# ---- block 1 ----
Figure 1. Power grid (block 1).
The bar under the picture is 50 um long. Pins as bars on the die edge. Tap cells in gray.
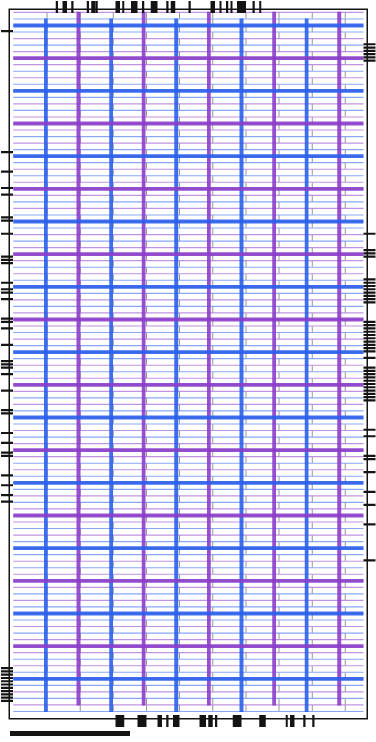
Figure 2. Placed cells, one color a class (block 1).
The bar under the picture is 50 um long.
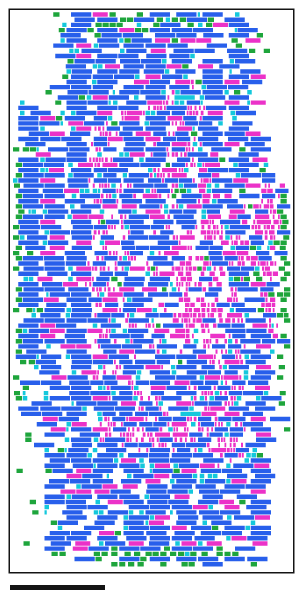
File: src/rtl/aes_block_uart_serializer_pkg.sv
// Shared constants, FSM encoding and byte-select helper for the AES block UART serializer.
package aes_block_uart_serializer_pkg;

    localparam int BLOCK_W         = 128;
    localparam int BYTE_W          = 8;
    localparam int BYTES_PER_BLOCK = BLOCK_W / BYTE_W;
    localparam int IDX_W           = $clog2(BYTES_PER_BLOCK);

    typedef enum logic {
        S_IDLE = 1'b0,
        S_WAIT = 1'b1
    } ser_state_e;

    // MSB-first order is the LSB-first order with the byte index mirrored.
    function automatic logic [BYTE_W-1:0] sel_byte(input logic [BLOCK_W-1:0] blk,
                                                   input logic [IDX_W-1:0]   idx,
                                                   input logic               lsb_first);
        logic [IDX_W-1:0] k;
        k = lsb_first ? idx : ~idx;
        return blk[int'(k)*BYTE_W +: BYTE_W];
    endfunction

endpackage

File: src/rtl/aes_block_uart_serializer_block_fifo.sv
// Single-clock block FIFO with registered count; pointers wrap modulo DEPTH (power of two).
module aes_block_uart_serializer_block_fifo #(
    parameter int WIDTH = 128,
    parameter int DEPTH = 4
) (
    input  logic                     clk,
    input  logic                     reset,
    input  logic                     push_i,
    input  logic [WIDTH-1:0]         data_i,
    input  logic                     pop_i,
    output logic [WIDTH-1:0]         data_o,
    output logic                     full_o,
    output logic                     empty_o,
    output logic [$clog2(DEPTH):0]   count_o
);

    localparam int PTR_W = $clog2(DEPTH);

    logic [WIDTH-1:0] mem_q [DEPTH];
    logic [PTR_W-1:0] wptr_q, rptr_q;
    logic [PTR_W:0]   count_q;
    logic             push_ok, pop_ok;

    assign full_o  = (count_q == (PTR_W+1)'(DEPTH));
    assign empty_o = (count_q == '0);
    assign push_ok = push_i && !full_o;
    assign pop_ok  = pop_i && !empty_o;
    assign data_o  = mem_q[rptr_q];
    assign count_o = count_q;

    always_ff @(posedge clk) begin
        if (reset) begin
            wptr_q  <= '0;
            rptr_q  <= '0;
            count_q <= '0;
        end else begin
            if (push_ok) wptr_q <= wptr_q + 1'b1;
            if (pop_ok)  rptr_q <= rptr_q + 1'b1;
            case ({push_ok, pop_ok})
                2'b10:   count_q <= count_q + 1'b1;
                2'b01:   count_q <= count_q - 1'b1;
                default: count_q <= count_q;
            endcase
        end
    end

    always_ff @(posedge clk) begin
        if (push_ok) mem_q[wptr_q] <= data_i;
    end

endmodule

File: src/rtl/aes_block_uart_serializer.sv
// Buffers 128-bit AES result blocks and feeds them byte-by-byte to a uart_tx start/done handshake.
module aes_block_uart_serializer
    import aes_block_uart_serializer_pkg::*;
#(
    parameter int FIFO_DEPTH = 4,
    parameter bit LSB_FIRST  = 1'b1
) (
    input  logic               clk,
    input  logic               reset,
    input  logic [BLOCK_W-1:0] blk_data_i,
    input  logic               blk_valid_i,
    output logic               blk_ready_o,
    output logic [BYTE_W-1:0]  tx_data_o,
    output logic               tx_start_o,
    input  logic               tx_done_i,
    output logic               busy_o,
    output logic [15:0]        blocks_sent_o
);

    localparam int CNT_W = $clog2(FIFO_DEPTH) + 1;

    ser_state_e         state_q, state_d;
    logic [BLOCK_W-1:0] blk_q, blk_d;
    logic [IDX_W-1:0]   idx_q, idx_d;
    logic [BYTE_W-1:0]  tx_data_q, tx_data_d;
    logic               tx_start_q, tx_start_d;
    logic [15:0]        sent_q, sent_d;
    logic               busy_q;

    logic [BLOCK_W-1:0] fifo_head;
    logic               fifo_full, fifo_empty;
    logic [CNT_W-1:0]   fifo_count, cnt_nxt;
    logic               push, pop, load, done_acc;

    assign blk_ready_o = !fifo_full;
    assign push        = blk_valid_i && blk_ready_o;

    aes_block_uart_serializer_block_fifo #(
        .WIDTH (BLOCK_W),
        .DEPTH (FIFO_DEPTH)
    ) u_fifo (
        .clk     (clk),
        .reset   (reset),
        .push_i  (push),
        .data_i  (blk_data_i),
        .pop_i   (pop),
        .data_o  (fifo_head),
        .full_o  (fifo_full),
        .empty_o (fifo_empty),
        .count_o (fifo_count)
    );

    // A done arriving while our own start pulse is still high belongs to an earlier byte.
    assign done_acc = tx_done_i && !tx_start_q;

    always_comb begin
        state_d    = state_q;
        blk_d      = blk_q;
        idx_d      = idx_q;
        tx_data_d  = tx_data_q;
        tx_start_d = 1'b0;
        sent_d     = sent_q;
        load       = 1'b0;
        pop        = 1'b0;

        case (state_q)
            S_IDLE: begin
                if (!fifo_empty) begin
                    load    = 1'b1;
                    state_d = S_WAIT;
                end
            end
            S_WAIT: begin
                if (done_acc) begin
                    if (idx_q != IDX_W'(BYTES_PER_BLOCK - 1)) begin
                        idx_d      = idx_q + 1'b1;
                        tx_data_d  = sel_byte(blk_q, idx_d, LSB_FIRST);
                        tx_start_d = 1'b1;
                    end else begin
                        sent_d = sent_q + 16'd1;
                        if (!fifo_empty) load = 1'b1;
                        else             state_d = S_IDLE;
                    end
                end
            end
        endcase

        if (load) begin
            pop        = 1'b1;
            blk_d      = fifo_head;
            idx_d      = '0;
            tx_data_d  = sel_byte(fifo_head, '0, LSB_FIRST);
            tx_start_d = 1'b1;
        end
    end

    assign cnt_nxt = fifo_count + CNT_W'(push) - CNT_W'(pop);

    always_ff @(posedge clk) begin
        if (reset) begin
            state_q    <= S_IDLE;
            blk_q      <= '0;
            idx_q      <= '0;
            tx_data_q  <= '0;
            tx_start_q <= 1'b0;
            sent_q     <= '0;
            busy_q     <= 1'b0;
        end else begin
            state_q    <= state_d;
            blk_q      <= blk_d;
            idx_q      <= idx_d;
            tx_data_q  <= tx_data_d;
            tx_start_q <= tx_start_d;
            sent_q     <= sent_d;
            busy_q     <= (state_d == S_WAIT) || (cnt_nxt != '0);
        end
    end

    assign tx_data_o     = tx_data_q;
    assign tx_start_o    = tx_start_q;
    assign busy_o        = busy_q;
    assign blocks_sent_o = sent_q;

endmodule

File: config.mk
export PLATFORM = sky130hd
export DESIGN_NAME = aes_block_uart_serializer
export DESIGN_NICKNAME = d
export VERILOG_FILES = /design/src/rtl/aes_block_uart_serializer_pkg.sv /design/src/rtl/aes_block_uart_serializer_block_fifo.sv /design/src/rtl/aes_block_uart_serializer.sv
export SDC_FILE = /design/constraint.sdc
export NUM_CORES = 1
export LEC_CHECK = 0
export CORE_ASPECT_RATIO = 2
export CORE_UTILIZATION = 60
export CTS_BUF_LIST = sky130_fd_sc_hd__clkbuf_4
export DETAILED_ROUTE_END_ITERATION = 16
export GPL_ROUTABILITY_DRIVEN = 0
export PLACE_DENSITY = 0.8
export SLEW_MARGIN = 20
export SYNTH_ARGS = -nofsm -noshare
export SYNTH_HDL_FRONTEND = slang
export SYNTH_SLANG_ARGS = --single-unit
File: constraint.sdc
create_clock -name clk -period 10.9 [get_ports clk]
set_input_delay 2.18 -clock clk [delete_from_list [all_inputs] [get_ports clk]]
set_output_delay 2.18 -clock clk [all_outputs]
set_load 0.05 [all_outputs]
==> metrics.cfg <==
[synthesis]
syn_area_um2 = 25710
synthTopCellsByCount = edfxtp_1 (512), nand2_1 (271), dfxtp_1 (168)

[power_and_ir_drop]
p_comb_uw = 1670
netSwitchingPower_uw = 2159

[final_timing]
skew_ns = 0.04057
fin_ws_ns = 6.220
worst_pin_slew_ns = 1.106
hold_ws_ns = 0.4527
rsz0062_at_grt = false
slew_violations = 0

[job]
drv_cap = 0

[floorplan]
fp_util_pct = 60.59
dieArea_um2 = 43740

[grt]
grt_max_degree = 101
grt-ovfl-total = 0

[run_status]
status = finished, final reports clean

[finish]
logic_area_um2 = 6495

[clock_network]
cts_tree = built

[worst_setup_path]
crit_fanout = 6
setup.worst_path.class = flip-flop to output pin

[placed_design]
place_hpwl_um = 33810

About Figure 1:
Purple stands for VDD. Blue stands for VSS.
10 straps on met4. 108 met1 rails follow the rows. 159 signal pins sit on the boundary.
peak supply drop: 0.0001498 V
Die X: 148.4 um

About Figure 2:
Blue stands for flip-flops, cells 680. Magenta stands for all other logic, cells 753. Green stands for other buffers and delay cells, cells 170. Cyan stands for clock drivers and dummy loads, cells 255.
post-layout util: 69.60%
post-route cell area: 29540 um^2

## critical path: stages (launching register included)
cell             delay (ns)
dfxtp_1                0.37
inv_1                  0.10
nand3_1                0.28
clkdlybuf4s50_1        0.90
## registers in the layout, indices dropped and copies added (netlist names), named ones only
name and count:
u_fifo.rptr_q 2, blocks_sent_o 16, u_fifo.wptr_q 2, blk_q 128, state_q 1, tx_data_o 8
tx_start_o 1, idx_q 4, u_fifo.mem_q 512, busy_o 1, u_fifo.count_o 3
## final cells by class
class                           instances  share of cell area (%)
Sequential cell                       680                   63.47
Multi-Input combinational cell        729                   21.99
Timing Repair Buffer                  170                   5.651
Clock buffer                          215                   5.465
Tap cell                              545                   2.309
Clock inverter                         40                  0.7668
Inverter                               24                  0.3135
Antenna cell                            4                 0.03389
## routing by layer
| layer | track usage (%) | vias up | wire, um |
|---|---|---|---|
| li1 | - | 6358 | - |
| met1 | 28.82 | 7106 | 19050 |
| met2 | 45.86 | 453 | 29780 |
| met3 | 4.737 | 123 | 2477 |
| met4 | 14.51 | 0 | 2406 |
| met5 | 0 | - | 0 |

# ---- block 2 ----
Figure 3. Power grid (block 2).
The bar under the picture is 20 um long. Pins as bars on the die edge. Tap cells in gray.
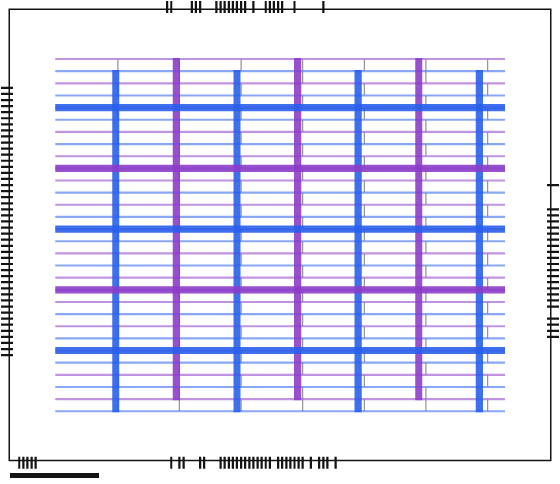
Figure 4. Placed cells, one color a class (block 2).
The bar under the picture is 20 um long.
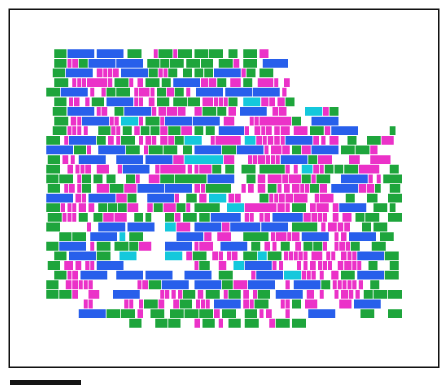
Figure 5. Clock wires, drivers and flops (block 2).
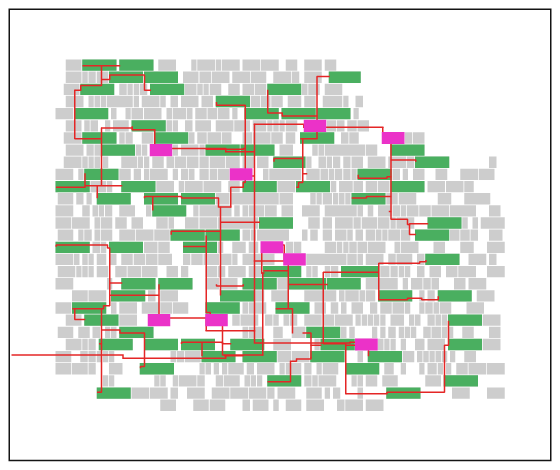
### config.mk
export PLATFORM = sky130hd
export DESIGN_NAME = pinky_writeback
export DESIGN_NICKNAME = d
export VERILOG_FILES = /design/src/rtl/pinky_writeback.sv
export SDC_FILE = /design/constraint.sdc
export NUM_CORES = 1
export LEC_CHECK = 0
export ABC_AREA = 1
export CORE_ASPECT_RATIO = 0.8
export CORE_MARGIN = 10
export CORE_UTILIZATION = 39
export CTS_CLUSTER_SIZE = 24
export DETAILED_ROUTE_END_ITERATION = 10
export PLACE_DENSITY = 0.83
export SETUP_SLACK_MARGIN = 0.15
export SLEW_MARGIN = 30
export SYNTH_ARGS = -nofsm -noshare
export SYNTH_HDL_FRONTEND = slang
export SYNTH_SLANG_ARGS = --single-unit
### constraint.sdc
create_clock -name i_clk -period 1.2 [get_ports i_clk]
set_input_delay 0.3 -clock i_clk [delete_from_list [all_inputs] [get_ports i_clk]]
set_output_delay 0.3 -clock i_clk [all_outputs]
set_load 0.02 [all_outputs]
### src/rtl/pinky_writeback.sv
// PinKY writeback stage: commits register writes, maintains the Z flag,
// redirects fetch on writes to R15 and squashes the younger instructions
// that follow, and latches halt on SYS.
// Optional macro WB_FORWARD_EN adds a combinational bypass (fwd_*) showing
// the write that will commit at the next clock edge.
//
// Instruction fields: op = ir[15:11], cc = ir[10:9], rd = ir[7:4].
// Opcode map: 0x00-0x12 are writers except STR (0x10); 0x13 is SYS;
// 0x14 is NOP; 0x15-0x17 are undefined; 0x18-0x1F are PRE.
// Bubbles are 0x14 and above.
//
// state   | meaning
// RUN     | normal commit of the incoming instruction
// FLUSH   | discarding younger instructions after a redirect
// HALTED  | SYS seen; inputs ignored until reset
module pinky_writeback #(
  parameter int FLUSH_DEPTH = 3,
  parameter int CNT_W       = 16
) (
  input  logic             i_clk,
  input  logic             i_reset,
  input  logic [15:0]      i_ir_in,
  input  logic [15:0]      i_result,
  input  logic [15:0]      i_pc,
  output logic             o_rf_we,
  output logic [3:0]       o_rf_addr,
  output logic [15:0]      o_rf_data,
  output logic             o_z_out,
  output logic             o_pc_load,
  output logic [15:0]      o_pc_target,
  output logic             o_squash,
  output logic             o_halt,
  output logic [15:0]      o_pc_follow,
  output logic [CNT_W-1:0] o_retire_count
`ifdef WB_FORWARD_EN
  ,
  output logic             o_fwd_valid,
  output logic [3:0]       o_fwd_addr,
  output logic [15:0]      o_fwd_data
`endif
);

  localparam logic [4:0] OP_STR = 5'h10;
  localparam logic [4:0] OP_SYS = 5'h13;
  localparam logic [4:0] OP_NOP = 5'h14;
  localparam logic [1:0] CC_S   = 2'b01;

  typedef enum logic [1:0] {
    ST_RUN    = 2'd0,
    ST_FLUSH  = 2'd1,
    ST_HALTED = 2'd2
  } state_t;

  state_t             r_state, w_nxt_state;
  logic [2:0]         r_cnt, w_nxt_cnt;
  logic               r_rf_we, w_nxt_rf_we;
  logic [3:0]         r_rf_addr, w_nxt_rf_addr;
  logic [15:0]        r_rf_data, w_nxt_rf_data;
  logic               r_z, w_nxt_z;
  logic               r_pc_load, w_nxt_pc_load;
  logic [15:0]        r_pc_target, w_nxt_pc_target;
  logic               r_squash, w_nxt_squash;
  logic               r_halt, w_nxt_halt;
  logic [15:0]        r_pc_follow, w_nxt_pc_follow;
  logic [CNT_W-1:0]   r_retire, w_nxt_retire;

  logic [4:0] w_op;
  logic [1:0] w_cc;
  logic [3:0] w_rd;
  logic       w_bubble;
  logic       w_writer;
  logic       w_is_sys;
  logic       w_unused_ir;

  assign w_op        = i_ir_in[15:11];
  assign w_cc        = i_ir_in[10:9];
  assign w_rd        = i_ir_in[7:4];
  assign w_bubble    = (w_op >= OP_NOP);
  assign w_writer    = (w_op < OP_SYS) && (w_op != OP_STR);
  assign w_is_sys    = (w_op == OP_SYS);
  assign w_unused_ir = ^{i_ir_in[8], i_ir_in[3:0]};

  // Next-state and next-output decode; every register holds unless changed.
  always_comb begin
    w_nxt_state     = r_state;
    w_nxt_cnt       = r_cnt;
    w_nxt_rf_we     = 1'b0;
    w_nxt_rf_addr   = r_rf_addr;
    w_nxt_rf_data   = r_rf_data;
    w_nxt_z         = r_z;
    w_nxt_pc_load   = 1'b0;
    w_nxt_pc_target = r_pc_target;
    w_nxt_squash    = r_squash;
    w_nxt_halt      = r_halt;
    w_nxt_pc_follow = r_pc_follow;
    w_nxt_retire    = r_retire;
    case (r_state)
      ST_RUN: begin
        if (!w_bubble) begin
          w_nxt_pc_follow = i_pc;
          w_nxt_retire    = r_retire + CNT_W'(1);
          if (w_cc == CC_S) begin
            w_nxt_z = (i_result == 16'h0000);
          end
          if (w_writer) begin
            w_nxt_rf_we   = 1'b1;
            w_nxt_rf_addr = w_rd;
            w_nxt_rf_data = i_result;
            if (w_rd == 4'hF) begin
              w_nxt_pc_load   = 1'b1;
              w_nxt_pc_target = i_result;
              w_nxt_squash    = 1'b1;
              w_nxt_cnt       = 3'(FLUSH_DEPTH);
              w_nxt_state     = ST_FLUSH;
            end
          end
          if (w_is_sys) begin
            w_nxt_halt  = 1'b1;
            w_nxt_state = ST_HALTED;
          end
        end
      end
      ST_FLUSH: begin
        w_nxt_cnt = r_cnt - 3'd1;
        if (r_cnt == 3'd1) begin
          w_nxt_squash = 1'b0;
          w_nxt_state  = ST_RUN;
        end
      end
      ST_HALTED: begin
      end
      default: begin
        w_nxt_state = ST_RUN;
      end
    endcase
  end

  // State and output registers with synchronous active-low reset.
  always_ff @(posedge i_clk) begin
    if (!i_reset) begin
      r_state     <= ST_RUN;
      r_cnt       <= 3'd0;
      r_rf_we     <= 1'b0;
      r_rf_addr   <= 4'h0;
      r_rf_data   <= 16'h0000;
      r_z         <= 1'b0;
      r_pc_load   <= 1'b0;
      r_pc_target <= 16'h0000;
      r_squash    <= 1'b0;
      r_halt      <= 1'b0;
      r_pc_follow <= 16'h0000;
      r_retire    <= '0;
    end else begin
      r_state     <= w_nxt_state;
      r_cnt       <= w_nxt_cnt;
      r_rf_we     <= w_nxt_rf_we;
      r_rf_addr   <= w_nxt_rf_addr;
      r_rf_data   <= w_nxt_rf_data;
      r_z         <= w_nxt_z;
      r_pc_load   <= w_nxt_pc_load;
      r_pc_target <= w_nxt_pc_target;
      r_squash    <= w_nxt_squash;
      r_halt      <= w_nxt_halt;
      r_pc_follow <= w_nxt_pc_follow;
      r_retire    <= w_nxt_retire;
    end
  end

  assign o_rf_we        = r_rf_we;
  assign o_rf_addr      = r_rf_addr;
  assign o_rf_data      = r_rf_data;
  assign o_z_out        = r_z;
  assign o_pc_load      = r_pc_load;
  assign o_pc_target    = r_pc_target;
  assign o_squash       = r_squash;
  assign o_halt         = r_halt;
  assign o_pc_follow    = r_pc_follow;
  assign o_retire_count = r_retire;

`ifdef WB_FORWARD_EN
  // Bypass of the write that commits at the coming edge.
  assign o_fwd_valid = (r_state == ST_RUN) && w_writer && i_reset;
  assign o_fwd_addr  = w_rd;
  assign o_fwd_data  = i_result;
`endif

endmodule

==> metrics.cfg <==
[run_status]
status = finished, violations left
violations = negative setup slack

[routing]
wl_per_cell_um = 15.52
drtIter0Drc = 255
via_count = 3573

[synthesis]
ys_seq_elements = 78
syn_avg_cell_area_um2 = 7.374

[clock_network]
postCtsSetupRepairBufs = 6
cts_resized = 545

[finish]
num-fill-cells = 543
layoutNonFillerInstCount = 741
nNetsFinal = 681

[power_and_ir_drop]
clockPowerShare_pct = 32.1
irDropWorstVdd_v = 0.0007258
maxPowerGroup = sequential cells
netSwitchingPower_uw = 1826

[worst_setup_path]
cpLargestDelayFamily = simple AND/OR/NAND/NOR gates
worstPathCellList = nor2_4 > nand2_4 > nor2_8 > buf_6 > clkbuf_16 > nand2_2 > a21oi_2
cp.depth = 7
crit_buf_inv = 2

[grt]
grt_pass1_wl_um = 17190

[final_timing]
fmax_ghz = 0.7579
finalSetupViolations = 49
fin_ws_ns = -0.1195

About Figure 3:
Blue stands for VSS. Purple stands for VDD.
30 met1 rails follow the rows. 5 straps on met5. The core has 29 rows. 108 tap cells. 7 straps on met4.
Core Footprint: 7946 um^2
Die X: 120.9 um

About Figure 4:
Green stands for other buffers and delay cells, cells 203. Blue stands for flip-flops, cells 78. Cyan stands for clock drivers and dummy loads, cells 16. Magenta stands for all other logic, cells 336.

About Figure 5:
Magenta stands for cells driving clock nets, count 9. Green stands for flip-flops, count 78. Red stands for clock wires, length 934 um.
There are 10 routed clock nets.

-- cell usage in the layout (no fill, tap or decap), drive strengths merged, types with 5 or more instances in the layout --
cell type / synthesis / layout
nand2: 67 / 67
clkbuf: 7 / 12
inv: 38 / 41
nor2: 109 / 109
dlygate4sd2: 0 / 6
clkdlybuf4s50: 0 / 34
nand4: 7 / 7
a21oi: 24 / 24
dfxtp: 78 / 78
o21ai: 50 / 50
nand3: 25 / 25
o21a: 5 / 5
buf: 10 / 160
-- metal layers --
metal | track usage [%] | vias up
met5 | 0 | -
met4 | 4.907 | 2
met3 | 10.64 | 27
met2 | 29.95 | 128
met1 | 17.89 | 1639
li1 | - | 1777
-- kinds of logic (layout without fill, tap and decap cells) --
family                     count (synthesis)  count (layout)  share of synthesized area (%)
and+or+nand+nor                          213             213                          28.54
AOI/OAI and AO/OA                         80              80                          13.54
DFF                                       78              78                          49.13
buffers and inverters                     56             258                          7.323
adders and majority gates                  3               3                          1.181
xor gates and xnor gates                   1               1                         0.2756
-- final cells by class --
type                       instances  area share (%)
timing repair buffer             203           34.33
clock buffer                       9           2.132
clock inverter                     7           1.335
inverter                          39           2.886
multi-input combinational        297           28.34
tap                              108           2.326
sequential                        78           28.65

# ---- block 3 ----
Figure 6. Power grid (block 3).
The bar under the picture is 100 um long. Pins as bars on the die edge. Tap cells in gray.
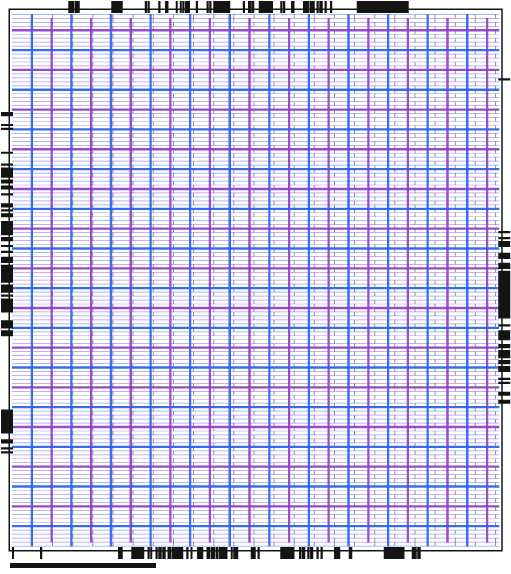
Figure 7. Placed cells, one color a class (block 3).
The bar under the picture is 100 um long.
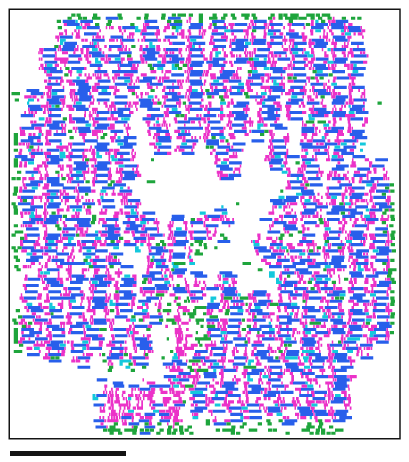
Figure 8. Clock wires, drivers and flops (block 3).
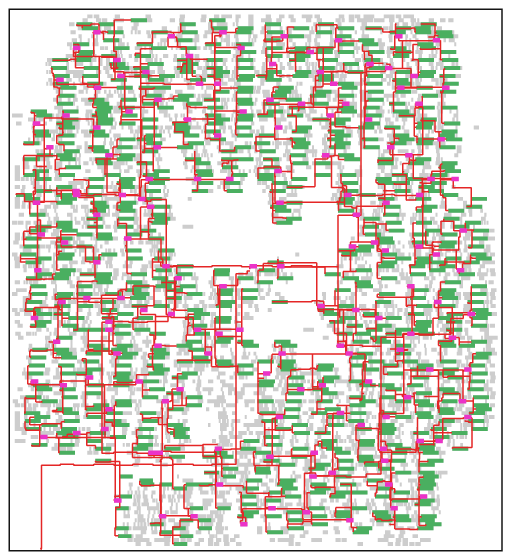
`config.mk`:
```
export PLATFORM = sky130hd
export DESIGN_NAME = trdb_retire_serializer
export DESIGN_NICKNAME = d
export VERILOG_FILES = /design/src/rtl/trdb_retire_serializer.sv
export SDC_FILE = /design/constraint.sdc
export NUM_CORES = 1
export LEC_CHECK = 0
export ABC_AREA = 1
export CAP_MARGIN = 10
export CORE_ASPECT_RATIO = 1.1
export CORE_UTILIZATION = 40
export CTS_BUF_LIST = sky130_fd_sc_hd__clkbuf_4 sky130_fd_sc_hd__clkbuf_8
export CTS_CLUSTER_SIZE = 20
export DETAILED_ROUTE_END_ITERATION = 10
export MAX_ROUTING_LAYER = met4
export RECOVER_POWER = 25
export SLEW_MARGIN = 25
export SYNTH_ARGS = -nofsm -noshare
export SYNTH_HDL_FRONTEND = slang
export SYNTH_SLANG_ARGS = --single-unit
```
`constraint.sdc`:
```
create_clock -name clk_i -period 7.29 [get_ports clk_i]
set_input_delay 0.729 -clock clk_i [delete_from_list [all_inputs] [get_ports clk_i]]
set_output_delay 0.729 -clock clk_i [all_outputs]
set_load 0.01 [all_outputs]
```
`src/rtl/trdb_retire_serializer.sv`:
```
// Retirement serializer: compacts up to NRET retiring lanes per cycle into a circular FIFO, one entry out per cycle.
// Pushes are visible on the output one cycle later; when fewer than NRET slots are free the whole cycle's lanes are dropped and counted.
package trdb_pkg;
  localparam int XLEN     = 32;
  localparam int ILEN     = 32;
  localparam int CAUSELEN = 5;
  localparam int PRIVLEN  = 2;
endpackage

module trdb_retire_serializer
  import trdb_pkg::*;
#(
  parameter int NRET  = 2,
  parameter int DEPTH = 8,
  parameter int CNTW  = 16
) (
  input  logic                        clk_i,
  input  logic                        rst_ni,
  input  logic                        test_mode_i,
  input  logic                        flush_i,
  input  logic [NRET-1:0]             ivalid_i,
  input  logic [NRET-1:0]             iexception_i,
  input  logic [NRET-1:0]             interrupt_i,
  input  logic [NRET*CAUSELEN-1:0]    cause_i,
  input  logic [NRET*XLEN-1:0]        tval_i,
  input  logic [NRET*PRIVLEN-1:0]     priv_i,
  input  logic [NRET*XLEN-1:0]        iaddr_i,
  input  logic [NRET*ILEN-1:0]        instr_i,
  input  logic [NRET-1:0]             compressed_i,
  output logic                        stall_o,
  output logic                        out_valid_o,
  input  logic                        out_ready_i,
  output logic                        out_exception_o,
  output logic                        out_interrupt_o,
  output logic [CAUSELEN-1:0]         out_cause_o,
  output logic [XLEN-1:0]             out_tval_o,
  output logic [PRIVLEN-1:0]          out_priv_o,
  output logic [XLEN-1:0]             out_iaddr_o,
  output logic [ILEN-1:0]             out_instr_o,
  output logic                        out_compressed_o,
  output logic [$clog2(DEPTH+1)-1:0]  occupancy_o,
  output logic                        overflow_o,
  output logic [CNTW-1:0]             dropped_cnt_o
);

  localparam int PW = $clog2(DEPTH);
  localparam int CW = $clog2(DEPTH+1);
  localparam int LW = $clog2(NRET+1);

  typedef struct packed {
    logic                exc;
    logic                intr;
    logic [CAUSELEN-1:0] cause;
    logic [XLEN-1:0]     tval;
    logic [PRIVLEN-1:0]  priv;
    logic [XLEN-1:0]     iaddr;
    logic [ILEN-1:0]     instr;
    logic                cmp;
  } ent_t;

  ent_t            mem_q [DEPTH];
  ent_t            lane_ent [NRET];
  logic [PW-1:0]   slot [NRET];
  logic [NRET-1:0] elig;
  logic [LW-1:0]   n_elig;
  logic            blocked;

  logic [PW-1:0]   wptr_q, wptr_d, rptr_q, rptr_d;
  logic [CW-1:0]   count_q, count_d;
  logic            ovf_q, ovf_d;
  logic [CNTW-1:0] drop_q, drop_d;
  logic [CNTW:0]   drop_sum;
  logic            push, pop;
  logic            unused_test_mode;

  assign unused_test_mode = test_mode_i;

  // Lanes behind the first excepting lane never retire; eligible lanes are packed into consecutive slots.
  always_comb begin
    blocked = 1'b0;
    n_elig  = '0;
    for (int k = 0; k < NRET; k++) begin
      elig[k] = 1'b0;
      slot[k] = PW'(n_elig);
      lane_ent[k] = '{exc:   iexception_i[k],
                      intr:  interrupt_i[k],
                      cause: cause_i[k*CAUSELEN +: CAUSELEN],
                      tval:  tval_i[k*XLEN +: XLEN],
                      priv:  priv_i[k*PRIVLEN +: PRIVLEN],
                      iaddr: iaddr_i[k*XLEN +: XLEN],
                      instr: instr_i[k*ILEN +: ILEN],
                      cmp:   compressed_i[k]};
      if (ivalid_i[k] && !blocked) begin
        elig[k] = 1'b1;
        n_elig  = n_elig + LW'(1);
      end
      if (ivalid_i[k] && iexception_i[k]) blocked = 1'b1;
    end
  end

  assign stall_o     = (CW'(DEPTH) - count_q) < CW'(NRET);
  assign out_valid_o = (count_q != '0);
  assign occupancy_o = count_q;
  assign overflow_o  = ovf_q;
  assign dropped_cnt_o = drop_q;

  assign push = !stall_o && !flush_i;
  assign pop  = out_valid_o && out_ready_i && !flush_i;

  assign drop_sum = {1'b0, drop_q} + (CNTW+1)'(n_elig);

  always_comb begin
    wptr_d  = wptr_q + (push ? PW'(n_elig) : '0);
    rptr_d  = rptr_q + PW'(pop);
    count_d = count_q + (push ? CW'(n_elig) : '0) - CW'(pop);
    ovf_d   = ovf_q;
    drop_d  = drop_q;
    if (stall_o && (n_elig != '0)) begin
      ovf_d  = 1'b1;
      drop_d = drop_sum[CNTW] ? '1 : drop_sum[CNTW-1:0];
    end
    if (flush_i) begin
      wptr_d  = '0;
      rptr_d  = '0;
      count_d = '0;
      ovf_d   = 1'b0;
      drop_d  = '0;
    end
  end

  always_ff @(posedge clk_i or negedge rst_ni) begin
    if (!rst_ni) begin
      wptr_q  <= '0;
      rptr_q  <= '0;
      count_q <= '0;
      ovf_q   <= 1'b0;
      drop_q  <= '0;
    end else begin
      wptr_q  <= wptr_d;
      rptr_q  <= rptr_d;
      count_q <= count_d;
      ovf_q   <= ovf_d;
      drop_q  <= drop_d;
    end
  end

  // Storage is not reset; the cleared count alone hides stale entries.
  always_ff @(posedge clk_i) begin
    for (int k = 0; k < NRET; k++) begin
      if (push && elig[k]) mem_q[wptr_q + slot[k]] <= lane_ent[k];
    end
  end

  assign out_exception_o  = mem_q[rptr_q].exc;
  assign out_interrupt_o  = mem_q[rptr_q].intr;
  assign out_cause_o      = mem_q[rptr_q].cause;
  assign out_tval_o       = mem_q[rptr_q].tval;
  assign out_priv_o       = mem_q[rptr_q].priv;
  assign out_iaddr_o      = mem_q[rptr_q].iaddr;
  assign out_instr_o      = mem_q[rptr_q].instr;
  assign out_compressed_o = mem_q[rptr_q].cmp;

endmodule
```
==> metrics.cfg <==
[grt]
grt_pass1_vias = 40750

[final_timing]
slew_headroom_pct = -218.3
rsz0062_at_grt = false
slew_violations = 757

[worst_hold_path]
hold_class = flip-flop to flip-flop

[run_status]
status = finished, violations left
violations = max-capacitance violations, max-slew violations

[routing]
drt-met1-wl_um = 68290
drtIter0Drc = 4413

[worst_setup_path]
cp.depth = 9

[job]
drv_cap = 20

[finish]
drive_above_1_share_pct = 6.226

[synthesis]
ys_cells = 5692

[clock_network]
cts_buffer_depth = 3

[floorplan]
io_pins = 348

Notes on Figure 6 above:
Blue stands for VSS. Purple stands for VDD.
135 met1 rails follow the rows. 24 straps on met4. 26 straps on met5. 1632 tap cells. The core has 134 rows.
peak supply drop: 0.0003021 V
Core Footprint: 121700 um^2
Die X: 336.7 um
DIE HEIGHT: 370.2 um

Notes on Figure 7 above:
Green stands for other buffers and delay cells, cells 428. Magenta stands for all other logic, cells 4084. Blue stands for flip-flops, cells 875. Cyan stands for clock drivers and dummy loads, cells 267.

Notes on Figure 8 above:
Red stands for clock wires, length 12900 um. Green stands for flip-flops, count 875. Magenta stands for cells driving clock nets, count 155.
There are 156 routed clock nets. Position of the flops: widely spread.
power share of the clock group: 29.0%
clk_skew: 0.03462 ns
Insertion Delay late pin: 0.90 ns
P_clk: 4660 uW

[sequential cells by signal, summed over array words and instances, names as in the netlist]
| signal | flops |
|---|---|
| dropped_cnt_o | 16 |
| overflow_o | 1 |
| wptr_q | 3 |
| rptr_q | 3 |
| occupancy_o | 4 |
| mem_q | 848 |
[cell families (layout without fill, tap and decap cells)]
| kind of cell | count (synthesis) | count (layout) | share of synthesized area [%] |
|---|---|---|---|
| AND/OR/NAND/NOR | 3459 | 3459 | 31.08 |
| flip-flops | 875 | 875 | 53.02 |
| buffers and inverters | 775 | 737 | 7.433 |
| AND-OR/OR-AND | 452 | 452 | 5.677 |
| multiplexers | 106 | 106 | 2.152 |
| adder cells (fa/ha/maj) | 19 | 19 | 0.5279 |
| XOR/XNOR | 6 | 6 | 0.1066 |
| other | 0 | 35 | 0 |
[metrics by stage]
step,hold WS (ns),total power [uW],setup WS [ns],instance area [um^2],cells
after global placement,0.4717,11410,2.095,52330,7014
after CTS,0.1568,16110,1.752,55420,7283
final,0.4779,16060,0.9827,55360,7321
after detailed placement,0.4716,11470,2.095,52370,7016
after global routing,0.5103,16690,0.8661,55360,7320
after floorplan,0.4334,9554,0.4487,49300,5692

# ---- block 4 ----
Figure 9. Routing congestion map (block 4).
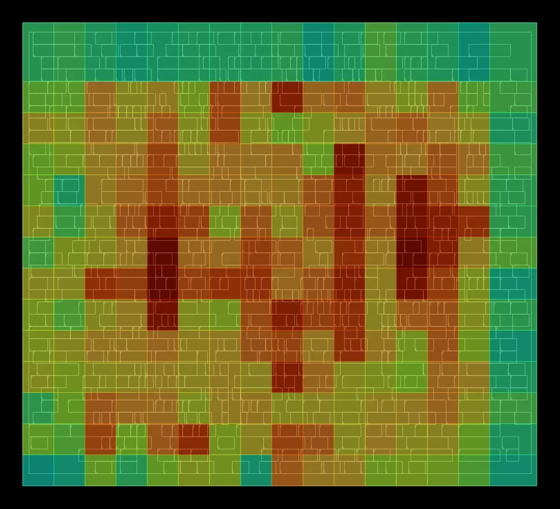
Figure 10. Power grid (block 4).
The bar under the picture is 20 um long. Pins as bars on the die edge. Tap cells in gray.
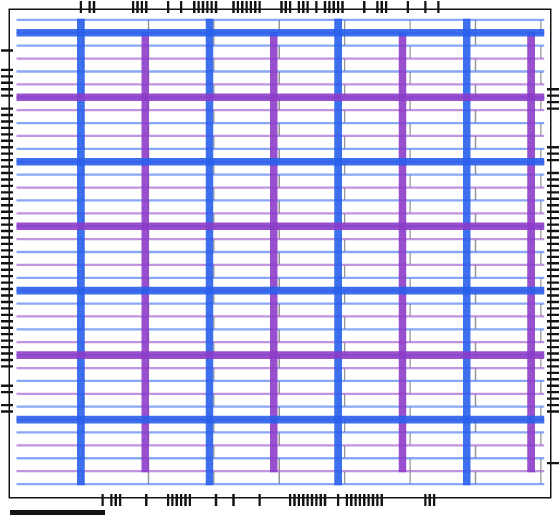
==> src/rtl/dmem_lsu_ctrl.sv <==
// ----------------------------------------------------------------------------
// dmem_lsu_ctrl
//
// Purpose:
//   Load/store sequencer between the RV32 memory stage and a single-port,
//   word-wide data RAM. The RAM writes synchronously and registers its read
//   address. The controller accepts byte-addressed LB/LH/LW/LBU/LHU/SB/SH/SW
//   requests and returns one response per request. Sub-word stores are done
//   as read-modify-write. Loads get byte-lane extraction and sign/zero
//   extension. Misaligned accesses and the illegal size code are reported
//   with an error flag and never touch the RAM.
//
// Ports:
//   sysCLK        system clock, rising edge
//   resetN        asynchronous, active-low reset
//   req_valid     request present
//   req_ready     controller can accept a request (IDLE only)
//   req_we        1 = store, 0 = load
//   req_size      00 byte, 01 half, 10 word, 11 illegal
//   req_unsigned  zero-extend sub-word loads
//   req_addr      byte address
//   req_wdata     store data, right-aligned
//   resp_valid    response available
//   resp_ready    consumer accepts response
//   resp_rdata    extended load data (0 for stores and errors)
//   resp_err      misaligned access or illegal size
//   mem_addr      RAM word address
//   mem_wdata     RAM write data
//   mem_we        RAM write enable
//   mem_rdata     RAM read data for the address registered on the last edge
// ----------------------------------------------------------------------------
module dmem_lsu_ctrl #(
  parameter int ADDR_W = 18,
  parameter int DATA_W = 32
) (
  input  logic              sysCLK,
  input  logic              resetN,
  input  logic              req_valid,
  output logic              req_ready,
  input  logic              req_we,
  input  logic [1:0]        req_size,
  input  logic              req_unsigned,
  input  logic [ADDR_W-1:0] req_addr,
  input  logic [DATA_W-1:0] req_wdata,
  output logic              resp_valid,
  input  logic              resp_ready,
  output logic [DATA_W-1:0] resp_rdata,
  output logic              resp_err,
  output logic [ADDR_W-3:0] mem_addr,
  output logic [DATA_W-1:0] mem_wdata,
  output logic              mem_we,
  input  logic [DATA_W-1:0] mem_rdata
);

  localparam logic [2:0] S_IDLE = 3'd0;
  localparam logic [2:0] S_RD   = 3'd1;
  localparam logic [2:0] S_CAP  = 3'd2;
  localparam logic [2:0] S_WR   = 3'd3;
  localparam logic [2:0] S_RESP = 3'd4;

  localparam logic [1:0] SZ_BYTE = 2'b00;
  localparam logic [1:0] SZ_HALF = 2'b01;
  localparam logic [1:0] SZ_WORD = 2'b10;
  localparam logic [1:0] SZ_BAD  = 2'b11;

  logic [2:0]  r_state;
  logic        r_we;
  logic [1:0]  r_size;
  logic        r_unsigned;
  logic [1:0]  r_lane;
  logic [15:0] r_wdata;

  logic              w_accept;
  logic              w_reqErr;
  logic [7:0]        w_byte;
  logic [15:0]       w_half;
  logic [DATA_W-1:0] w_loadData;
  logic [DATA_W-1:0] w_merged;

  assign w_accept = (r_state == S_IDLE) && req_valid && req_ready;

  // Bytes can never be misaligned. Halves need addr[0]=0 and words need
  // addr[1:0]=0.
  assign w_reqErr = (req_size == SZ_BAD) ||
                    ((req_size == SZ_HALF) && req_addr[0]) ||
                    ((req_size == SZ_WORD) && (req_addr[1:0] != 2'b00));

  // Little-endian lane selection from the word that was just read.
  assign w_byte = mem_rdata[{r_lane, 3'b000} +: 8];
  assign w_half = r_lane[1] ? mem_rdata[31:16] : mem_rdata[15:0];

  always_comb begin
    w_loadData = mem_rdata;
    case (r_size)
      SZ_BYTE: w_loadData = r_unsigned ? {24'd0, w_byte} : {{24{w_byte[7]}}, w_byte};
      SZ_HALF: w_loadData = r_unsigned ? {16'd0, w_half} : {{16{w_half[15]}}, w_half};
      default: w_loadData = mem_rdata;
    endcase
  end

  // RMW merge: keep the rest of the old word and replace only the addressed lane.
  always_comb begin
    w_merged = mem_rdata;
    if (r_size == SZ_HALF) begin
      w_merged[{r_lane[1], 4'b0000} +: 16] = r_wdata;
    end else begin
      w_merged[{r_lane, 3'b000} +: 8] = r_wdata[7:0];
    end
  end

  // Every output is driven straight from a register. mem_we is only ever set
  // on the edge that enters WR and cleared on the edge that leaves it, so an
  // asynchronous reset always cancels a pending write.
  always_ff @(posedge sysCLK or negedge resetN) begin
    if (!resetN) begin
      r_state    <= S_IDLE;
      r_we       <= 1'b0;
      r_size     <= SZ_BYTE;
      r_unsigned <= 1'b0;
      r_lane     <= 2'b00;
      r_wdata    <= '0;
      req_ready  <= 1'b1;
      resp_valid <= 1'b0;
      resp_err   <= 1'b0;
      resp_rdata <= '0;
      mem_addr   <= '0;
      mem_wdata  <= '0;
      mem_we     <= 1'b0;
    end else begin
      case (r_state)
        S_IDLE: begin
          if (w_accept) begin
            r_we       <= req_we;
            r_size     <= req_size;
            r_unsigned <= req_unsigned;
            r_lane     <= req_addr[1:0];
            r_wdata    <= req_wdata[15:0];
            mem_addr   <= req_addr[ADDR_W-1:2];
            resp_rdata <= '0;
            req_ready  <= 1'b0;
            if (w_reqErr) begin
              resp_err   <= 1'b1;
              resp_valid <= 1'b1;
              r_state    <= S_RESP;
            end else if (req_we && (req_size == SZ_WORD)) begin
              mem_wdata <= req_wdata;
              mem_we    <= 1'b1;
              r_state   <= S_WR;
            end else begin
              r_state <= S_RD;
            end
          end
        end
        S_RD: begin
          r_state <= S_CAP;
        end
        S_CAP: begin
          if (r_we) begin
            mem_wdata <= w_merged;
            mem_we    <= 1'b1;
            r_state   <= S_WR;
          end else begin
            resp_rdata <= w_loadData;
            resp_valid <= 1'b1;
            r_state    <= S_RESP;
          end
        end
        S_WR: begin
          mem_we     <= 1'b0;
          resp_valid <= 1'b1;
          r_state    <= S_RESP;
        end
        S_RESP: begin
          if (resp_valid && resp_ready) begin
            resp_valid <= 1'b0;
            resp_err   <= 1'b0;
            req_ready  <= 1'b1;
            r_state    <= S_IDLE;
          end
        end
        default: begin
          mem_we     <= 1'b0;
          resp_valid <= 1'b0;
          resp_err   <= 1'b0;
          req_ready  <= 1'b1;
          r_state    <= S_IDLE;
        end
      endcase
    end
  end

endmodule

==> config.mk <==
export PLATFORM = sky130hd
export DESIGN_NAME = dmem_lsu_ctrl
export DESIGN_NICKNAME = d
export VERILOG_FILES = /design/src/rtl/dmem_lsu_ctrl.sv
export SDC_FILE = /design/constraint.sdc
export NUM_CORES = 1
export LEC_CHECK = 0
export CAP_MARGIN = 25
export CORE_ASPECT_RATIO = 0.9
export CORE_UTILIZATION = 52
export DETAILED_ROUTE_END_ITERATION = 16
export PLACE_DENSITY_LB_ADDON = 0.12
export SYNTH_ARGS = -nofsm -noshare
export SYNTH_HDL_FRONTEND = slang
export SYNTH_SLANG_ARGS = --single-unit
==> constraint.sdc <==
create_clock -name sysCLK -period 5.7 [get_ports sysCLK]
set_input_delay 1.14 -clock sysCLK [delete_from_list [all_inputs] [get_ports sysCLK]]
set_output_delay 1.14 -clock sysCLK [all_outputs]
set_load 0.01 [all_outputs]
==> metrics.cfg <==
[synthesis]
ys_sh_adder_pct = 1.067
yosysChipArea_um2 = 5863
syn-num-nets = 691
mux_share_pct = 10.22

[finish]
final_cell_mix = clkdlybuf4s50_1 (172), dfrtp_1 (107), nand2_1 (88), nor2_1 (47), a21oi_1 (37)
lay_top_count = clkdlybuf4s50_1
n_antenna_cell = 0

[power_and_ir_drop]
p_int_uw = 2565
irDropWorstVdd_v = 0.0003477
netSwitchingPower_uw = 1741

[grt]
grt-ovfl-total = 0
grt_pass1_vias = 5247

[clock_network]
cts_resized = 0
cts.sinks = 109
postCtsSetupRepairBufs = 0
cts_tree = built

[worst_hold_path]
min_from = resp_rdata[12]
min_delay_path_depth = 1

[routing]
drc_errors = 0
drt-pass1-iter-count = 5
top_layer = met4
via_count = 5438

[floorplan]
core_um2 = 10900
fp_util_pct = 53.79
dieHeight_um = 102.7

[run_status]
status = finished, final reports clean

[final_timing]
skew_ns = 0.008017

[worst_setup_path]
arrival_ns = 3.20

Notes on Figure 9 above:
Top Usage Layer GRT: met2
M2 GR Usage: 49.93%
M3 GR Usage: 6.408%
GRT met1 Usage: 39.47%
routed len/inst: 19.25 um

Notes on Figure 10 above:
Blue stands for VSS. Purple stands for VDD.
152 tap cells. 37 met1 rails follow the rows. 7 straps on met5. The core has 36 rows. 8 straps on met4.

==> cell type report <==
class	count	area [um^2]
Tap cell	152	190.2
Multi-Input combinational cell	413	2810
Clock inverter	4	26.28
Fill cell	838	3018
Sequential cell	109	2730
Clock buffer	11	232.7
Inverter	23	86.33
Timing Repair Buffer	181	1807
==> Yosys cell counts (all sizes together) (2+ instances only) <==
library cell,count
a21o,7
a21oi,38
nand2,89
nand3,2
o22ai,7
buf,33
a221o,25
mux2,23
a211oi,9
a31oi,23
a221oi,31
and4,2
nand2b,3
clkbuf,18
a22oi,8
and2,3
ha,5
dfrtp,108
a21boi,2
inv,22
o2bb2ai,8
nor2b,2
nor2,50
o21ai,12
a211o,16
nor4b,2
mux2i,34
==> per-stage QoR <==
stage	setup slack (ns)	hold WS [ns]	instance area, um^2	power (uW)	cells
floorplan	3.409	0.4668	5863	2768	596
global placement	2.275	0.4643	7584	3611	875
detailed placement	2.369	0.4702	7624	3709	878
CTS	2.729	0.4807	7883	4297	893
global route	2.545	0.4929	7883	4582	893
finish	2.729	0.4793	7883	4306	893

# ---- block 5 ----
Figure 11. Placed cells, one color a class (block 5).
The bar under the picture is 20 um long.
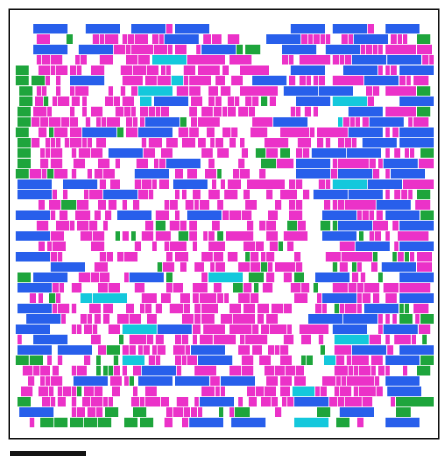
Figure 12. Clock wires, drivers and flops (block 5).
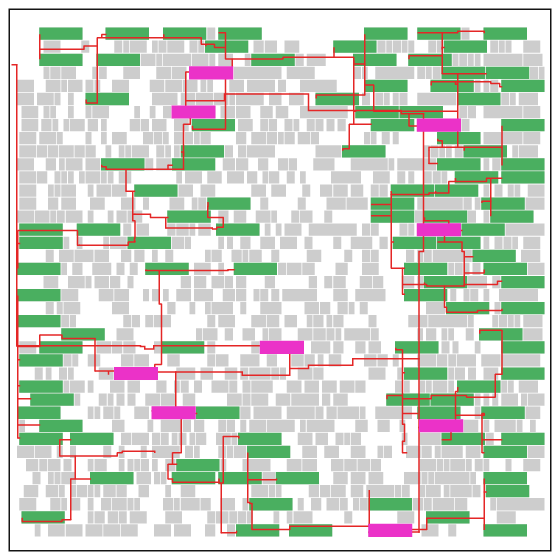
### config.mk
export PLATFORM = sky130hd
export DESIGN_NAME = gamepad_event_arbiter
export DESIGN_NICKNAME = d
export VERILOG_FILES = /design/src/rtl/gamepad_evt_pkg.sv /design/src/rtl/gamepad_evt_fifo.sv /design/src/rtl/gamepad_event_arbiter.sv
export SDC_FILE = /design/constraint.sdc
export NUM_CORES = 1
export LEC_CHECK = 0
export CAP_MARGIN = 30
export CORE_UTILIZATION = 61
export CTS_CLUSTER_SIZE = 14
export DETAILED_ROUTE_END_ITERATION = 8
export GPL_TIMING_DRIVEN = 0
export PLACE_DENSITY = 0.9
export SLEW_MARGIN = 10
export SYNTH_ARGS = -nofsm -noshare
export SYNTH_HDL_FRONTEND = slang
export SYNTH_SLANG_ARGS = --single-unit
### constraint.sdc
create_clock -name clk -period 4.6 [get_ports clk]
set_input_delay 0.69 -clock clk [delete_from_list [all_inputs] [get_ports clk]]
set_output_delay 0.69 -clock clk [all_outputs]
set_load 0.03 [all_outputs]
### src/rtl/gamepad_evt_pkg.sv
// Shared constants, event payload layout and decode helpers for the gamepad event arbiter.
package gamepad_evt_pkg;

  localparam int unsigned NUM_PADS = 2;
  localparam int unsigned PAD_W    = 12;
  localparam int unsigned BTN_W    = 4;
  localparam int unsigned EVT_W    = 6;

  // Button indices within one pad slice
  localparam logic [BTN_W-1:0] BTN_R        = 4'd0;
  localparam logic [BTN_W-1:0] BTN_L        = 4'd1;
  localparam logic [BTN_W-1:0] BTN_X        = 4'd2;
  localparam logic [BTN_W-1:0] BTN_A        = 4'd3;
  localparam logic [BTN_W-1:0] BTN_RIGHT    = 4'd4;
  localparam logic [BTN_W-1:0] BTN_LEFT     = 4'd5;
  localparam logic [BTN_W-1:0] BTN_DOWN     = 4'd6;
  localparam logic [BTN_W-1:0] BTN_UP       = 4'd7;
  localparam logic [BTN_W-1:0] BTN_START    = 4'd8;
  localparam logic [BTN_W-1:0] BTN_SELECT   = 4'd9;
  localparam logic [BTN_W-1:0] BTN_Y        = 4'd10;
  localparam logic [BTN_W-1:0] BTN_B        = 4'd11;
  localparam logic [BTN_W-1:0] BTN_PRESENCE = 4'd15;

  // Event word bit positions
  localparam int unsigned EVT_PAD_BIT     = 5;
  localparam int unsigned EVT_PRESSED_BIT = 4;

  // Slice pattern the driver reports for a disconnected pad
  localparam logic [PAD_W-1:0] PAD_ABSENT = 12'hFFF;

  typedef struct packed {
    logic             pad;
    logic             pressed;
    logic [BTN_W-1:0] button;
  } evt_t;

  // Absent pad reads as all buttons released
  function automatic logic [PAD_W-1:0] decode_slice(input logic [PAD_W-1:0] slice);
    return (slice == PAD_ABSENT) ? '0 : slice;
  endfunction

  // Index of the lowest set bit (0 when the vector is empty)
  function automatic logic [BTN_W-1:0] lowest_set(input logic [PAD_W-1:0] vec);
    logic [BTN_W-1:0] idx;
    idx = BTN_W'(0);
    for (int i = PAD_W - 1; i >= 0; i--) begin
      if (vec[i]) idx = BTN_W'(i);
    end
    return idx;
  endfunction

endpackage

### src/rtl/gamepad_evt_fifo.sv
// Synchronous event FIFO: push blocked while full, pop while non-empty, flush empties it.
module gamepad_evt_fifo #(
  parameter int unsigned DEPTH = 8,
  parameter int unsigned WIDTH = 6
) (
  input  logic                     clk,
  input  logic                     rst_n,
  input  logic                     flush,
  input  logic                     push,
  input  logic [WIDTH-1:0]         push_data,
  input  logic                     pop,
  output logic [WIDTH-1:0]         head_data_c,
  output logic                     full_c,
  output logic                     valid,
  output logic [$clog2(DEPTH):0]   level
);

  localparam int unsigned AW = $clog2(DEPTH);
  localparam int unsigned LW = AW + 1;

  logic [WIDTH-1:0] mem_q [DEPTH];
  logic [AW-1:0]    wr_ptr_q;
  logic [AW-1:0]    rd_ptr_q;
  logic [LW-1:0]    level_d;
  logic             do_push;
  logic             do_pop;

  assign full_c      = (level == LW'(DEPTH));
  assign do_push     = push & ~full_c;
  assign do_pop      = pop & valid;
  assign head_data_c = mem_q[rd_ptr_q];

  // Next occupancy; simultaneous push and pop leaves it unchanged
  always_comb begin
    level_d = level;
    case ({do_push, do_pop})
      2'b10:   level_d = level + LW'(1);
      2'b01:   level_d = level - LW'(1);
      default: level_d = level;
    endcase
  end

  // Pointers, occupancy and registered non-empty flag
  always_ff @(posedge clk or negedge rst_n) begin
    if (!rst_n) begin
      wr_ptr_q <= '0;
      rd_ptr_q <= '0;
      level    <= '0;
      valid    <= 1'b0;
    end else if (flush) begin
      wr_ptr_q <= '0;
      rd_ptr_q <= '0;
      level    <= '0;
      valid    <= 1'b0;
    end else begin
      if (do_push) wr_ptr_q <= wr_ptr_q + AW'(1);
      if (do_pop)  rd_ptr_q <= rd_ptr_q + AW'(1);
      level <= level_d;
      valid <= (level_d != '0);
    end
  end

  // Entry storage
  always_ff @(posedge clk or negedge rst_n) begin
    if (!rst_n) begin
      for (int unsigned i = 0; i < DEPTH; i++) mem_q[i] <= '0;
    end else if (do_push && !flush) begin
      mem_q[wr_ptr_q] <= push_data;
    end
  end

endmodule

### src/rtl/gamepad_event_arbiter.sv
// Turns the two-pad button image into a serialized press/release event stream.
// Optional build macro GAMEPAD_EVT_PRESENCE_EN adds per-pad connect/disconnect
// events (button code 4'hF), served ahead of button 0 within a pad.
module gamepad_event_arbiter
  import gamepad_evt_pkg::*;
#(
  parameter int unsigned FIFO_DEPTH = 8,
  parameter bit          SINGLE_PAD = 1'b0
) (
  input  logic                          clk,
  input  logic                          rst_n,
  input  logic [23:0]                   pad_data,
  input  logic                          flush,
  input  logic                          evt_ready,
  output logic                          evt_valid,
  output logic [5:0]                    evt_data,
  output logic [$clog2(FIFO_DEPTH):0]   fifo_level,
  output logic                          pending_any
);

  logic [NUM_PADS-1:0][PAD_W-1:0] cur_q;
  logic [NUM_PADS-1:0][PAD_W-1:0] cur_d;
  logic [NUM_PADS-1:0][PAD_W-1:0] rep_q;
  logic [NUM_PADS-1:0][PAD_W-1:0] rep_d;
  logic [NUM_PADS-1:0]            pad_pend;
  logic                           rr_q;
  logic                           rr_d;
  logic                           sel_pad;
  logic                           push_c;
  logic                           fifo_full_c;
  logic                           pending_any_d;
  evt_t                           push_evt;

`ifdef GAMEPAD_EVT_PRESENCE_EN
  logic [NUM_PADS-1:0] pres_cur_q;
  logic [NUM_PADS-1:0] pres_cur_d;
  logic [NUM_PADS-1:0] pres_rep_q;
  logic [NUM_PADS-1:0] pres_rep_d;
`endif

  // Decode the raw driver image; absent or disabled pads read as released
  always_comb begin
    cur_d[0] = decode_slice(pad_data[PAD_W-1:0]);
    cur_d[1] = SINGLE_PAD ? '0 : decode_slice(pad_data[2*PAD_W-1:PAD_W]);
`ifdef GAMEPAD_EVT_PRESENCE_EN
    pres_cur_d[0] = (pad_data[PAD_W-1:0] != PAD_ABSENT);
    pres_cur_d[1] = !SINGLE_PAD && (pad_data[2*PAD_W-1:PAD_W] != PAD_ABSENT);
`endif
  end

  // Round-robin pad choice, lowest pending index within the pad, reported-state update
  always_comb begin
    rep_d    = rep_q;
    rr_d     = rr_q;
    push_c   = 1'b0;
    sel_pad  = 1'b0;
    push_evt = '0;
`ifdef GAMEPAD_EVT_PRESENCE_EN
    pres_rep_d = pres_rep_q;
`endif
    for (int p = 0; p < NUM_PADS; p++) begin
      pad_pend[p] = |(cur_q[p] ^ rep_q[p]);
    end
`ifdef GAMEPAD_EVT_PRESENCE_EN
    pad_pend = pad_pend | (pres_cur_q ^ pres_rep_q);
`endif

    if (flush) begin
      rep_d = cur_q;
`ifdef GAMEPAD_EVT_PRESENCE_EN
      pres_rep_d = pres_cur_q;
`endif
    end else if (!fifo_full_c && (pad_pend != '0)) begin
      sel_pad      = (&pad_pend) ? rr_q : pad_pend[1];
      push_c       = 1'b1;
      rr_d         = ~sel_pad;
      push_evt.pad = sel_pad;
`ifdef GAMEPAD_EVT_PRESENCE_EN
      if (pres_cur_q[sel_pad] != pres_rep_q[sel_pad]) begin
        push_evt.button     = BTN_PRESENCE;
        push_evt.pressed    = pres_cur_q[sel_pad];
        pres_rep_d[sel_pad] = pres_cur_q[sel_pad];
      end else
`endif
      begin
        push_evt.button  = lowest_set(cur_q[sel_pad] ^ rep_q[sel_pad]);
        push_evt.pressed = cur_q[sel_pad][push_evt.button];
        rep_d[sel_pad][push_evt.button] = push_evt.pressed;
      end
    end

    pending_any_d = |(cur_d ^ rep_d);
`ifdef GAMEPAD_EVT_PRESENCE_EN
    pending_any_d = pending_any_d | (|(pres_cur_d ^ pres_rep_d));
`endif
  end

  // Sampled state, reported state, round-robin pointer and pending flag
  always_ff @(posedge clk or negedge rst_n) begin
    if (!rst_n) begin
      cur_q       <= '0;
      rep_q       <= '0;
      rr_q        <= 1'b0;
      pending_any <= 1'b0;
    end else begin
      cur_q       <= cur_d;
      rep_q       <= rep_d;
      rr_q        <= rr_d;
      pending_any <= pending_any_d;
    end
  end

`ifdef GAMEPAD_EVT_PRESENCE_EN
  // Sampled and reported presence per pad
  always_ff @(posedge clk or negedge rst_n) begin
    if (!rst_n) begin
      pres_cur_q <= '0;
      pres_rep_q <= '0;
    end else begin
      pres_cur_q <= pres_cur_d;
      pres_rep_q <= pres_rep_d;
    end
  end
`endif

  gamepad_evt_fifo #(
    .DEPTH (FIFO_DEPTH),
    .WIDTH (EVT_W)
  ) u_fifo (
    .clk         (clk),
    .rst_n       (rst_n),
    .flush       (flush),
    .push        (push_c),
    .push_data   (push_evt),
    .pop         (evt_ready),
    .head_data_c (evt_data),
    .full_c      (fifo_full_c),
    .valid       (evt_valid),
    .level       (fifo_level)
  );

endmodule
==> metrics.cfg <==
[worst_setup_path]
startpoint = cur_q[21]
r2r_cells = 13
cp-start-kind = flip-flop

[routing]
via_count = 7093
drc_errors = 0
wl_met3_um = 1874
wl_met2_um = 10970

[grt]
grt_max_degree = 79

[synthesis]
logic_family = simple AND/OR/NAND/NOR gates
synth.cellmix.simpleShare_pct = 20.44

[final_timing]
finalSetupViolations = 0
slew_headroom_pct = 44.66
worst_pin_slew_ns = 0.8302
skew_ns = 0.009668

[power_and_ir_drop]
power_clock_uw = 786

[run_status]
status = finished, final reports clean

[clock_network]
hold_buffers = 0
postCtsSetupRepairBufs = 2

## Picture notes: Figure 11
Green stands for other buffers and delay cells, cells 97. Blue stands for flip-flops, cells 109. Magenta stands for all other logic, cells 675. Cyan stands for clock drivers and dummy loads, cells 16.
Core Footprint: 11660 um^2
post-layout util: 73.45%

## Picture notes: Figure 12
Green stands for flip-flops, count 109. Magenta stands for cells driving clock nets, count 9. Red stands for clock wires, length 1370 um.
There are 10 routed clock nets. Position of the flops: widely spread.

-- registers in the layout (all words and copies together), names as in the netlist --
name / count
u_fifo.rd_ptr_q: 3
u_fifo.wr_ptr_q: 3
u_fifo.valid: 1
u_fifo.mem_q: 48
cur_q: 24
pending_any: 1
rr_q: 1
u_fifo.level: 4
rep_q: 24
-- area by class of cell --
cell class / instances / area, um^2 / share of cell area [%]
buffer: 50 / 245.2 / 2.863
clock inverter: 6 / 67.56 / 0.7888
tap: 143 / 178.9 / 2.089
multi-input combinational: 643 / 4528 / 52.86
timing repair buffer: 47 / 469.2 / 5.478
sequential: 109 / 2728 / 31.84
clock buffer: 10 / 229.0 / 2.673
inverter: 32 / 120.1 / 1.402
-- Yosys cell counts, types with 6 or more instances --
cell,n
o22ai_1,6
nand4_1,19
o31ai_1,8
nor2_1,44
inv_1,31
or4_1,6
mux4_2,12
a211oi_1,12
xnor2_1,41
a31oi_1,15
a21oi_1,33
o211ai_1,9
o21ai_0,76
o21a_1,8
clkbuf_1,31
nand3_1,18
and2_1,9
xor2_1,25
dfrtp_1,109
a21o_1,6
mux2i_1,19
buf_2,10
nor3_1,28
nand2_1,123
mux2_2,14
nor4_1,12

# ---- block 6 ----
<file path="config.mk">
export PLATFORM = sky130hd
export DESIGN_NAME = step_controller
export DESIGN_NICKNAME = d
export VERILOG_FILES = /design/src/rtl/step_ctrl_pkg.sv /design/src/rtl/key_debouncer.sv /design/src/rtl/step_controller.sv
export SDC_FILE = /design/constraint.sdc
export NUM_CORES = 1
export LEC_CHECK = 0
export ABC_AREA = 1
export CORE_MARGIN = 2
export CORE_UTILIZATION = 56
export DETAILED_ROUTE_END_ITERATION = 16
export HOLD_SLACK_MARGIN = 0.03
export PLACE_DENSITY = 0.79
export SLEW_MARGIN = 20
export SYNTH_ARGS = -nofsm -noshare
export SYNTH_HDL_FRONTEND = slang
export SYNTH_SLANG_ARGS = --single-unit
</file>
<file path="constraint.sdc">
create_clock -name clk_50MHz -period 1.7 [get_ports clk_50MHz]
set_input_delay 0.255 -clock clk_50MHz [delete_from_list [all_inputs] [get_ports clk_50MHz]]
set_output_delay 0.255 -clock clk_50MHz [all_outputs]
set_load 0.05 [all_outputs]
</file>
<file path="src/rtl/step_ctrl_pkg.sv">
// -----------------------------------------------------------------------------
// step_ctrl_pkg
//   Shared definitions for the single-step controller: the externally visible
//   mode encodings, the FSM state type built on them, the default step counter
//   width, and a helper that sizes the debounce counter.
// -----------------------------------------------------------------------------
package step_ctrl_pkg;

  // Encodings presented on the mode output (and shown on the board).
  localparam logic [1:0] MODE_MANUAL = 2'b00;
  localparam logic [1:0] MODE_RUN    = 2'b01;
  localparam logic [1:0] MODE_HALTED = 2'b10;

  // Default width of the step counter driving the HEX displays.
  localparam int DEFAULT_COUNT_W = 16;

  // The state encoding is the mode encoding, so mode is a plain copy of state.
  typedef enum logic [1:0] {
    ST_MANUAL = MODE_MANUAL,
    ST_RUN    = MODE_RUN,
    ST_HALTED = MODE_HALTED
  } state_t;

  // Width of a counter that must hold 0 .. n-1 (never narrower than one bit).
  function automatic int cnt_width(input int n);
    return (n <= 2) ? 1 : $clog2(n);
  endfunction

endpackage

</file>
<file path="src/rtl/key_debouncer.sv">
// -----------------------------------------------------------------------------
// key_debouncer
//   Synchronises an asynchronous active-low pushbutton, filters contact bounce
//   and reports each accepted press as a single-cycle pulse.
//
//   A change on the synchronised key is accepted only after it has differed
//   from the debounced level for DEBOUNCE_CYCLES consecutive samples. Any
//   sample that agrees with the debounced level restarts the count.
//
// Ports
//   clk    in   system clock, rising edge
//   rst_n  in   asynchronous active-low reset
//   key_n  in   raw pushbutton, asynchronous, 0 = pressed
//   press  out  one-cycle pulse when the debounced key goes pressed
// -----------------------------------------------------------------------------
module key_debouncer
  import step_ctrl_pkg::*;
#(
  parameter int DEBOUNCE_CYCLES = 1000000,
  parameter int SYNC_STAGES     = 2
) (
  input  logic clk,
  input  logic rst_n,
  input  logic key_n,
  output logic press
);

  localparam int                CNT_W    = cnt_width(DEBOUNCE_CYCLES);
  localparam logic [CNT_W-1:0]  CNT_LAST = CNT_W'(DEBOUNCE_CYCLES - 1);

  logic [SYNC_STAGES-1:0] sync_q;
  logic                   key_s;
  logic [CNT_W-1:0]       cnt;
  logic                   key_db;
  logic                   key_db_d;

  // Synchroniser resets to the released level so reset never looks like a press.
  // NOTE: sequential state uses non-blocking assignments so every flop samples
  // the pre-edge value of its neighbours, which is what makes a shift chain work.
  always_ff @(posedge clk or negedge rst_n) begin
    if (!rst_n) begin
      sync_q <= '1;
    end else begin
      sync_q <= {sync_q[SYNC_STAGES-2:0], key_n};
    end
  end

  assign key_s = sync_q[SYNC_STAGES-1];

  // Counter measures how long key_s has disagreed with key_db; the last count
  // slot is where the new level is accepted.
  always_ff @(posedge clk or negedge rst_n) begin
    if (!rst_n) begin
      cnt      <= '0;
      key_db   <= 1'b1;
      key_db_d <= 1'b1;
    end else begin
      key_db_d <= key_db;
      if (key_s == key_db) begin
        cnt <= '0;
      end else if (cnt == CNT_LAST) begin
        key_db <= key_s;
        cnt    <= '0;
      end else begin
        cnt <= cnt + 1'b1;
      end
    end
  end

  // Falling edge of the debounced level only; releases produce nothing.
  assign press = key_db_d & ~key_db;

endmodule

</file>
<file path="src/rtl/step_controller.sv">
// -----------------------------------------------------------------------------
// step_controller
//   Converts auto-run ticks (rising edges of clk_1Hz) or debounced KEY presses
//   into single-cycle cpu_en pulses that advance the processor one instruction,
//   and counts the pulses issued.
//
//   Modes: MANUAL (key steps), RUN (clk_1Hz steps), HALTED (processor asked to
//   stop; left only once halt is low and the run switch is off).
//   An event is qualified by the state in the cycle it is detected; events in a
//   non-qualifying state are dropped, never queued.
//
// Ports
//   clk_50MHz   in   system clock, rising edge
//   reset_n     in   asynchronous active-low reset
//   clk_1Hz     in   slow square wave, already synchronous to clk_50MHz
//   run_sw      in   slide switch, asynchronous, 1 = auto-run
//   step_key_n  in   pushbutton, asynchronous, 0 = pressed
//   halt        in   synchronous stop request from the processor
//   cpu_en      out  one-cycle processor clock enable
//   step_count  out  cpu_en pulses since reset, wraps silently
//   mode        out  00 MANUAL, 01 RUN, 10 HALTED
// -----------------------------------------------------------------------------
module step_controller
  import step_ctrl_pkg::*;
#(
  parameter int DEBOUNCE_CYCLES = 1000000,
  parameter int SYNC_STAGES     = 2,
  parameter int COUNT_W         = DEFAULT_COUNT_W
) (
  input  logic               clk_50MHz,
  input  logic               reset_n,
  input  logic               clk_1Hz,
  input  logic               run_sw,
  input  logic               step_key_n,
  input  logic               halt,
  output logic               cpu_en,
  output logic [COUNT_W-1:0] step_count,
  output logic [1:0]         mode
);

  logic [SYNC_STAGES-1:0] run_sync_q;
  logic                   run_s;
  logic                   clk_1hz_d;
  logic                   tick;
  logic                   press;
  logic                   pulse;
  state_t                 state;
  state_t                 state_next;

  // ---------------------------------------------------------------------------
  // Key path: synchroniser, debounce and press detection.
  // ---------------------------------------------------------------------------
  key_debouncer #(
    .DEBOUNCE_CYCLES (DEBOUNCE_CYCLES),
    .SYNC_STAGES     (SYNC_STAGES)
  ) u_key_debouncer (
    .clk   (clk_50MHz),
    .rst_n (reset_n),
    .key_n (step_key_n),
    .press (press)
  );

  // ---------------------------------------------------------------------------
  // Run switch synchroniser (resets to "not running").
  // ---------------------------------------------------------------------------
  always_ff @(posedge clk_50MHz or negedge reset_n) begin
    if (!reset_n) begin
      run_sync_q <= '0;
    end else begin
      run_sync_q <= {run_sync_q[SYNC_STAGES-2:0], run_sw};
    end
  end

  assign run_s = run_sync_q[SYNC_STAGES-1];

  // ---------------------------------------------------------------------------
  // Auto-run tick. clk_1Hz is already in this domain, so one register suffices.
  // The delayed copy resets high so a clk_1Hz that is high when reset releases
  // is not mistaken for a fresh rising edge.
  // ---------------------------------------------------------------------------
  always_ff @(posedge clk_50MHz or negedge reset_n) begin
    if (!reset_n) begin
      clk_1hz_d <= 1'b1;
    end else begin
      clk_1hz_d <= clk_1Hz;
    end
  end

  assign tick = clk_1Hz & ~clk_1hz_d;

  // ---------------------------------------------------------------------------
  // Mode FSM: next state and pulse qualification. halt overrides everything,
  // including an event detected in the same cycle.
  // ---------------------------------------------------------------------------
  // NOTE: every output of this block is given a default before any branch, so
  // no path leaves a value unassigned and no latch is inferred.
  always_comb begin
    state_next = state;
    pulse      = 1'b0;
    if (halt) begin
      state_next = ST_HALTED;
    end else begin
      case (state)
        ST_MANUAL: begin
          pulse = press;
          if (run_s) state_next = ST_RUN;
        end
        ST_RUN: begin
          pulse = tick;
          if (!run_s) state_next = ST_MANUAL;
        end
        ST_HALTED: begin
          if (!run_s) state_next = ST_MANUAL;
        end
        default: begin
          state_next = ST_MANUAL;
        end
      endcase
    end
  end

  // ---------------------------------------------------------------------------
  // State, pulse and counter registers. cpu_en and the counter update on the
  // same edge, so the count already includes the pulse being shown.
  // ---------------------------------------------------------------------------
  always_ff @(posedge clk_50MHz or negedge reset_n) begin
    if (!reset_n) begin
      state      <= ST_MANUAL;
      cpu_en     <= 1'b0;
      step_count <= '0;
    end else begin
      state  <= state_next;
      cpu_en <= pulse;
      if (pulse) step_count <= step_count + 1'b1;
    end
  end

  assign mode = state;

endmodule

</file>
==> metrics.cfg <==
[finish]
largestRegisters = u_key_debouncer.cnt: 20 flops, step_count: 16 flops
inverters = 39
regMostFlops = u_key_debouncer.cnt
num-fill-cells = 342

[routing]
wl_um = 4423
wl_per_cell_um = 12.05
drt-pass1-iter-count = 4

[synthesis]
mux_share_pct = 0
ys.flop_type = dfrtp_1
syn_avg_cell_area_um2 = 8.331
edf_count = 0

[power_and_ir_drop]
p_seq_uw = 1190
swShare_pct = 26.99
power_clock_uw = 813

[run_status]
status = finished, final reports clean

[clock_network]
cts_root_buf = clkbuf_8

[worst_setup_path]
slowest_delay_ns = 0.39

[floorplan]
dieArea_um2 = 4714

[placed_design]
dp.cells = 358
preCtsSetupSlack_ns = 0.1224

[final_timing]
finalSetupViolations = 0

-- Yosys cell counts, types with 2 or more instances --
| cell | n | share of area (%) |
|---|---|---|
| nand3_2 | 5 | 2.1 |
| ha_1 | 4 | 2.1 |
| nor2_2 | 5 | 1.3 |
| nand4_1 | 7 | 1.9 |
| nand2_2 | 4 | 1.1 |
| o21ai_0 | 5 | 1.1 |
| nor2_4 | 3 | 1.4 |
| inv_1 | 36 | 5.8 |
| xor2_1 | 14 | 5.2 |
| nor3_2 | 2 | 0.86 |
| nand2_1 | 69 | 11 |
| dfstp_2 | 5 | 5.6 |
| dfrtp_1 | 41 | 44 |
| nor3_1 | 8 | 1.7 |
| a21oi_1 | 3 | 0.64 |
| xnor2_1 | 5 | 1.9 |
| inv_2 | 2 | 0.32 |
| nand3_1 | 13 | 2.8 |
| nor2_1 | 45 | 7.2 |
-- per-layer routing --
layer  routed length [um]  GRT usage [%]  share of wire, %
met5                    0              0                 0
met4                   65          8.250               1.5
met3                  186          5.844               4.2
met2                 2040          33.17                46
met1                 2130          30.54                48
-- repair_timing --
item	4_1_cts	5_1_grt
gates resized	0	1
hold endpoints to repair	41	0
hold buffers	1	0
endpoints found under the setup margin	0	1
Figure 13. Power grid (block 6).
The bar under the picture is 20 um long. Pins as bars on the die edge. Tap cells in gray.
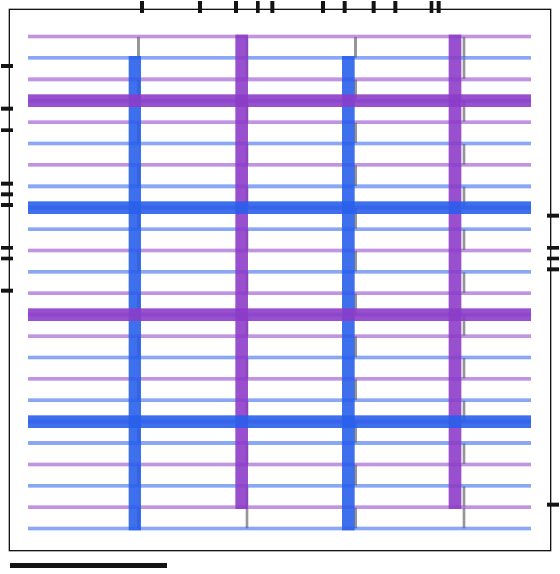
Purple stands for VDD. Blue stands for VSS.
25 signal pins sit on the boundary. 24 met1 rails follow the rows. The core has 23 rows. 50 tap cells. 4 straps on met4.

Figure 14. Placed cells, one color a class (block 6).
The bar under the picture is 20 um long.
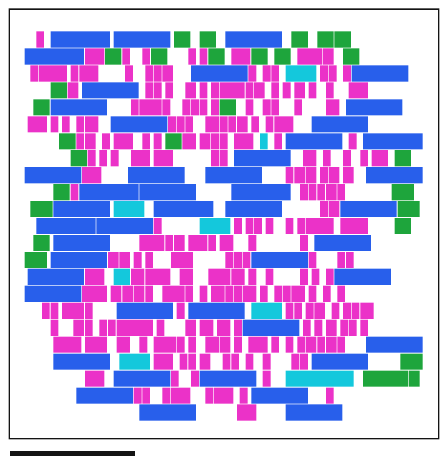
Green stands for other buffers and delay cells, cells 28. Magenta stands for all other logic, cells 235. Blue stands for flip-flops, cells 46. Cyan stands for clock drivers and dummy loads, cells 8.
post-route cell area: 2754 um^2
post-layout util: 68.85%
Core Footprint: 4000 um^2


# ---- block 7 ----
Figure 15. Power grid (block 7).
The bar under the picture is 20 um long. Pins as bars on the die edge. Tap cells in gray.
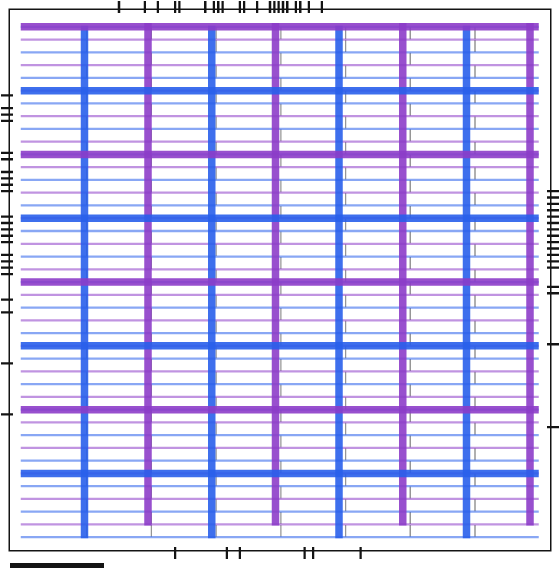
Figure 16. Placed cells, one color a class (block 7).
The bar under the picture is 20 um long.
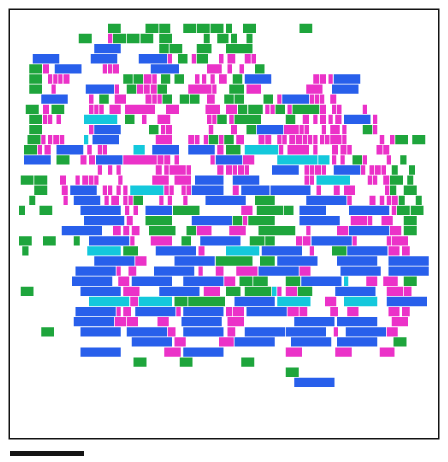
==> config.mk <==
export PLATFORM = sky130hd
export DESIGN_NAME = vga_tile_mem_arbiter
export DESIGN_NICKNAME = d
export VERILOG_FILES = /design/src/rtl/vga_tile_mem_arbiter.sv
export SDC_FILE = /design/constraint.sdc
export NUM_CORES = 1
export LEC_CHECK = 0
export ABC_AREA = 1
export CORE_MARGIN = 2
export CORE_UTILIZATION = 30
export DETAILED_ROUTE_END_ITERATION = 7
export PLACE_DENSITY = 0.56
export SLEW_MARGIN = 20
export SYNTH_ARGS = -nofsm -noshare
export SYNTH_HDL_FRONTEND = slang
export SYNTH_SLANG_ARGS = --single-unit
==> constraint.sdc <==
create_clock -name clk -period 1.8 [get_ports clk]
set_input_delay 0.36 -clock clk [delete_from_list [all_inputs] [get_ports clk]]
set_output_delay 0.36 -clock clk [all_outputs]
set_load 0.005 [all_outputs]
==> src/rtl/vga_tile_mem_arbiter.sv <==
`default_nettype none
// ============================================================================
// vga_tile_mem_arbiter: tile colour RAM sequencer (display > clear > host queue)
// Rev 1.0
// ============================================================================
module vga_tile_mem_arbiter #(
  parameter int ADDR_W   = 8,
  parameter int DATA_W   = 6,
  parameter int WQ_DEPTH = 4
) (
  input  logic                        clk,
  input  logic                        rst,
  input  logic                        disp_req,
  input  logic [ADDR_W-1:0]           disp_addr,
  output logic                        disp_rvalid,
  output logic [DATA_W-1:0]           disp_rdata,
  input  logic                        wr_valid,
  output logic                        wr_ready,
  input  logic [ADDR_W-1:0]           wr_addr,
  input  logic [DATA_W-1:0]           wr_data,
  input  logic                        clr_start,
  input  logic [DATA_W-1:0]           clr_color,
  output logic                        clr_busy,
  output logic [$clog2(WQ_DEPTH):0]   wq_count,
  output logic                        mem_en,
  output logic                        mem_we,
  output logic [ADDR_W-1:0]           mem_addr,
  output logic [DATA_W-1:0]           mem_wdata,
  input  logic [DATA_W-1:0]           mem_rdata
);

  localparam int c_PTR_W = $clog2(WQ_DEPTH);
  localparam int c_CNT_W = c_PTR_W + 1;

  logic [ADDR_W-1:0]  r_wq_addr [WQ_DEPTH];
  logic [DATA_W-1:0]  r_wq_data [WQ_DEPTH];
  logic [c_PTR_W-1:0] r_wr_ptr;
  logic [c_PTR_W-1:0] r_rd_ptr;
  logic [c_CNT_W-1:0] r_count;
  logic               r_clr_busy;
  logic [ADDR_W-1:0]  r_clr_cnt;
  logic [DATA_W-1:0]  r_clr_color;
  logic               r_rd_p1;
  logic               r_rvalid;
  logic [DATA_W-1:0]  r_rdata;

  logic w_full, w_push, w_pop, w_gnt_disp, w_gnt_clr;

  // Full is taken from the registered count so a same-cycle pop never frees a slot
  assign w_full     = (r_count == c_CNT_W'(WQ_DEPTH));
  assign wr_ready   = !rst && !w_full;
  assign w_push     = wr_valid && wr_ready;
  assign w_gnt_disp = !rst && disp_req;
  assign w_gnt_clr  = !rst && !disp_req && r_clr_busy;
  assign w_pop      = !rst && !disp_req && !r_clr_busy && (r_count != '0);

  always_comb begin
    mem_en    = 1'b0;
    mem_we    = 1'b0;
    mem_addr  = '0;
    mem_wdata = '0;
    if (w_gnt_disp) begin
      mem_en   = 1'b1;
      mem_addr = disp_addr;
    end else if (w_gnt_clr) begin
      mem_en    = 1'b1;
      mem_we    = 1'b1;
      mem_addr  = r_clr_cnt;
      mem_wdata = r_clr_color;
    end else if (w_pop) begin
      mem_en    = 1'b1;
      mem_we    = 1'b1;
      mem_addr  = r_wq_addr[r_rd_ptr];
      mem_wdata = r_wq_data[r_rd_ptr];
    end
  end

  always_ff @(posedge clk) begin
    if (w_push) begin
      r_wq_addr[r_wr_ptr] <= wr_addr;
      r_wq_data[r_wr_ptr] <= wr_data;
    end
  end

  always_ff @(posedge clk) begin
    if (rst) begin
      r_wr_ptr    <= '0;
      r_rd_ptr    <= '0;
      r_count     <= '0;
      r_clr_busy  <= 1'b0;
      r_clr_cnt   <= '0;
      r_clr_color <= '0;
      r_rd_p1     <= 1'b0;
      r_rvalid    <= 1'b0;
      r_rdata     <= '0;
    end else begin
      if (w_push) r_wr_ptr <= r_wr_ptr + 1'b1;
      if (w_pop)  r_rd_ptr <= r_rd_ptr + 1'b1;
      case ({w_push, w_pop})
        2'b10:   r_count <= r_count + 1'b1;
        2'b01:   r_count <= r_count - 1'b1;
        default: r_count <= r_count;
      endcase

      if (!r_clr_busy) begin
        if (clr_start) begin
          r_clr_busy  <= 1'b1;
          r_clr_cnt   <= '0;
          r_clr_color <= clr_color;
        end
      end else if (w_gnt_clr) begin
        if (r_clr_cnt == '1) r_clr_busy <= 1'b0;
        r_clr_cnt <= r_clr_cnt + 1'b1;
      end

      // Two-stage read return: RAM data appears one cycle after the strobe
      r_rd_p1  <= w_gnt_disp;
      r_rvalid <= r_rd_p1;
      if (r_rd_p1) r_rdata <= mem_rdata;
    end
  end

  assign wq_count    = r_count;
  assign clr_busy    = r_clr_busy;
  assign disp_rvalid = r_rvalid;
  assign disp_rdata  = r_rdata;

endmodule
`default_nettype wire
==> metrics.cfg <==
[finish]
clkbuf_count = 11
comb.multi_input.count = 248
inverters = 25

[run_status]
violations = negative setup slack
status = finished, violations left

[worst_setup_path]
cp.depth = 8

[power_and_ir_drop]
p_comb_uw = 628
irDropWorstVdd_v = 0.0004808

[final_timing]
worst_pin_slew_ns = 0.2840
fin_ws_ns = -0.1188
finalSetupViolations = 15

[worst_hold_path]
min_from = r_clr_color[3]

[grt]
grt-ovfl-total = 0
grt_use_total_pct = 15.45

[placed_design]
io_buffers = 66

[routing]
ant_nets = 0

[clock_network]
cts_root_buf = clkbuf_16
insertion_delay_ns = 0.33

[synthesis]
logic_family = simple AND/OR/NAND/NOR gates

## Picture notes: Figure 15
Purple stands for VDD. Blue stands for VSS.
8 straps on met4. 67 signal pins sit on the boundary.

## Picture notes: Figure 16
Green stands for other buffers and delay cells, cells 124. Cyan stands for clock drivers and dummy loads, cells 16. Blue stands for flip-flops, cells 88. Magenta stands for all other logic, cells 273.
post-route cell area: 5654 um^2
post-layout util: 47.07%

[placed cells by master (no fill, tap or decap), types with 5 or more instances in the layout]
cell type / n
a21oi_1: 13
buf_12: 9
buf_2: 14
buf_4: 34
buf_6: 11
clkbuf_16: 9
clkdlybuf4s50_1: 47
dfxtp_1: 26
dfxtp_2: 5
edfxtp_1: 56
ha_1: 5
inv_1: 14
inv_2: 7
nand2_1: 65
nand3_1: 14
nor2_1: 54
nor2_2: 12
nor2_4: 7
o21ai_0: 19
o21ai_1: 5
o21ai_2: 23
o22ai_2: 11
[Yosys cell counts (all sizes together)]
| library cell | n | area share (%) |
|---|---|---|
| fa | 1 | 0.54 |
| nor3 | 2 | 0.27 |
| a31oi | 1 | 0.17 |
| nand3 | 17 | 2.6 |
| a22oi | 1 | 0.20 |
| edfxtp | 56 | 45 |
| clkbuf | 1 | 0.14 |
| o22ai | 14 | 2.4 |
| or2 | 1 | 0.17 |
| inv | 24 | 2.5 |
| o21ai | 47 | 6.4 |
| dfxtp | 32 | 17 |
| nand2 | 69 | 7.3 |
| ha | 6 | 2.0 |
| nor2 | 73 | 7.7 |
| a21oi | 15 | 2.1 |
| buf | 13 | 2.6 |
| xor2 | 1 | 0.24 |

# ---- block 8 ----
Figure 17. Power grid (block 8).
The bar under the picture is 50 um long. Pins as bars on the die edge. Tap cells in gray.
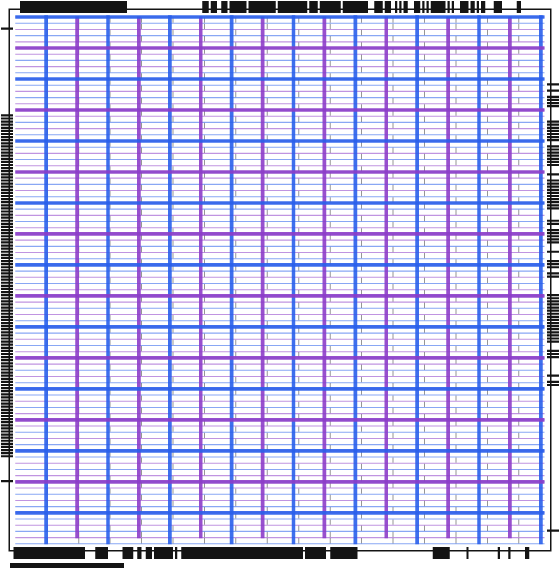
Figure 18. Placed cells, one color a class (block 8).
The bar under the picture is 50 um long.
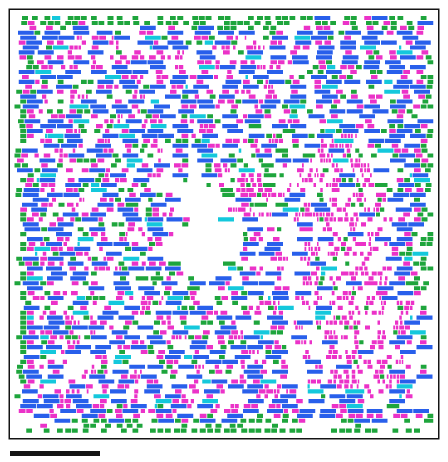
Figure 19. Clock wires, drivers and flops (block 8).
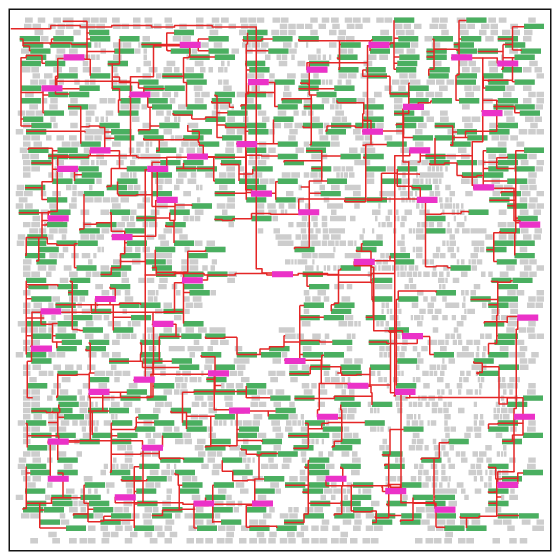
### config.mk
export PLATFORM = sky130hd
export DESIGN_NAME = corr_seq_ctrl
export DESIGN_NICKNAME = d
export VERILOG_FILES = /design/src/rtl/corr_seq_ctrl.sv
export SDC_FILE = /design/constraint.sdc
export NUM_CORES = 1
export LEC_CHECK = 0
export CAP_MARGIN = 20
export CELL_PAD_IN_SITES_DETAIL_PLACEMENT = 0
export CELL_PAD_IN_SITES_GLOBAL_PLACEMENT = 1
export CORE_MARGIN = 2
export CORE_UTILIZATION = 41
export DETAILED_ROUTE_END_ITERATION = 8
export PLACE_DENSITY_LB_ADDON = 0.05
export SKIP_CTS_REPAIR_TIMING = 1
export SYNTH_ARGS = -nofsm -noshare
export SYNTH_HDL_FRONTEND = slang
export SYNTH_SLANG_ARGS = --single-unit
### constraint.sdc
create_clock -name sys_clk -period 3.2 [get_ports sys_clk]
set_input_delay 0.64 -clock sys_clk [delete_from_list [all_inputs] [get_ports sys_clk]]
set_output_delay 0.64 -clock sys_clk [all_outputs]
set_load 0.03 [all_outputs]
### src/rtl/corr_seq_ctrl.sv
// corr_seq_ctrl: run sequencer for one correlator core.
// Clears the core, loads its control register, then counts a window of samples.
// At the end of the window it snapshots the five 64-bit sums and streams them
// out as ten 32-bit words over a valid/ready handshake.
//
// Ports:
//   sys_clk, rst_n         clock, async active-low reset
//   start, abort           run command / run termination
//   n_samples, cfg_word    run length and core control word (latched on start)
//   sample_valid           one strobe per accumulated sample
//   corr_reset, we, cr_out core clear, control write strobe, control data
//   sr_in                  core status, bit0 = config acknowledged
//   sum_*                  core accumulators
//   rd_data/valid/ready    readout stream, rd_last marks word 9
//   busy, done, state_o    run status
module corr_seq_ctrl #(
    parameter int CNT_W      = 32,
    parameter int CLR_CYCLES = 4
) (
    input  logic             sys_clk,
    input  logic             rst_n,
    input  logic             start,
    input  logic             abort,
    input  logic [CNT_W-1:0] n_samples,
    input  logic [31:0]      cfg_word,
    input  logic             sample_valid,
    output logic             corr_reset,
    output logic             we,
    output logic [31:0]      cr_out,
    input  logic [31:0]      sr_in,
    input  logic [63:0]      sum_x_2,
    input  logic [63:0]      sum_y_2,
    input  logic [63:0]      sum_xy,
    input  logic [63:0]      sum_xy90,
    input  logic [63:0]      sum_y90_2,
    output logic [31:0]      rd_data,
    output logic             rd_valid,
    input  logic             rd_ready,
    output logic             rd_last,
    output logic             busy,
    output logic             done,
    output logic [2:0]       state_o
);

    typedef enum logic [2:0] {
        S_IDLE   = 3'd0,
        S_CLEAR  = 3'd1,
        S_CONFIG = 3'd2,
        S_ACK    = 3'd3,
        S_INTEG  = 3'd4,
        S_SNAP   = 3'd5,
        S_READ   = 3'd6,
        S_ABORT  = 3'd7
    } state_t;

    localparam int CLR_W = (CLR_CYCLES > 1) ? $clog2(CLR_CYCLES) : 1;
    localparam logic [CLR_W-1:0] CLR_LAST = CLR_W'(CLR_CYCLES - 1);

    state_t           state;
    logic [CLR_W-1:0] clr_cnt;
    logic [CNT_W-1:0] n_lat;
    logic [CNT_W-1:0] smp_cnt;
    logic [31:0]      cfg_lat;
    logic [319:0]     snap_buf;
    logic [3:0]       rd_idx;

    // Only the acknowledge bit of the status register is used.
    logic unused_sr;
    assign unused_sr = ^sr_in[31:1];

    assign state_o = state;

    // Word i of the snapshot, high half of each sum first.
    function automatic logic [31:0] word_sel(
        input logic [319:0] b,
        input logic [3:0]   i
    );
        logic [31:0] w;
        w = '0;
        unique case (i)
            4'd0:    w = b[319:288];
            4'd1:    w = b[287:256];
            4'd2:    w = b[255:224];
            4'd3:    w = b[223:192];
            4'd4:    w = b[191:160];
            4'd5:    w = b[159:128];
            4'd6:    w = b[127:96];
            4'd7:    w = b[95:64];
            4'd8:    w = b[63:32];
            4'd9:    w = b[31:0];
            default: w = '0;
        endcase
        return w;
    endfunction

    always_ff @(posedge sys_clk or negedge rst_n) begin
        if (!rst_n) begin
            state      <= S_IDLE;
            clr_cnt    <= '0;
            n_lat      <= '0;
            smp_cnt    <= '0;
            cfg_lat    <= '0;
            snap_buf   <= '0;
            rd_idx     <= '0;
            corr_reset <= 1'b0;
            we         <= 1'b0;
            cr_out     <= '0;
            rd_data    <= '0;
            rd_valid   <= 1'b0;
            rd_last    <= 1'b0;
            busy       <= 1'b0;
            done       <= 1'b0;
        end else begin
            done <= 1'b0;
            // Abort wins over every other transition once a run is active.
            if (abort && (state != S_IDLE)) begin
                state      <= S_ABORT;
                corr_reset <= 1'b1;
                we         <= 1'b0;
                rd_valid   <= 1'b0;
                rd_last    <= 1'b0;
                busy       <= 1'b1;
            end else begin
                unique case (state)
                    S_IDLE: begin
                        if (start && !abort) begin
                            n_lat      <= n_samples;
                            cfg_lat    <= cfg_word;
                            clr_cnt    <= '0;
                            corr_reset <= 1'b1;
                            busy       <= 1'b1;
                            state      <= S_CLEAR;
                        end
                    end
                    S_CLEAR: begin
                        if (clr_cnt == CLR_LAST) begin
                            corr_reset <= 1'b0;
                            we         <= 1'b1;
                            cr_out     <= cfg_lat;
                            state      <= S_CONFIG;
                        end else begin
                            clr_cnt <= clr_cnt + CLR_W'(1);
                        end
                    end
                    S_CONFIG: begin
                        we    <= 1'b0;
                        state <= S_ACK;
                    end
                    S_ACK: begin
                        if (sr_in[0]) begin
                            smp_cnt <= '0;
                            state   <= S_INTEG;
                        end
                    end
                    S_INTEG: begin
                        // A zero-length window closes without any strobe.
                        if (n_lat == '0) begin
                            state <= S_SNAP;
                        end else if (sample_valid) begin
                            smp_cnt <= smp_cnt + CNT_W'(1);
                            if (smp_cnt + CNT_W'(1) == n_lat) begin
                                state <= S_SNAP;
                            end
                        end
                    end
                    S_SNAP: begin
                        snap_buf <= {sum_x_2, sum_y_2, sum_xy,
                                     sum_xy90, sum_y90_2};
                        // Word 0 comes straight from the sum being latched.
                        rd_data  <= sum_x_2[63:32];
                        rd_idx   <= '0;
                        rd_valid <= 1'b1;
                        rd_last  <= 1'b0;
                        state    <= S_READ;
                    end
                    S_READ: begin
                        if (rd_ready) begin
                            if (rd_idx == 4'd9) begin
                                rd_valid <= 1'b0;
                                rd_last  <= 1'b0;
                                done     <= 1'b1;
                                busy     <= 1'b0;
                                state    <= S_IDLE;
                            end else begin
                                rd_idx  <= rd_idx + 4'd1;
                                rd_data <= word_sel(snap_buf,
                                                    rd_idx + 4'd1);
                                rd_last <= (rd_idx == 4'd8);
                            end
                        end
                    end
                    S_ABORT: begin
                        corr_reset <= 1'b0;
                        busy       <= 1'b0;
                        state      <= S_IDLE;
                    end
                    default: begin
                        state <= S_IDLE;
                    end
                endcase
            end
        end
    end

endmodule

==> metrics.cfg <==
[run_status]
status = finished, final reports clean

[clock_network]
clk_pin_slew_ns = 0.06
cts.sinks = 495

[worst_setup_path]
cp.required_ns = 3.72
slowest_delay_ns = 0.54
crit_top_cell = nand4_1
setup.worst_path.class = flip-flop to flip-flop

[final_timing]
hold_ws_ns = 0.4761
finalWorstPathRequiredPeriod_ns = 3.000
finalSetupViolations = 0
fin_ws_ns = 0.2000
fmax_ghz = 0.3333

[grt]
antenna_found_initial = 34

[synthesis]
ys_cells = 1770
syn_inst = 1770
mux_share_pct = 21.24

[finish]
lay_top_count = dfrtp_1
drive_above_1_share_pct = 27.09
final_area_um2 = 30010
area_delta_synth_final_pct = 34.80
inverters = 7

[floorplan]
io_pins = 495

[power_and_ir_drop]
maxPowerGroup = sequential cells
p_int_uw = 17460

[routing]
wl_met3_um = 4533
drt-met1-wl_um = 29060
drtIter0Drc = 947

[placed_design]
place_hpwl_um = 48880

[worst_hold_path]
min_from = rd_data[14]

About Figure 17:
Purple stands for VDD. Blue stands for VSS.
696 tap cells. 495 signal pins sit on the boundary. 17 straps on met5. 86 met1 rails follow the rows.
peak supply drop: 0.0005065 V
Die X: 237.0 um
Core Footprint: 53710 um^2

About Figure 18:
Magenta stands for all other logic, cells 1146. Green stands for other buffers and delay cells, cells 540. Blue stands for flip-flops, cells 495. Cyan stands for clock drivers and dummy loads, cells 97.

About Figure 19:
Magenta stands for cells driving clock nets, count 54. Green stands for flip-flops, count 495. Red stands for clock wires, length 6700 um.
There are 55 routed clock nets. Position of the flops: widely spread.
power share of the clock group: 24.7%
Insertion Delay late pin: 0.61 ns
P_clk: 6370 uW

## sequential cells by signal, indices dropped and copies added, names as in the netlist, 2 cells and up
register	cells
clr_cnt	2
snap_buf	320
n_lat	32
state_o	3
rd_idx	4
rd_data	32
cr_out	32
cfg_lat	32
smp_cnt	32
## synth_stat cells (all sizes together), types with 2 or more instances
library cell,instances,share of area [%]
nor2,37,0.62
a31oi,38,1.1
or2,2,0.056
xnor2,26,1.0
o21ai,82,1.9
and3,48,1.4
o41ai,6,0.24
and2,9,0.26
clkbuf,108,1.8
nand4,19,0.63
mux2,418,21
a22oi,161,5.4
nand3,25,0.64
o31ai,16,0.54
o22ai,2,0.056
inv,7,0.12
o211ai,3,0.12
nand2b,3,0.084
or3,3,0.084
nand4b,2,0.079
xor2,21,0.83
ha,8,0.45
a31o,3,0.12
nor4,17,0.55
dfrtp,495,56
a21oi,56,1.3
mux2i,2,0.090
or4,3,0.10
nor2b,4,0.11
a41oi,2,0.079
o21a,2,0.067
a21o,6,0.20
nor3,15,0.36
buf,21,0.46
and4,8,0.31
nand2,69,1.2
nor3b,5,0.22
o32ai,2,0.079
o22a,2,0.079

# ---- block 9 ----
Figure 20. Routing congestion map (block 9).
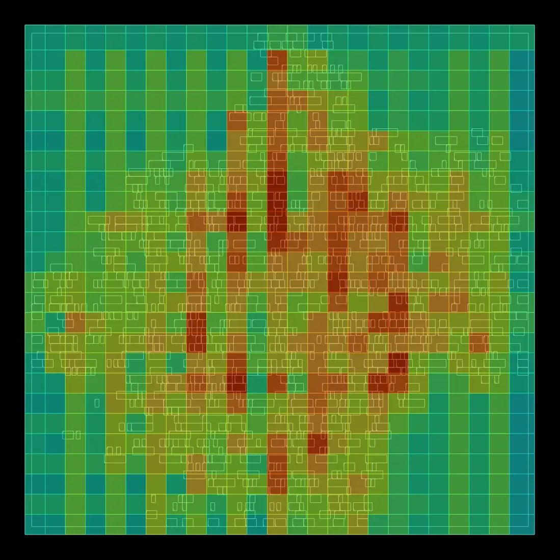
Figure 21. Wiring by layer (block 9).
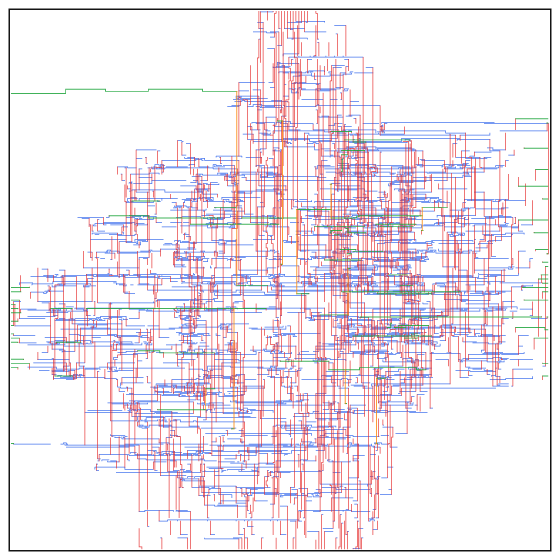
Figure 22. Placed cells, one color a class (block 9).
The bar under the picture is 50 um long.
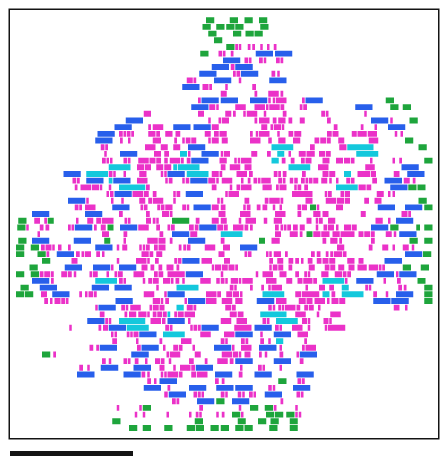
===== config.mk =====
export PLATFORM = sky130hd
export DESIGN_NAME = div_reconstruct_seq
export DESIGN_NICKNAME = d
export VERILOG_FILES = /design/src/rtl/div_pkg.sv /design/src/rtl/div_reconstruct_seq_shift_add_acc.sv /design/src/rtl/div_reconstruct_seq.sv
export SDC_FILE = /design/constraint.sdc
export NUM_CORES = 1
export LEC_CHECK = 0
export CORE_MARGIN = 2
export CORE_UTILIZATION = 25
export CTS_CLUSTER_DIAMETER = 150
export CTS_CLUSTER_SIZE = 8
export DETAILED_ROUTE_END_ITERATION = 8
export PLACE_DENSITY = 0.51
export SLEW_MARGIN = 20
export SYNTH_ARGS = -nofsm -noshare
export SYNTH_HDL_FRONTEND = slang
export SYNTH_SLANG_ARGS = --single-unit

===== constraint.sdc =====
create_clock -name clk -period 6.6 [get_ports clk]
set_input_delay 1.32 -clock clk [delete_from_list [all_inputs] [get_ports clk]]
set_output_delay 1.32 -clock clk [all_outputs]
set_load 0.01 [all_outputs]

===== src/rtl/div_pkg.sv =====
// Shared types, default widths and helpers for the divider reconstruction
// checker.
package div_pkg;

  // Default widths: dividend/reconstruction, divisor, quotient, remainder.
  localparam int XW = 16;
  localparam int YW = 8;
  localparam int QW = 8;
  localparam int RW = 8;

  // Working width of abs_diff; callers zero-extend into it and truncate out.
  localparam int ABS_W = 32;

  typedef enum logic [1:0] {
    IDLE,
    MUL,
    FIN
  } state_t;

  // Unsigned absolute difference |a - b|.
  function automatic logic [ABS_W-1:0] abs_diff(input logic [ABS_W-1:0] a,
                                                input logic [ABS_W-1:0] b);
    return (a >= b) ? (a - b) : (b - a);
  endfunction

endpackage


===== src/rtl/div_reconstruct_seq_shift_add_acc.sv =====
// Shift-add multiplier datapath: acc accumulates q*y one quotient bit per
// step. Sequencing (how many steps, when to load) belongs to the caller.
module shift_add_acc
  import div_pkg::*;
#(
  parameter int XW = div_pkg::XW,
  parameter int YW = div_pkg::YW,
  parameter int QW = div_pkg::QW
) (
  input  logic          clk,
  input  logic          rst,
  input  logic          load,
  input  logic          step,
  input  logic [YW-1:0] y,
  input  logic [QW-1:0] q,
  output logic [XW:0]   acc
);

  // y_sh carries the shifted divisor; bits pushed past XW are dropped, which
  // is harmless because the caller guarantees XW >= QW + YW.
  logic [XW:0]   y_sh;
  logic [QW-1:0] q_sh;

  // Load operands or perform one conditional add-and-shift step.
  always_ff @(posedge clk) begin
    // NOTE: sequential state uses non-blocking assignments so every register
    // here samples the pre-edge values of the others (acc adds the old y_sh).
    if (rst) begin
      acc  <= '0;
      y_sh <= '0;
      q_sh <= '0;
    end else if (load) begin
      acc  <= '0;
      y_sh <= {{(XW + 1 - YW){1'b0}}, y};
      q_sh <= q;
    end else if (step) begin
      if (q_sh[0]) begin
        acc <= acc + y_sh;
      end
      y_sh <= y_sh << 1;
      q_sh <= q_sh >> 1;
    end
  end

endmodule


===== src/rtl/div_reconstruct_seq.sv =====
// Sequential checker for divider results: rebuilds x_rec = q*y + r with a
// fixed-latency shift-add multiply and reports the absolute error against
// the original dividend, plus overflow / remainder-range / divide-by-zero
// flags.
module div_reconstruct_seq
  import div_pkg::*;
#(
  parameter int XW = div_pkg::XW,
  parameter int YW = div_pkg::YW,
  parameter int QW = div_pkg::QW,
  parameter int RW = div_pkg::RW
) (
  input  logic          clk,
  input  logic          rst,
  input  logic          start,
  input  logic [XW-1:0] x_in,
  input  logic [YW-1:0] y_in,
  input  logic [QW-1:0] q_in,
  input  logic [RW-1:0] r_in,
  output logic          busy,
  output logic          done,
  output logic [XW-1:0] x_rec,
  output logic [XW-1:0] err_abs,
  output logic          exact,
  output logic          ovf,
  output logic          rem_bad,
  output logic          div0
);

  localparam int CW = (QW > 1) ? $clog2(QW) : 1;
  localparam int EW = XW + 1;
  localparam int MW = (RW > YW) ? RW : YW;

  // The accumulator is XW+1 bits and discards shifted-out divisor bits, so
  // the full product must fit; abs_diff works at ABS_W bits.
  if (XW < QW + YW) begin : g_chk_prod
    $error("div_reconstruct_seq: XW (%0d) must be >= QW + YW (%0d)", XW, QW + YW);
  end
  if (RW > XW) begin : g_chk_rem
    $error("div_reconstruct_seq: RW (%0d) must be <= XW (%0d)", RW, XW);
  end
  if (EW > ABS_W) begin : g_chk_abs
    $error("div_reconstruct_seq: XW + 1 (%0d) exceeds abs_diff width %0d", EW, ABS_W);
  end

  state_t        state;
  state_t        state_nxt;
  logic          load;
  logic          step;
  logic          fin;
  logic [CW-1:0] cnt;

  logic [XW-1:0] x_l;
  logic [YW-1:0] y_l;
  logic [RW-1:0] r_l;

  logic [XW:0]   acc;
  logic [EW-1:0] sum;
  logic [EW-1:0] diff;
  logic [XW-1:0] err_sat;

  shift_add_acc #(
    .XW (XW),
    .YW (YW),
    .QW (QW)
  ) u_acc (
    .clk  (clk),
    .rst  (rst),
    .load (load),
    .step (step),
    .y    (y_in),
    .q    (q_in),
    .acc  (acc)
  );

  // State register.
  always_ff @(posedge clk) begin
    if (rst) begin
      state <= IDLE;
    end else begin
      state <= state_nxt;
    end
  end

  // Next-state and datapath controls; MUL always runs QW steps so latency
  // does not depend on the quotient value.
  always_comb begin
    // NOTE: every signal driven here gets a default first so no path through
    // the case leaves one unassigned, which would infer a latch.
    state_nxt = state;
    load      = 1'b0;
    step      = 1'b0;
    fin       = 1'b0;
    unique case (state)
      IDLE: begin
        if (start) begin
          load      = 1'b1;
          state_nxt = MUL;
        end
      end
      MUL: begin
        step = 1'b1;
        if (cnt == CW'(QW - 1)) begin
          state_nxt = FIN;
        end
      end
      FIN: begin
        fin       = 1'b1;
        state_nxt = IDLE;
      end
      default: state_nxt = IDLE;
    endcase
  end

  // Iteration counter for the multiply phase.
  always_ff @(posedge clk) begin
    if (rst) begin
      cnt <= '0;
    end else if (load) begin
      cnt <= '0;
    end else if (step) begin
      cnt <= cnt + 1'b1;
    end
  end

  // Operand latch; start while busy never reaches here because load is only
  // raised in IDLE.
  always_ff @(posedge clk) begin
    if (rst) begin
      x_l <= '0;
      y_l <= '0;
      r_l <= '0;
    end else if (load) begin
      x_l <= x_in;
      y_l <= y_in;
      r_l <= r_in;
    end
  end

  // Final sum and saturated error distance, consumed in FIN.
  always_comb begin
    sum     = acc + {{(EW - RW){1'b0}}, r_l};
    diff    = EW'(abs_diff(ABS_W'(sum), ABS_W'(x_l)));
    err_sat = diff[XW] ? '1 : diff[XW-1:0];
  end

  // Result registers: updated with the done pulse, held until the next one.
  always_ff @(posedge clk) begin
    if (rst) begin
      done    <= 1'b0;
      x_rec   <= '0;
      err_abs <= '0;
      exact   <= 1'b0;
      ovf     <= 1'b0;
      rem_bad <= 1'b0;
      div0    <= 1'b0;
    end else begin
      done <= fin;
      if (fin) begin
        x_rec   <= sum[XW-1:0];
        ovf     <= sum[XW];
        err_abs <= err_sat;
        exact   <= (diff == '0) && !sum[XW];
        rem_bad <= MW'(r_l) >= MW'(y_l);
        div0    <= (y_l == '0);
      end
    end
  end

  assign busy = (state != IDLE);

endmodule


==> metrics.cfg <==
[run_status]
status = finished, final reports clean

[final_timing]
hold_ws_ns = 0.4579
worst_pin_slew_ns = 1.015
fin_setup_tns_ns = 0
hold_viol = 0

[floorplan]
io_pins = 81
dieHeight_um = 174.2

[clock_network]
cts_resized = 0
cts_tree = built

[synthesis]
mux_share_pct = 0.5532
area_leaders = dfxtp_1 (32%), ha_1 (11%), nand2_1 (8.7%)
synthTopCellsByCount = nand2_1 (168), a21oi_1 (116), dfxtp_1 (116)
aoi_share_pct = 23.22
ys_seq_share_pct = 32.08
synth.cellmix.simpleShare_pct = 21.97

[power_and_ir_drop]
p_seq_uw = 740
power_frac_seq_pct = 33.8
p_leak_uw = 0.003513

[finish]
flops = 116
comb.multi_input.count = 712
clock_area_share_pct = 6.972

[worst_hold_path]
min_from = u_acc.q_sh[2]
whs_endpoint = u_acc.q_sh[2]
hold_class = flip-flop to flip-flop

[placed_design]
place_hpwl_um = 15650

[worst_setup_path]
slowest_delay_ns = 0.57
cpLargestDelayFamily = AND-OR/OR-AND gates
startpoint = u_acc.acc[1]

[grt]
grt-ovfl-total = 0

[routing]
drt-met1-wl_um = 9951

## Picture notes: Figure 20
Top Usage Layer GRT: met2
all-layer global routing usage: 14.00%
M2 GR Usage: 23.34%
GRT met1 Usage: 18.10%

## Picture notes: Figure 21
Orange stands for met4, wire length 247 um. Green stands for met3, wire length 856 um. Red stands for met2, wire length 9940 um. Blue stands for met1, wire length 9950 um.
routed len/inst: 15.10 um
routed via count: 6564

## Picture notes: Figure 22
Blue stands for flip-flops, cells 116. Magenta stands for all other logic, cells 772. Green stands for other buffers and delay cells, cells 87. Cyan stands for clock drivers and dummy loads, cells 32.
flop share of the area: 25.72%
Core Footprint: 28630 um^2

## kinds of logic after synthesis
kind of cell / Yosys count
adders and majority gates: 70
DFF: 116
and+or+nand+nor: 344
xor gates and xnor gates: 31
AOI/OAI and AO/OA: 263
buffers and inverters: 108
muxes: 4
## placed cells by master (no fill, tap or decap), drive strengths merged, types with 7 or more instances in the layout
master         netlist  routed
o21a                11      11
clkinv               0       7
o21ai               27      27
xnor2               23      23
xor2                 8       8
nor2b               14      14
o41a                 7       7
clkbuf              39      18
a31oi               12      12
ha                  66      66
a21oi              116     116
a21o                13      13
inv                 60      63
nand2              168     168
or3                  8       8
a211oi              24      24
nor4                 9       9
buf                  9       8
nand2b              12      12
nand3               12      12
a22oi                8       8
dfxtp              116     116
nor2                72      72
nor3                18      18
clkdlybuf4s50        0      79
## flip-flops by register name, summed over array words and instances, names as in the netlist
register / count
u_acc.acc: 17
u_acc.y_sh: 17
err_abs: 16
x_l: 16
x_rec: 16
r_l: 8
u_acc.q_sh: 8
y_l: 8
cnt: 3
state: 2
div0: 1
done: 1
exact: 1
ovf: 1
rem_bad: 1

# ---- block 10 ----
[config.mk]
export PLATFORM = sky130hd
export DESIGN_NAME = mem_access_ctrl_flat
export DESIGN_NICKNAME = d
export VERILOG_FILES = /design/src/rtl/mem_access_ctrl_if.sv /design/src/rtl/mem_access_ctrl.sv /design/src/flat_wrapper.sv
export SDC_FILE = /design/constraint.sdc
export NUM_CORES = 1
export LEC_CHECK = 0
export CORE_UTILIZATION = 30
export DETAILED_ROUTE_END_ITERATION = 7
export PLACE_DENSITY = 0.59
export REMOVE_ABC_BUFFERS = 1
export SLEW_MARGIN = 30
export SYNTH_ARGS = -nofsm -noshare
export SYNTH_HDL_FRONTEND = slang
export SYNTH_SLANG_ARGS = --single-unit
export TNS_END_PERCENT = 1
[constraint.sdc]
create_clock -name clk -period 6.2 [get_ports clk]
set_clock_uncertainty 0.1 [all_clocks]
set_input_delay 1.86 -clock clk [delete_from_list [all_inputs] [get_ports clk]]
set_output_delay 1.86 -clock clk [all_outputs]
set_load 0.02 [all_outputs]
[src/rtl/mem_access_ctrl_if.sv]
`default_nettype none
// ============================================================================
// Module   : mem_access_ctrl_if
// Purpose  : Bundles the pipeline-side request/response signals and the
//            memory-side bus signals of the memory access controller.
// Ports    : (interface, no ports)
//            pipeline side : req_valid, st_sel, ld_sel, addr, wdata,
//                            stall, rdata, rdata_valid, adel, ades, buserr
//            memory side   : mem_req, mem_we, mem_addr, mem_byteen,
//                            mem_wdata, mem_ack, mem_rdata
// Modports : master - the controller (drives the memory bus and the
//                     pipeline responses)
//            slave  - the environment (drives requests, ack and read data)
// Revision : 1.0 - initial release
// ============================================================================
interface mem_access_ctrl_if;
  // Pipeline request
  logic        req_valid;
  logic [1:0]  st_sel;
  logic [2:0]  ld_sel;
  logic [31:0] addr;
  logic [31:0] wdata;
  // Pipeline response
  logic        stall;
  logic [31:0] rdata;
  logic        rdata_valid;
  logic        adel;
  logic        ades;
  logic        buserr;
  // Memory bus
  logic        mem_req;
  logic        mem_we;
  logic [31:0] mem_addr;
  logic [3:0]  mem_byteen;
  logic [31:0] mem_wdata;
  logic        mem_ack;
  logic [31:0] mem_rdata;

  modport master (
    input  req_valid, st_sel, ld_sel, addr, wdata, mem_ack, mem_rdata,
    output stall, rdata, rdata_valid, adel, ades, buserr,
    output mem_req, mem_we, mem_addr, mem_byteen, mem_wdata
  );

  modport slave (
    output req_valid, st_sel, ld_sel, addr, wdata, mem_ack, mem_rdata,
    input  stall, rdata, rdata_valid, adel, ades, buserr,
    input  mem_req, mem_we, mem_addr, mem_byteen, mem_wdata
  );
endinterface
`default_nettype wire

[src/rtl/mem_access_ctrl.sv]
`default_nettype none
// ============================================================================
// Module   : mem_access_ctrl
// Purpose  : M-stage load/store controller. Checks alignment, stalls the
//            pipeline while a word-aligned memory transaction is in flight,
//            generates byte enables / replicated store data, bounds the wait
//            for mem_ack and sign-/zero-extends load data.
// Params   : MAX_WAIT - BUSY cycles without mem_ack before a bus error
//                       (1..255)
// Ports    : clk   - clock, all state on rising edge
//            rst_n - asynchronous active-low reset
//            bus   - mem_access_ctrl_if.master (pipeline + memory signals)
// Revision : 1.0 - initial release
// ============================================================================
module mem_access_ctrl #(
  parameter int MAX_WAIT = 15
) (
  input  logic                      clk,
  input  logic                      rst_n,
  mem_access_ctrl_if.master         bus
);

  localparam logic [7:0] c_max_wait = 8'(MAX_WAIT);

  // st_sel encodings
  localparam logic [1:0] c_st_sw   = 2'b00;
  localparam logic [1:0] c_st_sh   = 2'b01;
  localparam logic [1:0] c_st_none = 2'b11;
  // ld_sel encodings
  localparam logic [2:0] c_ld_none = 3'd0;
  localparam logic [2:0] c_ld_lw   = 3'd1;
  localparam logic [2:0] c_ld_lh   = 3'd2;
  localparam logic [2:0] c_ld_lhu  = 3'd3;
  localparam logic [2:0] c_ld_lb   = 3'd4;
  localparam logic [2:0] c_ld_lbu  = 3'd5;

  typedef enum logic [1:0] {
    ST_IDLE = 2'd0,
    ST_BUSY = 2'd1,
    ST_DONE = 2'd2
  } state_t;

  state_t      state_q,    state_d;
  logic [7:0]  cnt_q,      cnt_d;
  logic        is_store_q, is_store_d;
  logic [1:0]  st_sel_q,   st_sel_d;
  logic [2:0]  ld_sel_q,   ld_sel_d;
  logic [31:0] addr_q,     addr_d;
  logic [31:0] wdata_q,    wdata_d;
  logic [31:0] mem_data_q, mem_data_d;
  logic        buserr_q,   buserr_d;

  // --------------------------------------------------------------------------
  // Request decode (only meaningful in IDLE)
  // --------------------------------------------------------------------------
  logic w_st_op;
  logic w_ld_op;
  logic w_st_mis;
  logic w_ld_mis;

  always_comb begin
    // A store takes priority; a simultaneous load is dropped entirely.
    w_st_op  = bus.req_valid && (bus.st_sel != c_st_none);
    w_ld_op  = bus.req_valid && !w_st_op &&
               (bus.ld_sel != c_ld_none) && (bus.ld_sel <= c_ld_lbu);

    w_st_mis = ((bus.st_sel == c_st_sw) && (bus.addr[1:0] != 2'b00)) ||
               ((bus.st_sel == c_st_sh) && bus.addr[0]);
    w_ld_mis = ((bus.ld_sel == c_ld_lw) && (bus.addr[1:0] != 2'b00)) ||
               (((bus.ld_sel == c_ld_lh) || (bus.ld_sel == c_ld_lhu)) &&
                bus.addr[0]);
  end

  // --------------------------------------------------------------------------
  // Byte-lane steering for the captured op
  // --------------------------------------------------------------------------
  logic [3:0]  w_byteen;
  logic [31:0] w_wdata;

  always_comb begin
    w_byteen = 4'b1111;
    w_wdata  = 32'd0;
    if (is_store_q) begin
      case (st_sel_q)
        c_st_sw: begin
          w_byteen = 4'b1111;
          w_wdata  = wdata_q;
        end
        c_st_sh: begin
          w_byteen = addr_q[1] ? 4'b1100 : 4'b0011;
          w_wdata  = {2{wdata_q[15:0]}};
        end
        default: begin
          w_byteen = 4'b0001 << addr_q[1:0];
          w_wdata  = {4{wdata_q[7:0]}};
        end
      endcase
    end
  end

  // --------------------------------------------------------------------------
  // Load data extraction and extension
  // --------------------------------------------------------------------------
  logic [15:0] w_half;
  logic [7:0]  w_byte;
  logic [31:0] w_ext;

  always_comb begin
    w_half = addr_q[1] ? mem_data_q[31:16] : mem_data_q[15:0];
    case (addr_q[1:0])
      2'd0:    w_byte = mem_data_q[7:0];
      2'd1:    w_byte = mem_data_q[15:8];
      2'd2:    w_byte = mem_data_q[23:16];
      default: w_byte = mem_data_q[31:24];
    endcase

    case (ld_sel_q)
      c_ld_lw:  w_ext = mem_data_q;
      c_ld_lh:  w_ext = {{16{w_half[15]}}, w_half};
      c_ld_lhu: w_ext = {16'd0, w_half};
      c_ld_lb:  w_ext = {{24{w_byte[7]}}, w_byte};
      c_ld_lbu: w_ext = {24'd0, w_byte};
      default:  w_ext = 32'd0;
    endcase
  end

  // --------------------------------------------------------------------------
  // FSM next-state and outputs
  // --------------------------------------------------------------------------
  always_comb begin
    state_d     = state_q;
    cnt_d       = cnt_q;
    is_store_d  = is_store_q;
    st_sel_d    = st_sel_q;
    ld_sel_d    = ld_sel_q;
    addr_d      = addr_q;
    wdata_d     = wdata_q;
    mem_data_d  = mem_data_q;
    buserr_d    = buserr_q;

    bus.stall       = 1'b0;
    bus.adel        = 1'b0;
    bus.ades        = 1'b0;
    bus.buserr      = 1'b0;
    bus.rdata       = 32'd0;
    bus.rdata_valid = 1'b0;
    bus.mem_req     = 1'b0;
    bus.mem_we      = 1'b0;
    bus.mem_addr    = 32'd0;
    bus.mem_byteen  = 4'b0000;
    bus.mem_wdata   = 32'd0;

    case (state_q)
      ST_IDLE: begin
        if (w_st_op || w_ld_op) begin
          if (w_st_op && w_st_mis) begin
            bus.ades = 1'b1;
          end else if (w_ld_op && w_ld_mis) begin
            bus.adel = 1'b1;
          end else begin
            bus.stall  = 1'b1;
            state_d    = ST_BUSY;
            cnt_d      = 8'd0;
            is_store_d = w_st_op;
            st_sel_d   = bus.st_sel;
            ld_sel_d   = w_st_op ? c_ld_none : bus.ld_sel;
            addr_d     = bus.addr;
            wdata_d    = bus.wdata;
            mem_data_d = 32'd0;
            buserr_d   = 1'b0;
          end
        end
      end

      ST_BUSY: begin
        bus.stall      = 1'b1;
        bus.mem_req    = 1'b1;
        bus.mem_we     = is_store_q;
        bus.mem_addr   = {addr_q[31:2], 2'b00};
        bus.mem_byteen = w_byteen;
        bus.mem_wdata  = w_wdata;
        if (bus.mem_ack) begin
          mem_data_d = bus.mem_rdata;
          state_d    = ST_DONE;
        end else if ((cnt_q + 8'd1) == c_max_wait) begin
          // MAX_WAIT BUSY cycles have now passed without an ack.
          buserr_d   = 1'b1;
          mem_data_d = 32'd0;
          state_d    = ST_DONE;
        end else begin
          cnt_d = cnt_q + 8'd1;
        end
      end

      ST_DONE: begin
        bus.buserr      = buserr_q;
        bus.rdata_valid = !is_store_q;
        bus.rdata       = (is_store_q || buserr_q) ? 32'd0 : w_ext;
        state_d         = ST_IDLE;
      end

      default: begin
        state_d = ST_IDLE;
      end
    endcase
  end

  // --------------------------------------------------------------------------
  // State registers
  // --------------------------------------------------------------------------
  always_ff @(posedge clk or negedge rst_n) begin
    if (!rst_n) begin
      state_q    <= ST_IDLE;
      cnt_q      <= 8'd0;
      is_store_q <= 1'b0;
      st_sel_q   <= c_st_none;
      ld_sel_q   <= c_ld_none;
      addr_q     <= 32'd0;
      wdata_q    <= 32'd0;
      mem_data_q <= 32'd0;
      buserr_q   <= 1'b0;
    end else begin
      state_q    <= state_d;
      cnt_q      <= cnt_d;
      is_store_q <= is_store_d;
      st_sel_q   <= st_sel_d;
      ld_sel_q   <= ld_sel_d;
      addr_q     <= addr_d;
      wdata_q    <= wdata_d;
      mem_data_q <= mem_data_d;
      buserr_q   <= buserr_d;
    end
  end

endmodule
`default_nettype wire

[src/flat_wrapper.sv]
// flat-port wrapper written by rule: the top's interface ports become plain ports
module mem_access_ctrl_flat 
#(
  parameter int MAX_WAIT = 15
)
  (clk, rst_n, bus_req_valid, bus_st_sel, bus_ld_sel, bus_addr, bus_wdata, bus_mem_ack, bus_mem_rdata, bus_stall, bus_rdata, bus_rdata_valid, bus_adel, bus_ades, bus_buserr, bus_mem_req, bus_mem_we, bus_mem_addr, bus_mem_byteen, bus_mem_wdata);
  mem_access_ctrl_if bus_i ();
  input  logic clk;
  input  logic rst_n;
  input wire logic [$bits(bus_i.req_valid)-1:0] bus_req_valid;
  input wire logic [$bits(bus_i.st_sel)-1:0] bus_st_sel;
  input wire logic [$bits(bus_i.ld_sel)-1:0] bus_ld_sel;
  input wire logic [$bits(bus_i.addr)-1:0] bus_addr;
  input wire logic [$bits(bus_i.wdata)-1:0] bus_wdata;
  input wire logic [$bits(bus_i.mem_ack)-1:0] bus_mem_ack;
  input wire logic [$bits(bus_i.mem_rdata)-1:0] bus_mem_rdata;
  output wire logic [$bits(bus_i.stall)-1:0] bus_stall;
  output wire logic [$bits(bus_i.rdata)-1:0] bus_rdata;
  output wire logic [$bits(bus_i.rdata_valid)-1:0] bus_rdata_valid;
  output wire logic [$bits(bus_i.adel)-1:0] bus_adel;
  output wire logic [$bits(bus_i.ades)-1:0] bus_ades;
  output wire logic [$bits(bus_i.buserr)-1:0] bus_buserr;
  output wire logic [$bits(bus_i.mem_req)-1:0] bus_mem_req;
  output wire logic [$bits(bus_i.mem_we)-1:0] bus_mem_we;
  output wire logic [$bits(bus_i.mem_addr)-1:0] bus_mem_addr;
  output wire logic [$bits(bus_i.mem_byteen)-1:0] bus_mem_byteen;
  output wire logic [$bits(bus_i.mem_wdata)-1:0] bus_mem_wdata;
  assign bus_i.req_valid = bus_req_valid;
  assign bus_i.st_sel = bus_st_sel;
  assign bus_i.ld_sel = bus_ld_sel;
  assign bus_i.addr = bus_addr;
  assign bus_i.wdata = bus_wdata;
  assign bus_i.mem_ack = bus_mem_ack;
  assign bus_i.mem_rdata = bus_mem_rdata;
  assign bus_stall = bus_i.stall;
  assign bus_rdata = bus_i.rdata;
  assign bus_rdata_valid = bus_i.rdata_valid;
  assign bus_adel = bus_i.adel;
  assign bus_ades = bus_i.ades;
  assign bus_buserr = bus_i.buserr;
  assign bus_mem_req = bus_i.mem_req;
  assign bus_mem_we = bus_i.mem_we;
  assign bus_mem_addr = bus_i.mem_addr;
  assign bus_mem_byteen = bus_i.mem_byteen;
  assign bus_mem_wdata = bus_i.mem_wdata;
  mem_access_ctrl #(.MAX_WAIT(MAX_WAIT)) u_core (.clk(clk), .rst_n(rst_n), .bus(bus_i));
endmodule
==> metrics.cfg <==
[run_status]
status = finished, final reports clean

[synthesis]
ys_types = 58
ys.flop_type = dfrtp_1
yosysChipArea_um2 = 6060
mux_share_pct = 5.926
yosysWarnings = 0
logic_family = simple AND/OR/NAND/NOR gates
aoi_share_pct = 16.70
ys_async_sr_fraction_pct = 100.0

[finish]
n_antenna_cell = 0
layoutNonFillerInstCount = 1168
nNetsFinal = 997

[worst_setup_path]
cp.required_ns = 4.24
slowest_delay_ns = 0.61
r2r_start = u_core.cnt_q[0]

[routing]
ant_nets = 0
drt-pass1-iter-count = 5

[grt]
grt_use_met2_pct = 30.16
grt_pass1_wl_um = 30910

[final_timing]
hold_ws_ns = 0.3662
fmax_ghz = 0.1779
finalWorstPathRequiredPeriod_ns = 5.621
hold_viol = 0

[power_and_ir_drop]
powerDensity_nw_per_um2 = 452.7

[floorplan]
dieArea_um2 = 20770

[job]
drv_cap = 0

[worst_hold_path]
hold_class = flip-flop to flip-flop

[clock_network]
cts_resized = 0

[cell type report]
class | count | area [um^2]
fillers | 1938 | 10720
multi-input cells | 530 | 2978
flip-flops and latches | 113 | 2830
repair buffers | 218 | 2157
clock buffers | 17 | 425.4
well taps | 265 | 331.6
clock inverters | 15 | 175.2
inverters | 10 | 37.54
[path summary, 6_finish.rpt]
kind	to	slack, ns	cells past startpoint
setup reg to reg	u_core.mem_data_q[8]	3.60	7
max in group asynchronous	u_core.st_sel_q[1]	3.61	2
hold / removal	u_core.addr_q[14]	0.37	2
hold reg to reg	u_core.addr_q[14]	0.37	2
min in group asynchronous	u_core.mem_data_q[12]	1.40	1
setup / recovery	bus_stall	0.58	5
[report_power, final]
part	internal (uW)	leakage, uW	switching, uW	total [uW]
logic	740	0.00216	915	1660
clock network	605	0.000286	398	1000
registers	1040	0.00144	346	1390
total	2390	0.00389	1660	4050
[metrics by stage]
stage	cell area [um^2]	setup TNS (ns)
finish	8935	0
global route	8935	0
CTS	8932	0
detailed placement	8332	0
global placement	8325	0
floorplan	5818	-0.1481
Figure 23. Power grid (block 10).
The bar under the picture is 50 um long. Pins as bars on the die edge. Tap cells in gray.
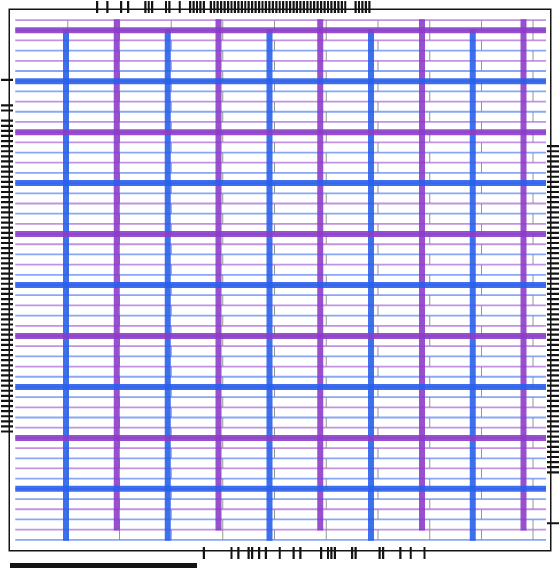
Blue stands for VSS. Purple stands for VDD.
10 straps on met4. 52 met1 rails follow the rows. 212 signal pins sit on the boundary. 265 tap cells.
Die X: 144.1 um
peak supply drop: 0.0002198 V
Core Footprint: 19650 um^2

Figure 24. Placed cells, one color a class (block 10).
The bar under the picture is 50 um long.
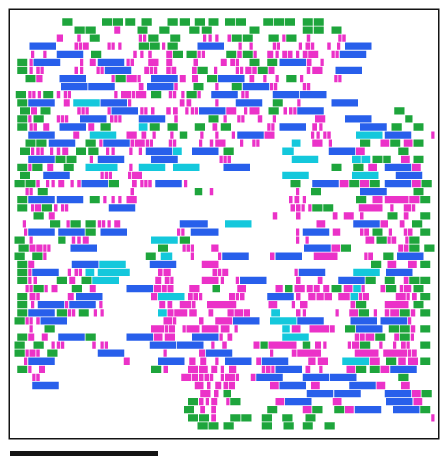
Magenta stands for all other logic, cells 540. Cyan stands for clock drivers and dummy loads, cells 32. Green stands for other buffers and delay cells, cells 218. Blue stands for flip-flops, cells 113.

Figure 25. Clock wires, drivers and flops (block 10).
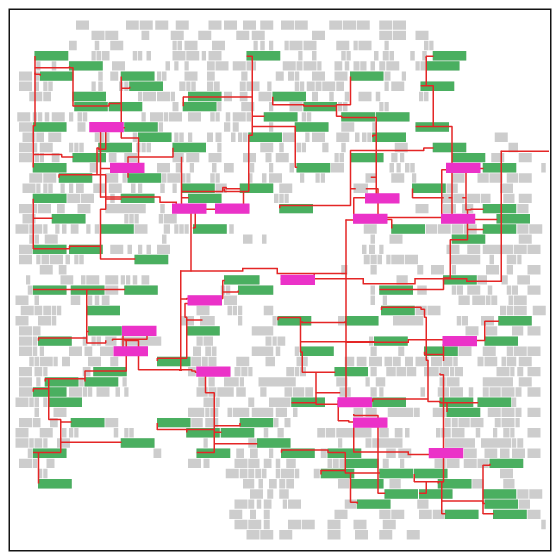
Red stands for clock wires, length 1780 um. Green stands for flip-flops, count 113. Magenta stands for cells driving clock nets, count 17.
Position of the flops: widely spread.



## Gallery

Clock wires, drivers and flops.
(a)
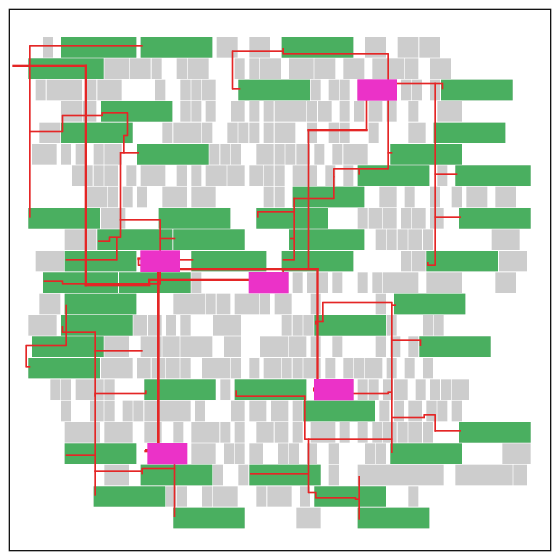
(b)
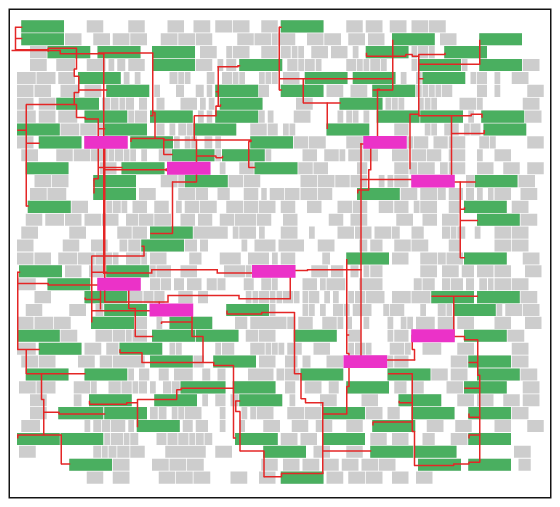
(c)
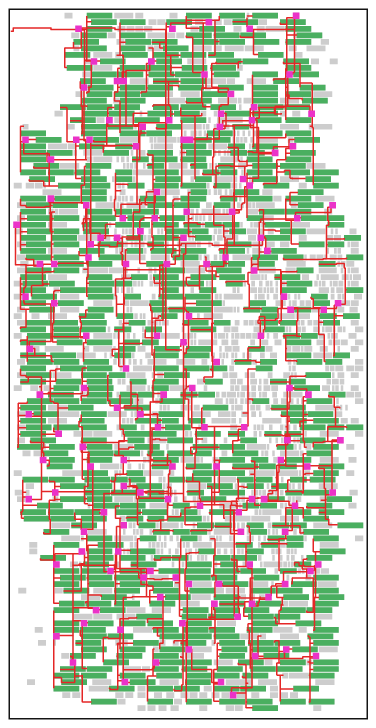
(d)
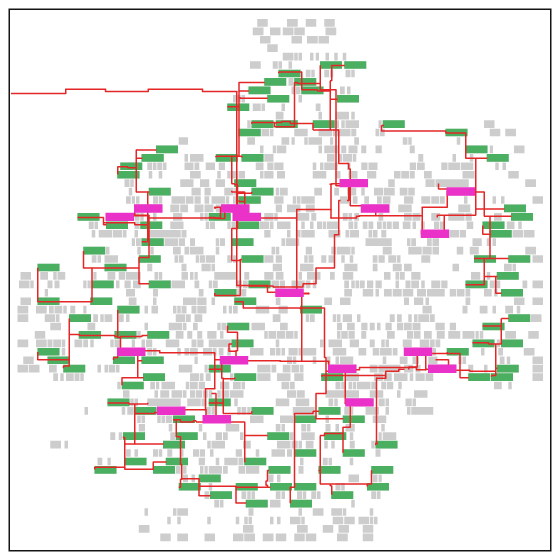
(e)
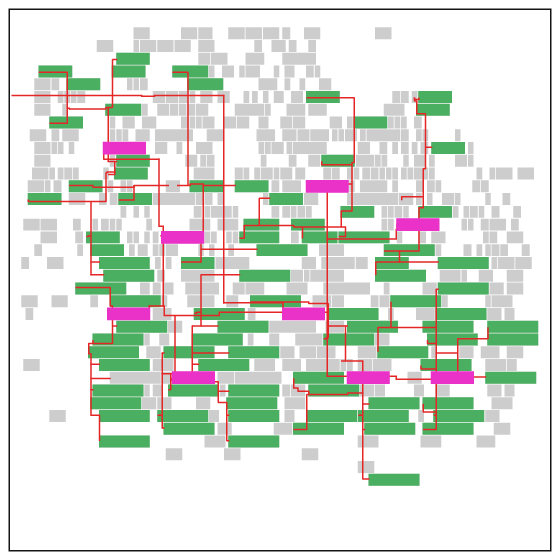
(d) -> block 9
(b) -> block 4
(e) -> block 7
(c) -> block 1
(a) -> block 6
Of these, most sequential cells: (c)


==> gallery <==
Routing congestion map.
picture 1
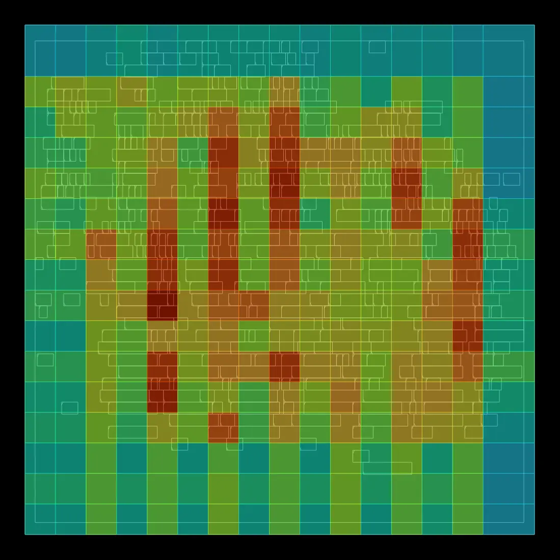
picture 2
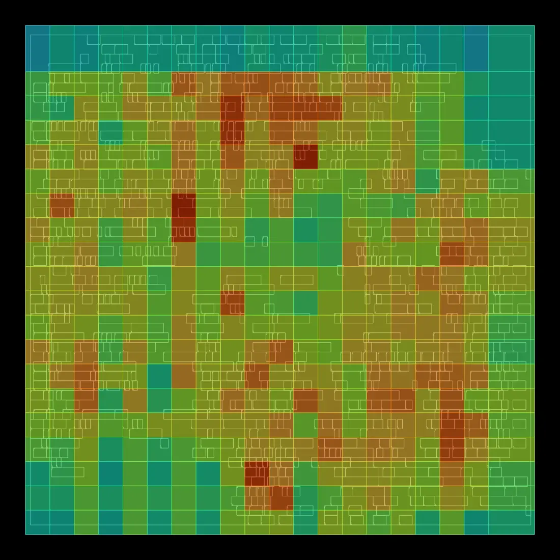
picture 3
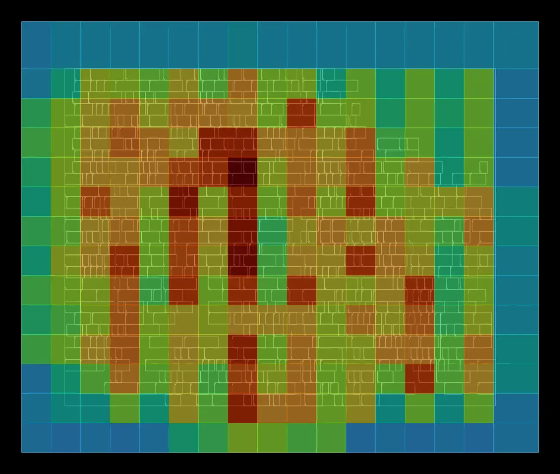
picture 4
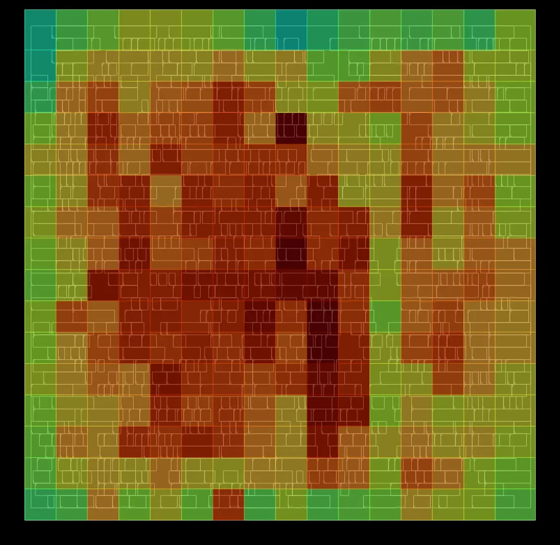
picture 5
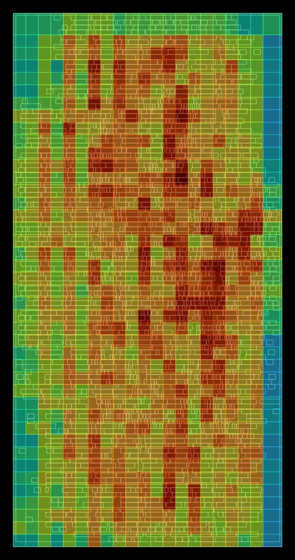
picture 6
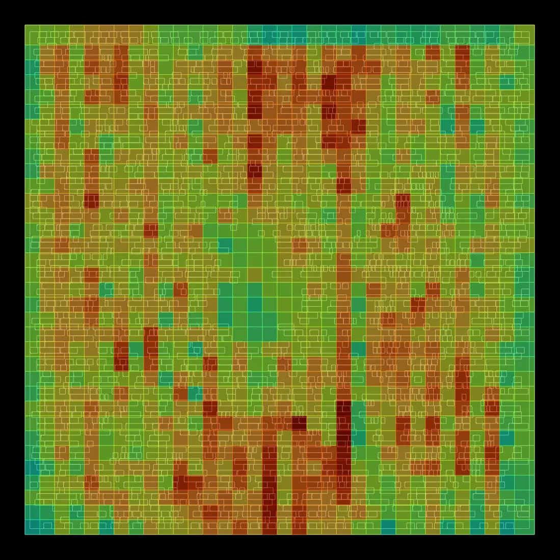
- highest track usage: picture 4
For block 7, see picture 1.
For block 1, see picture 5.
For block 8, see picture 6.
For block 10, see picture 2.
For block 2, see picture 3.
For block 5, see picture 4.

Power and IR drop assume default switching activity.
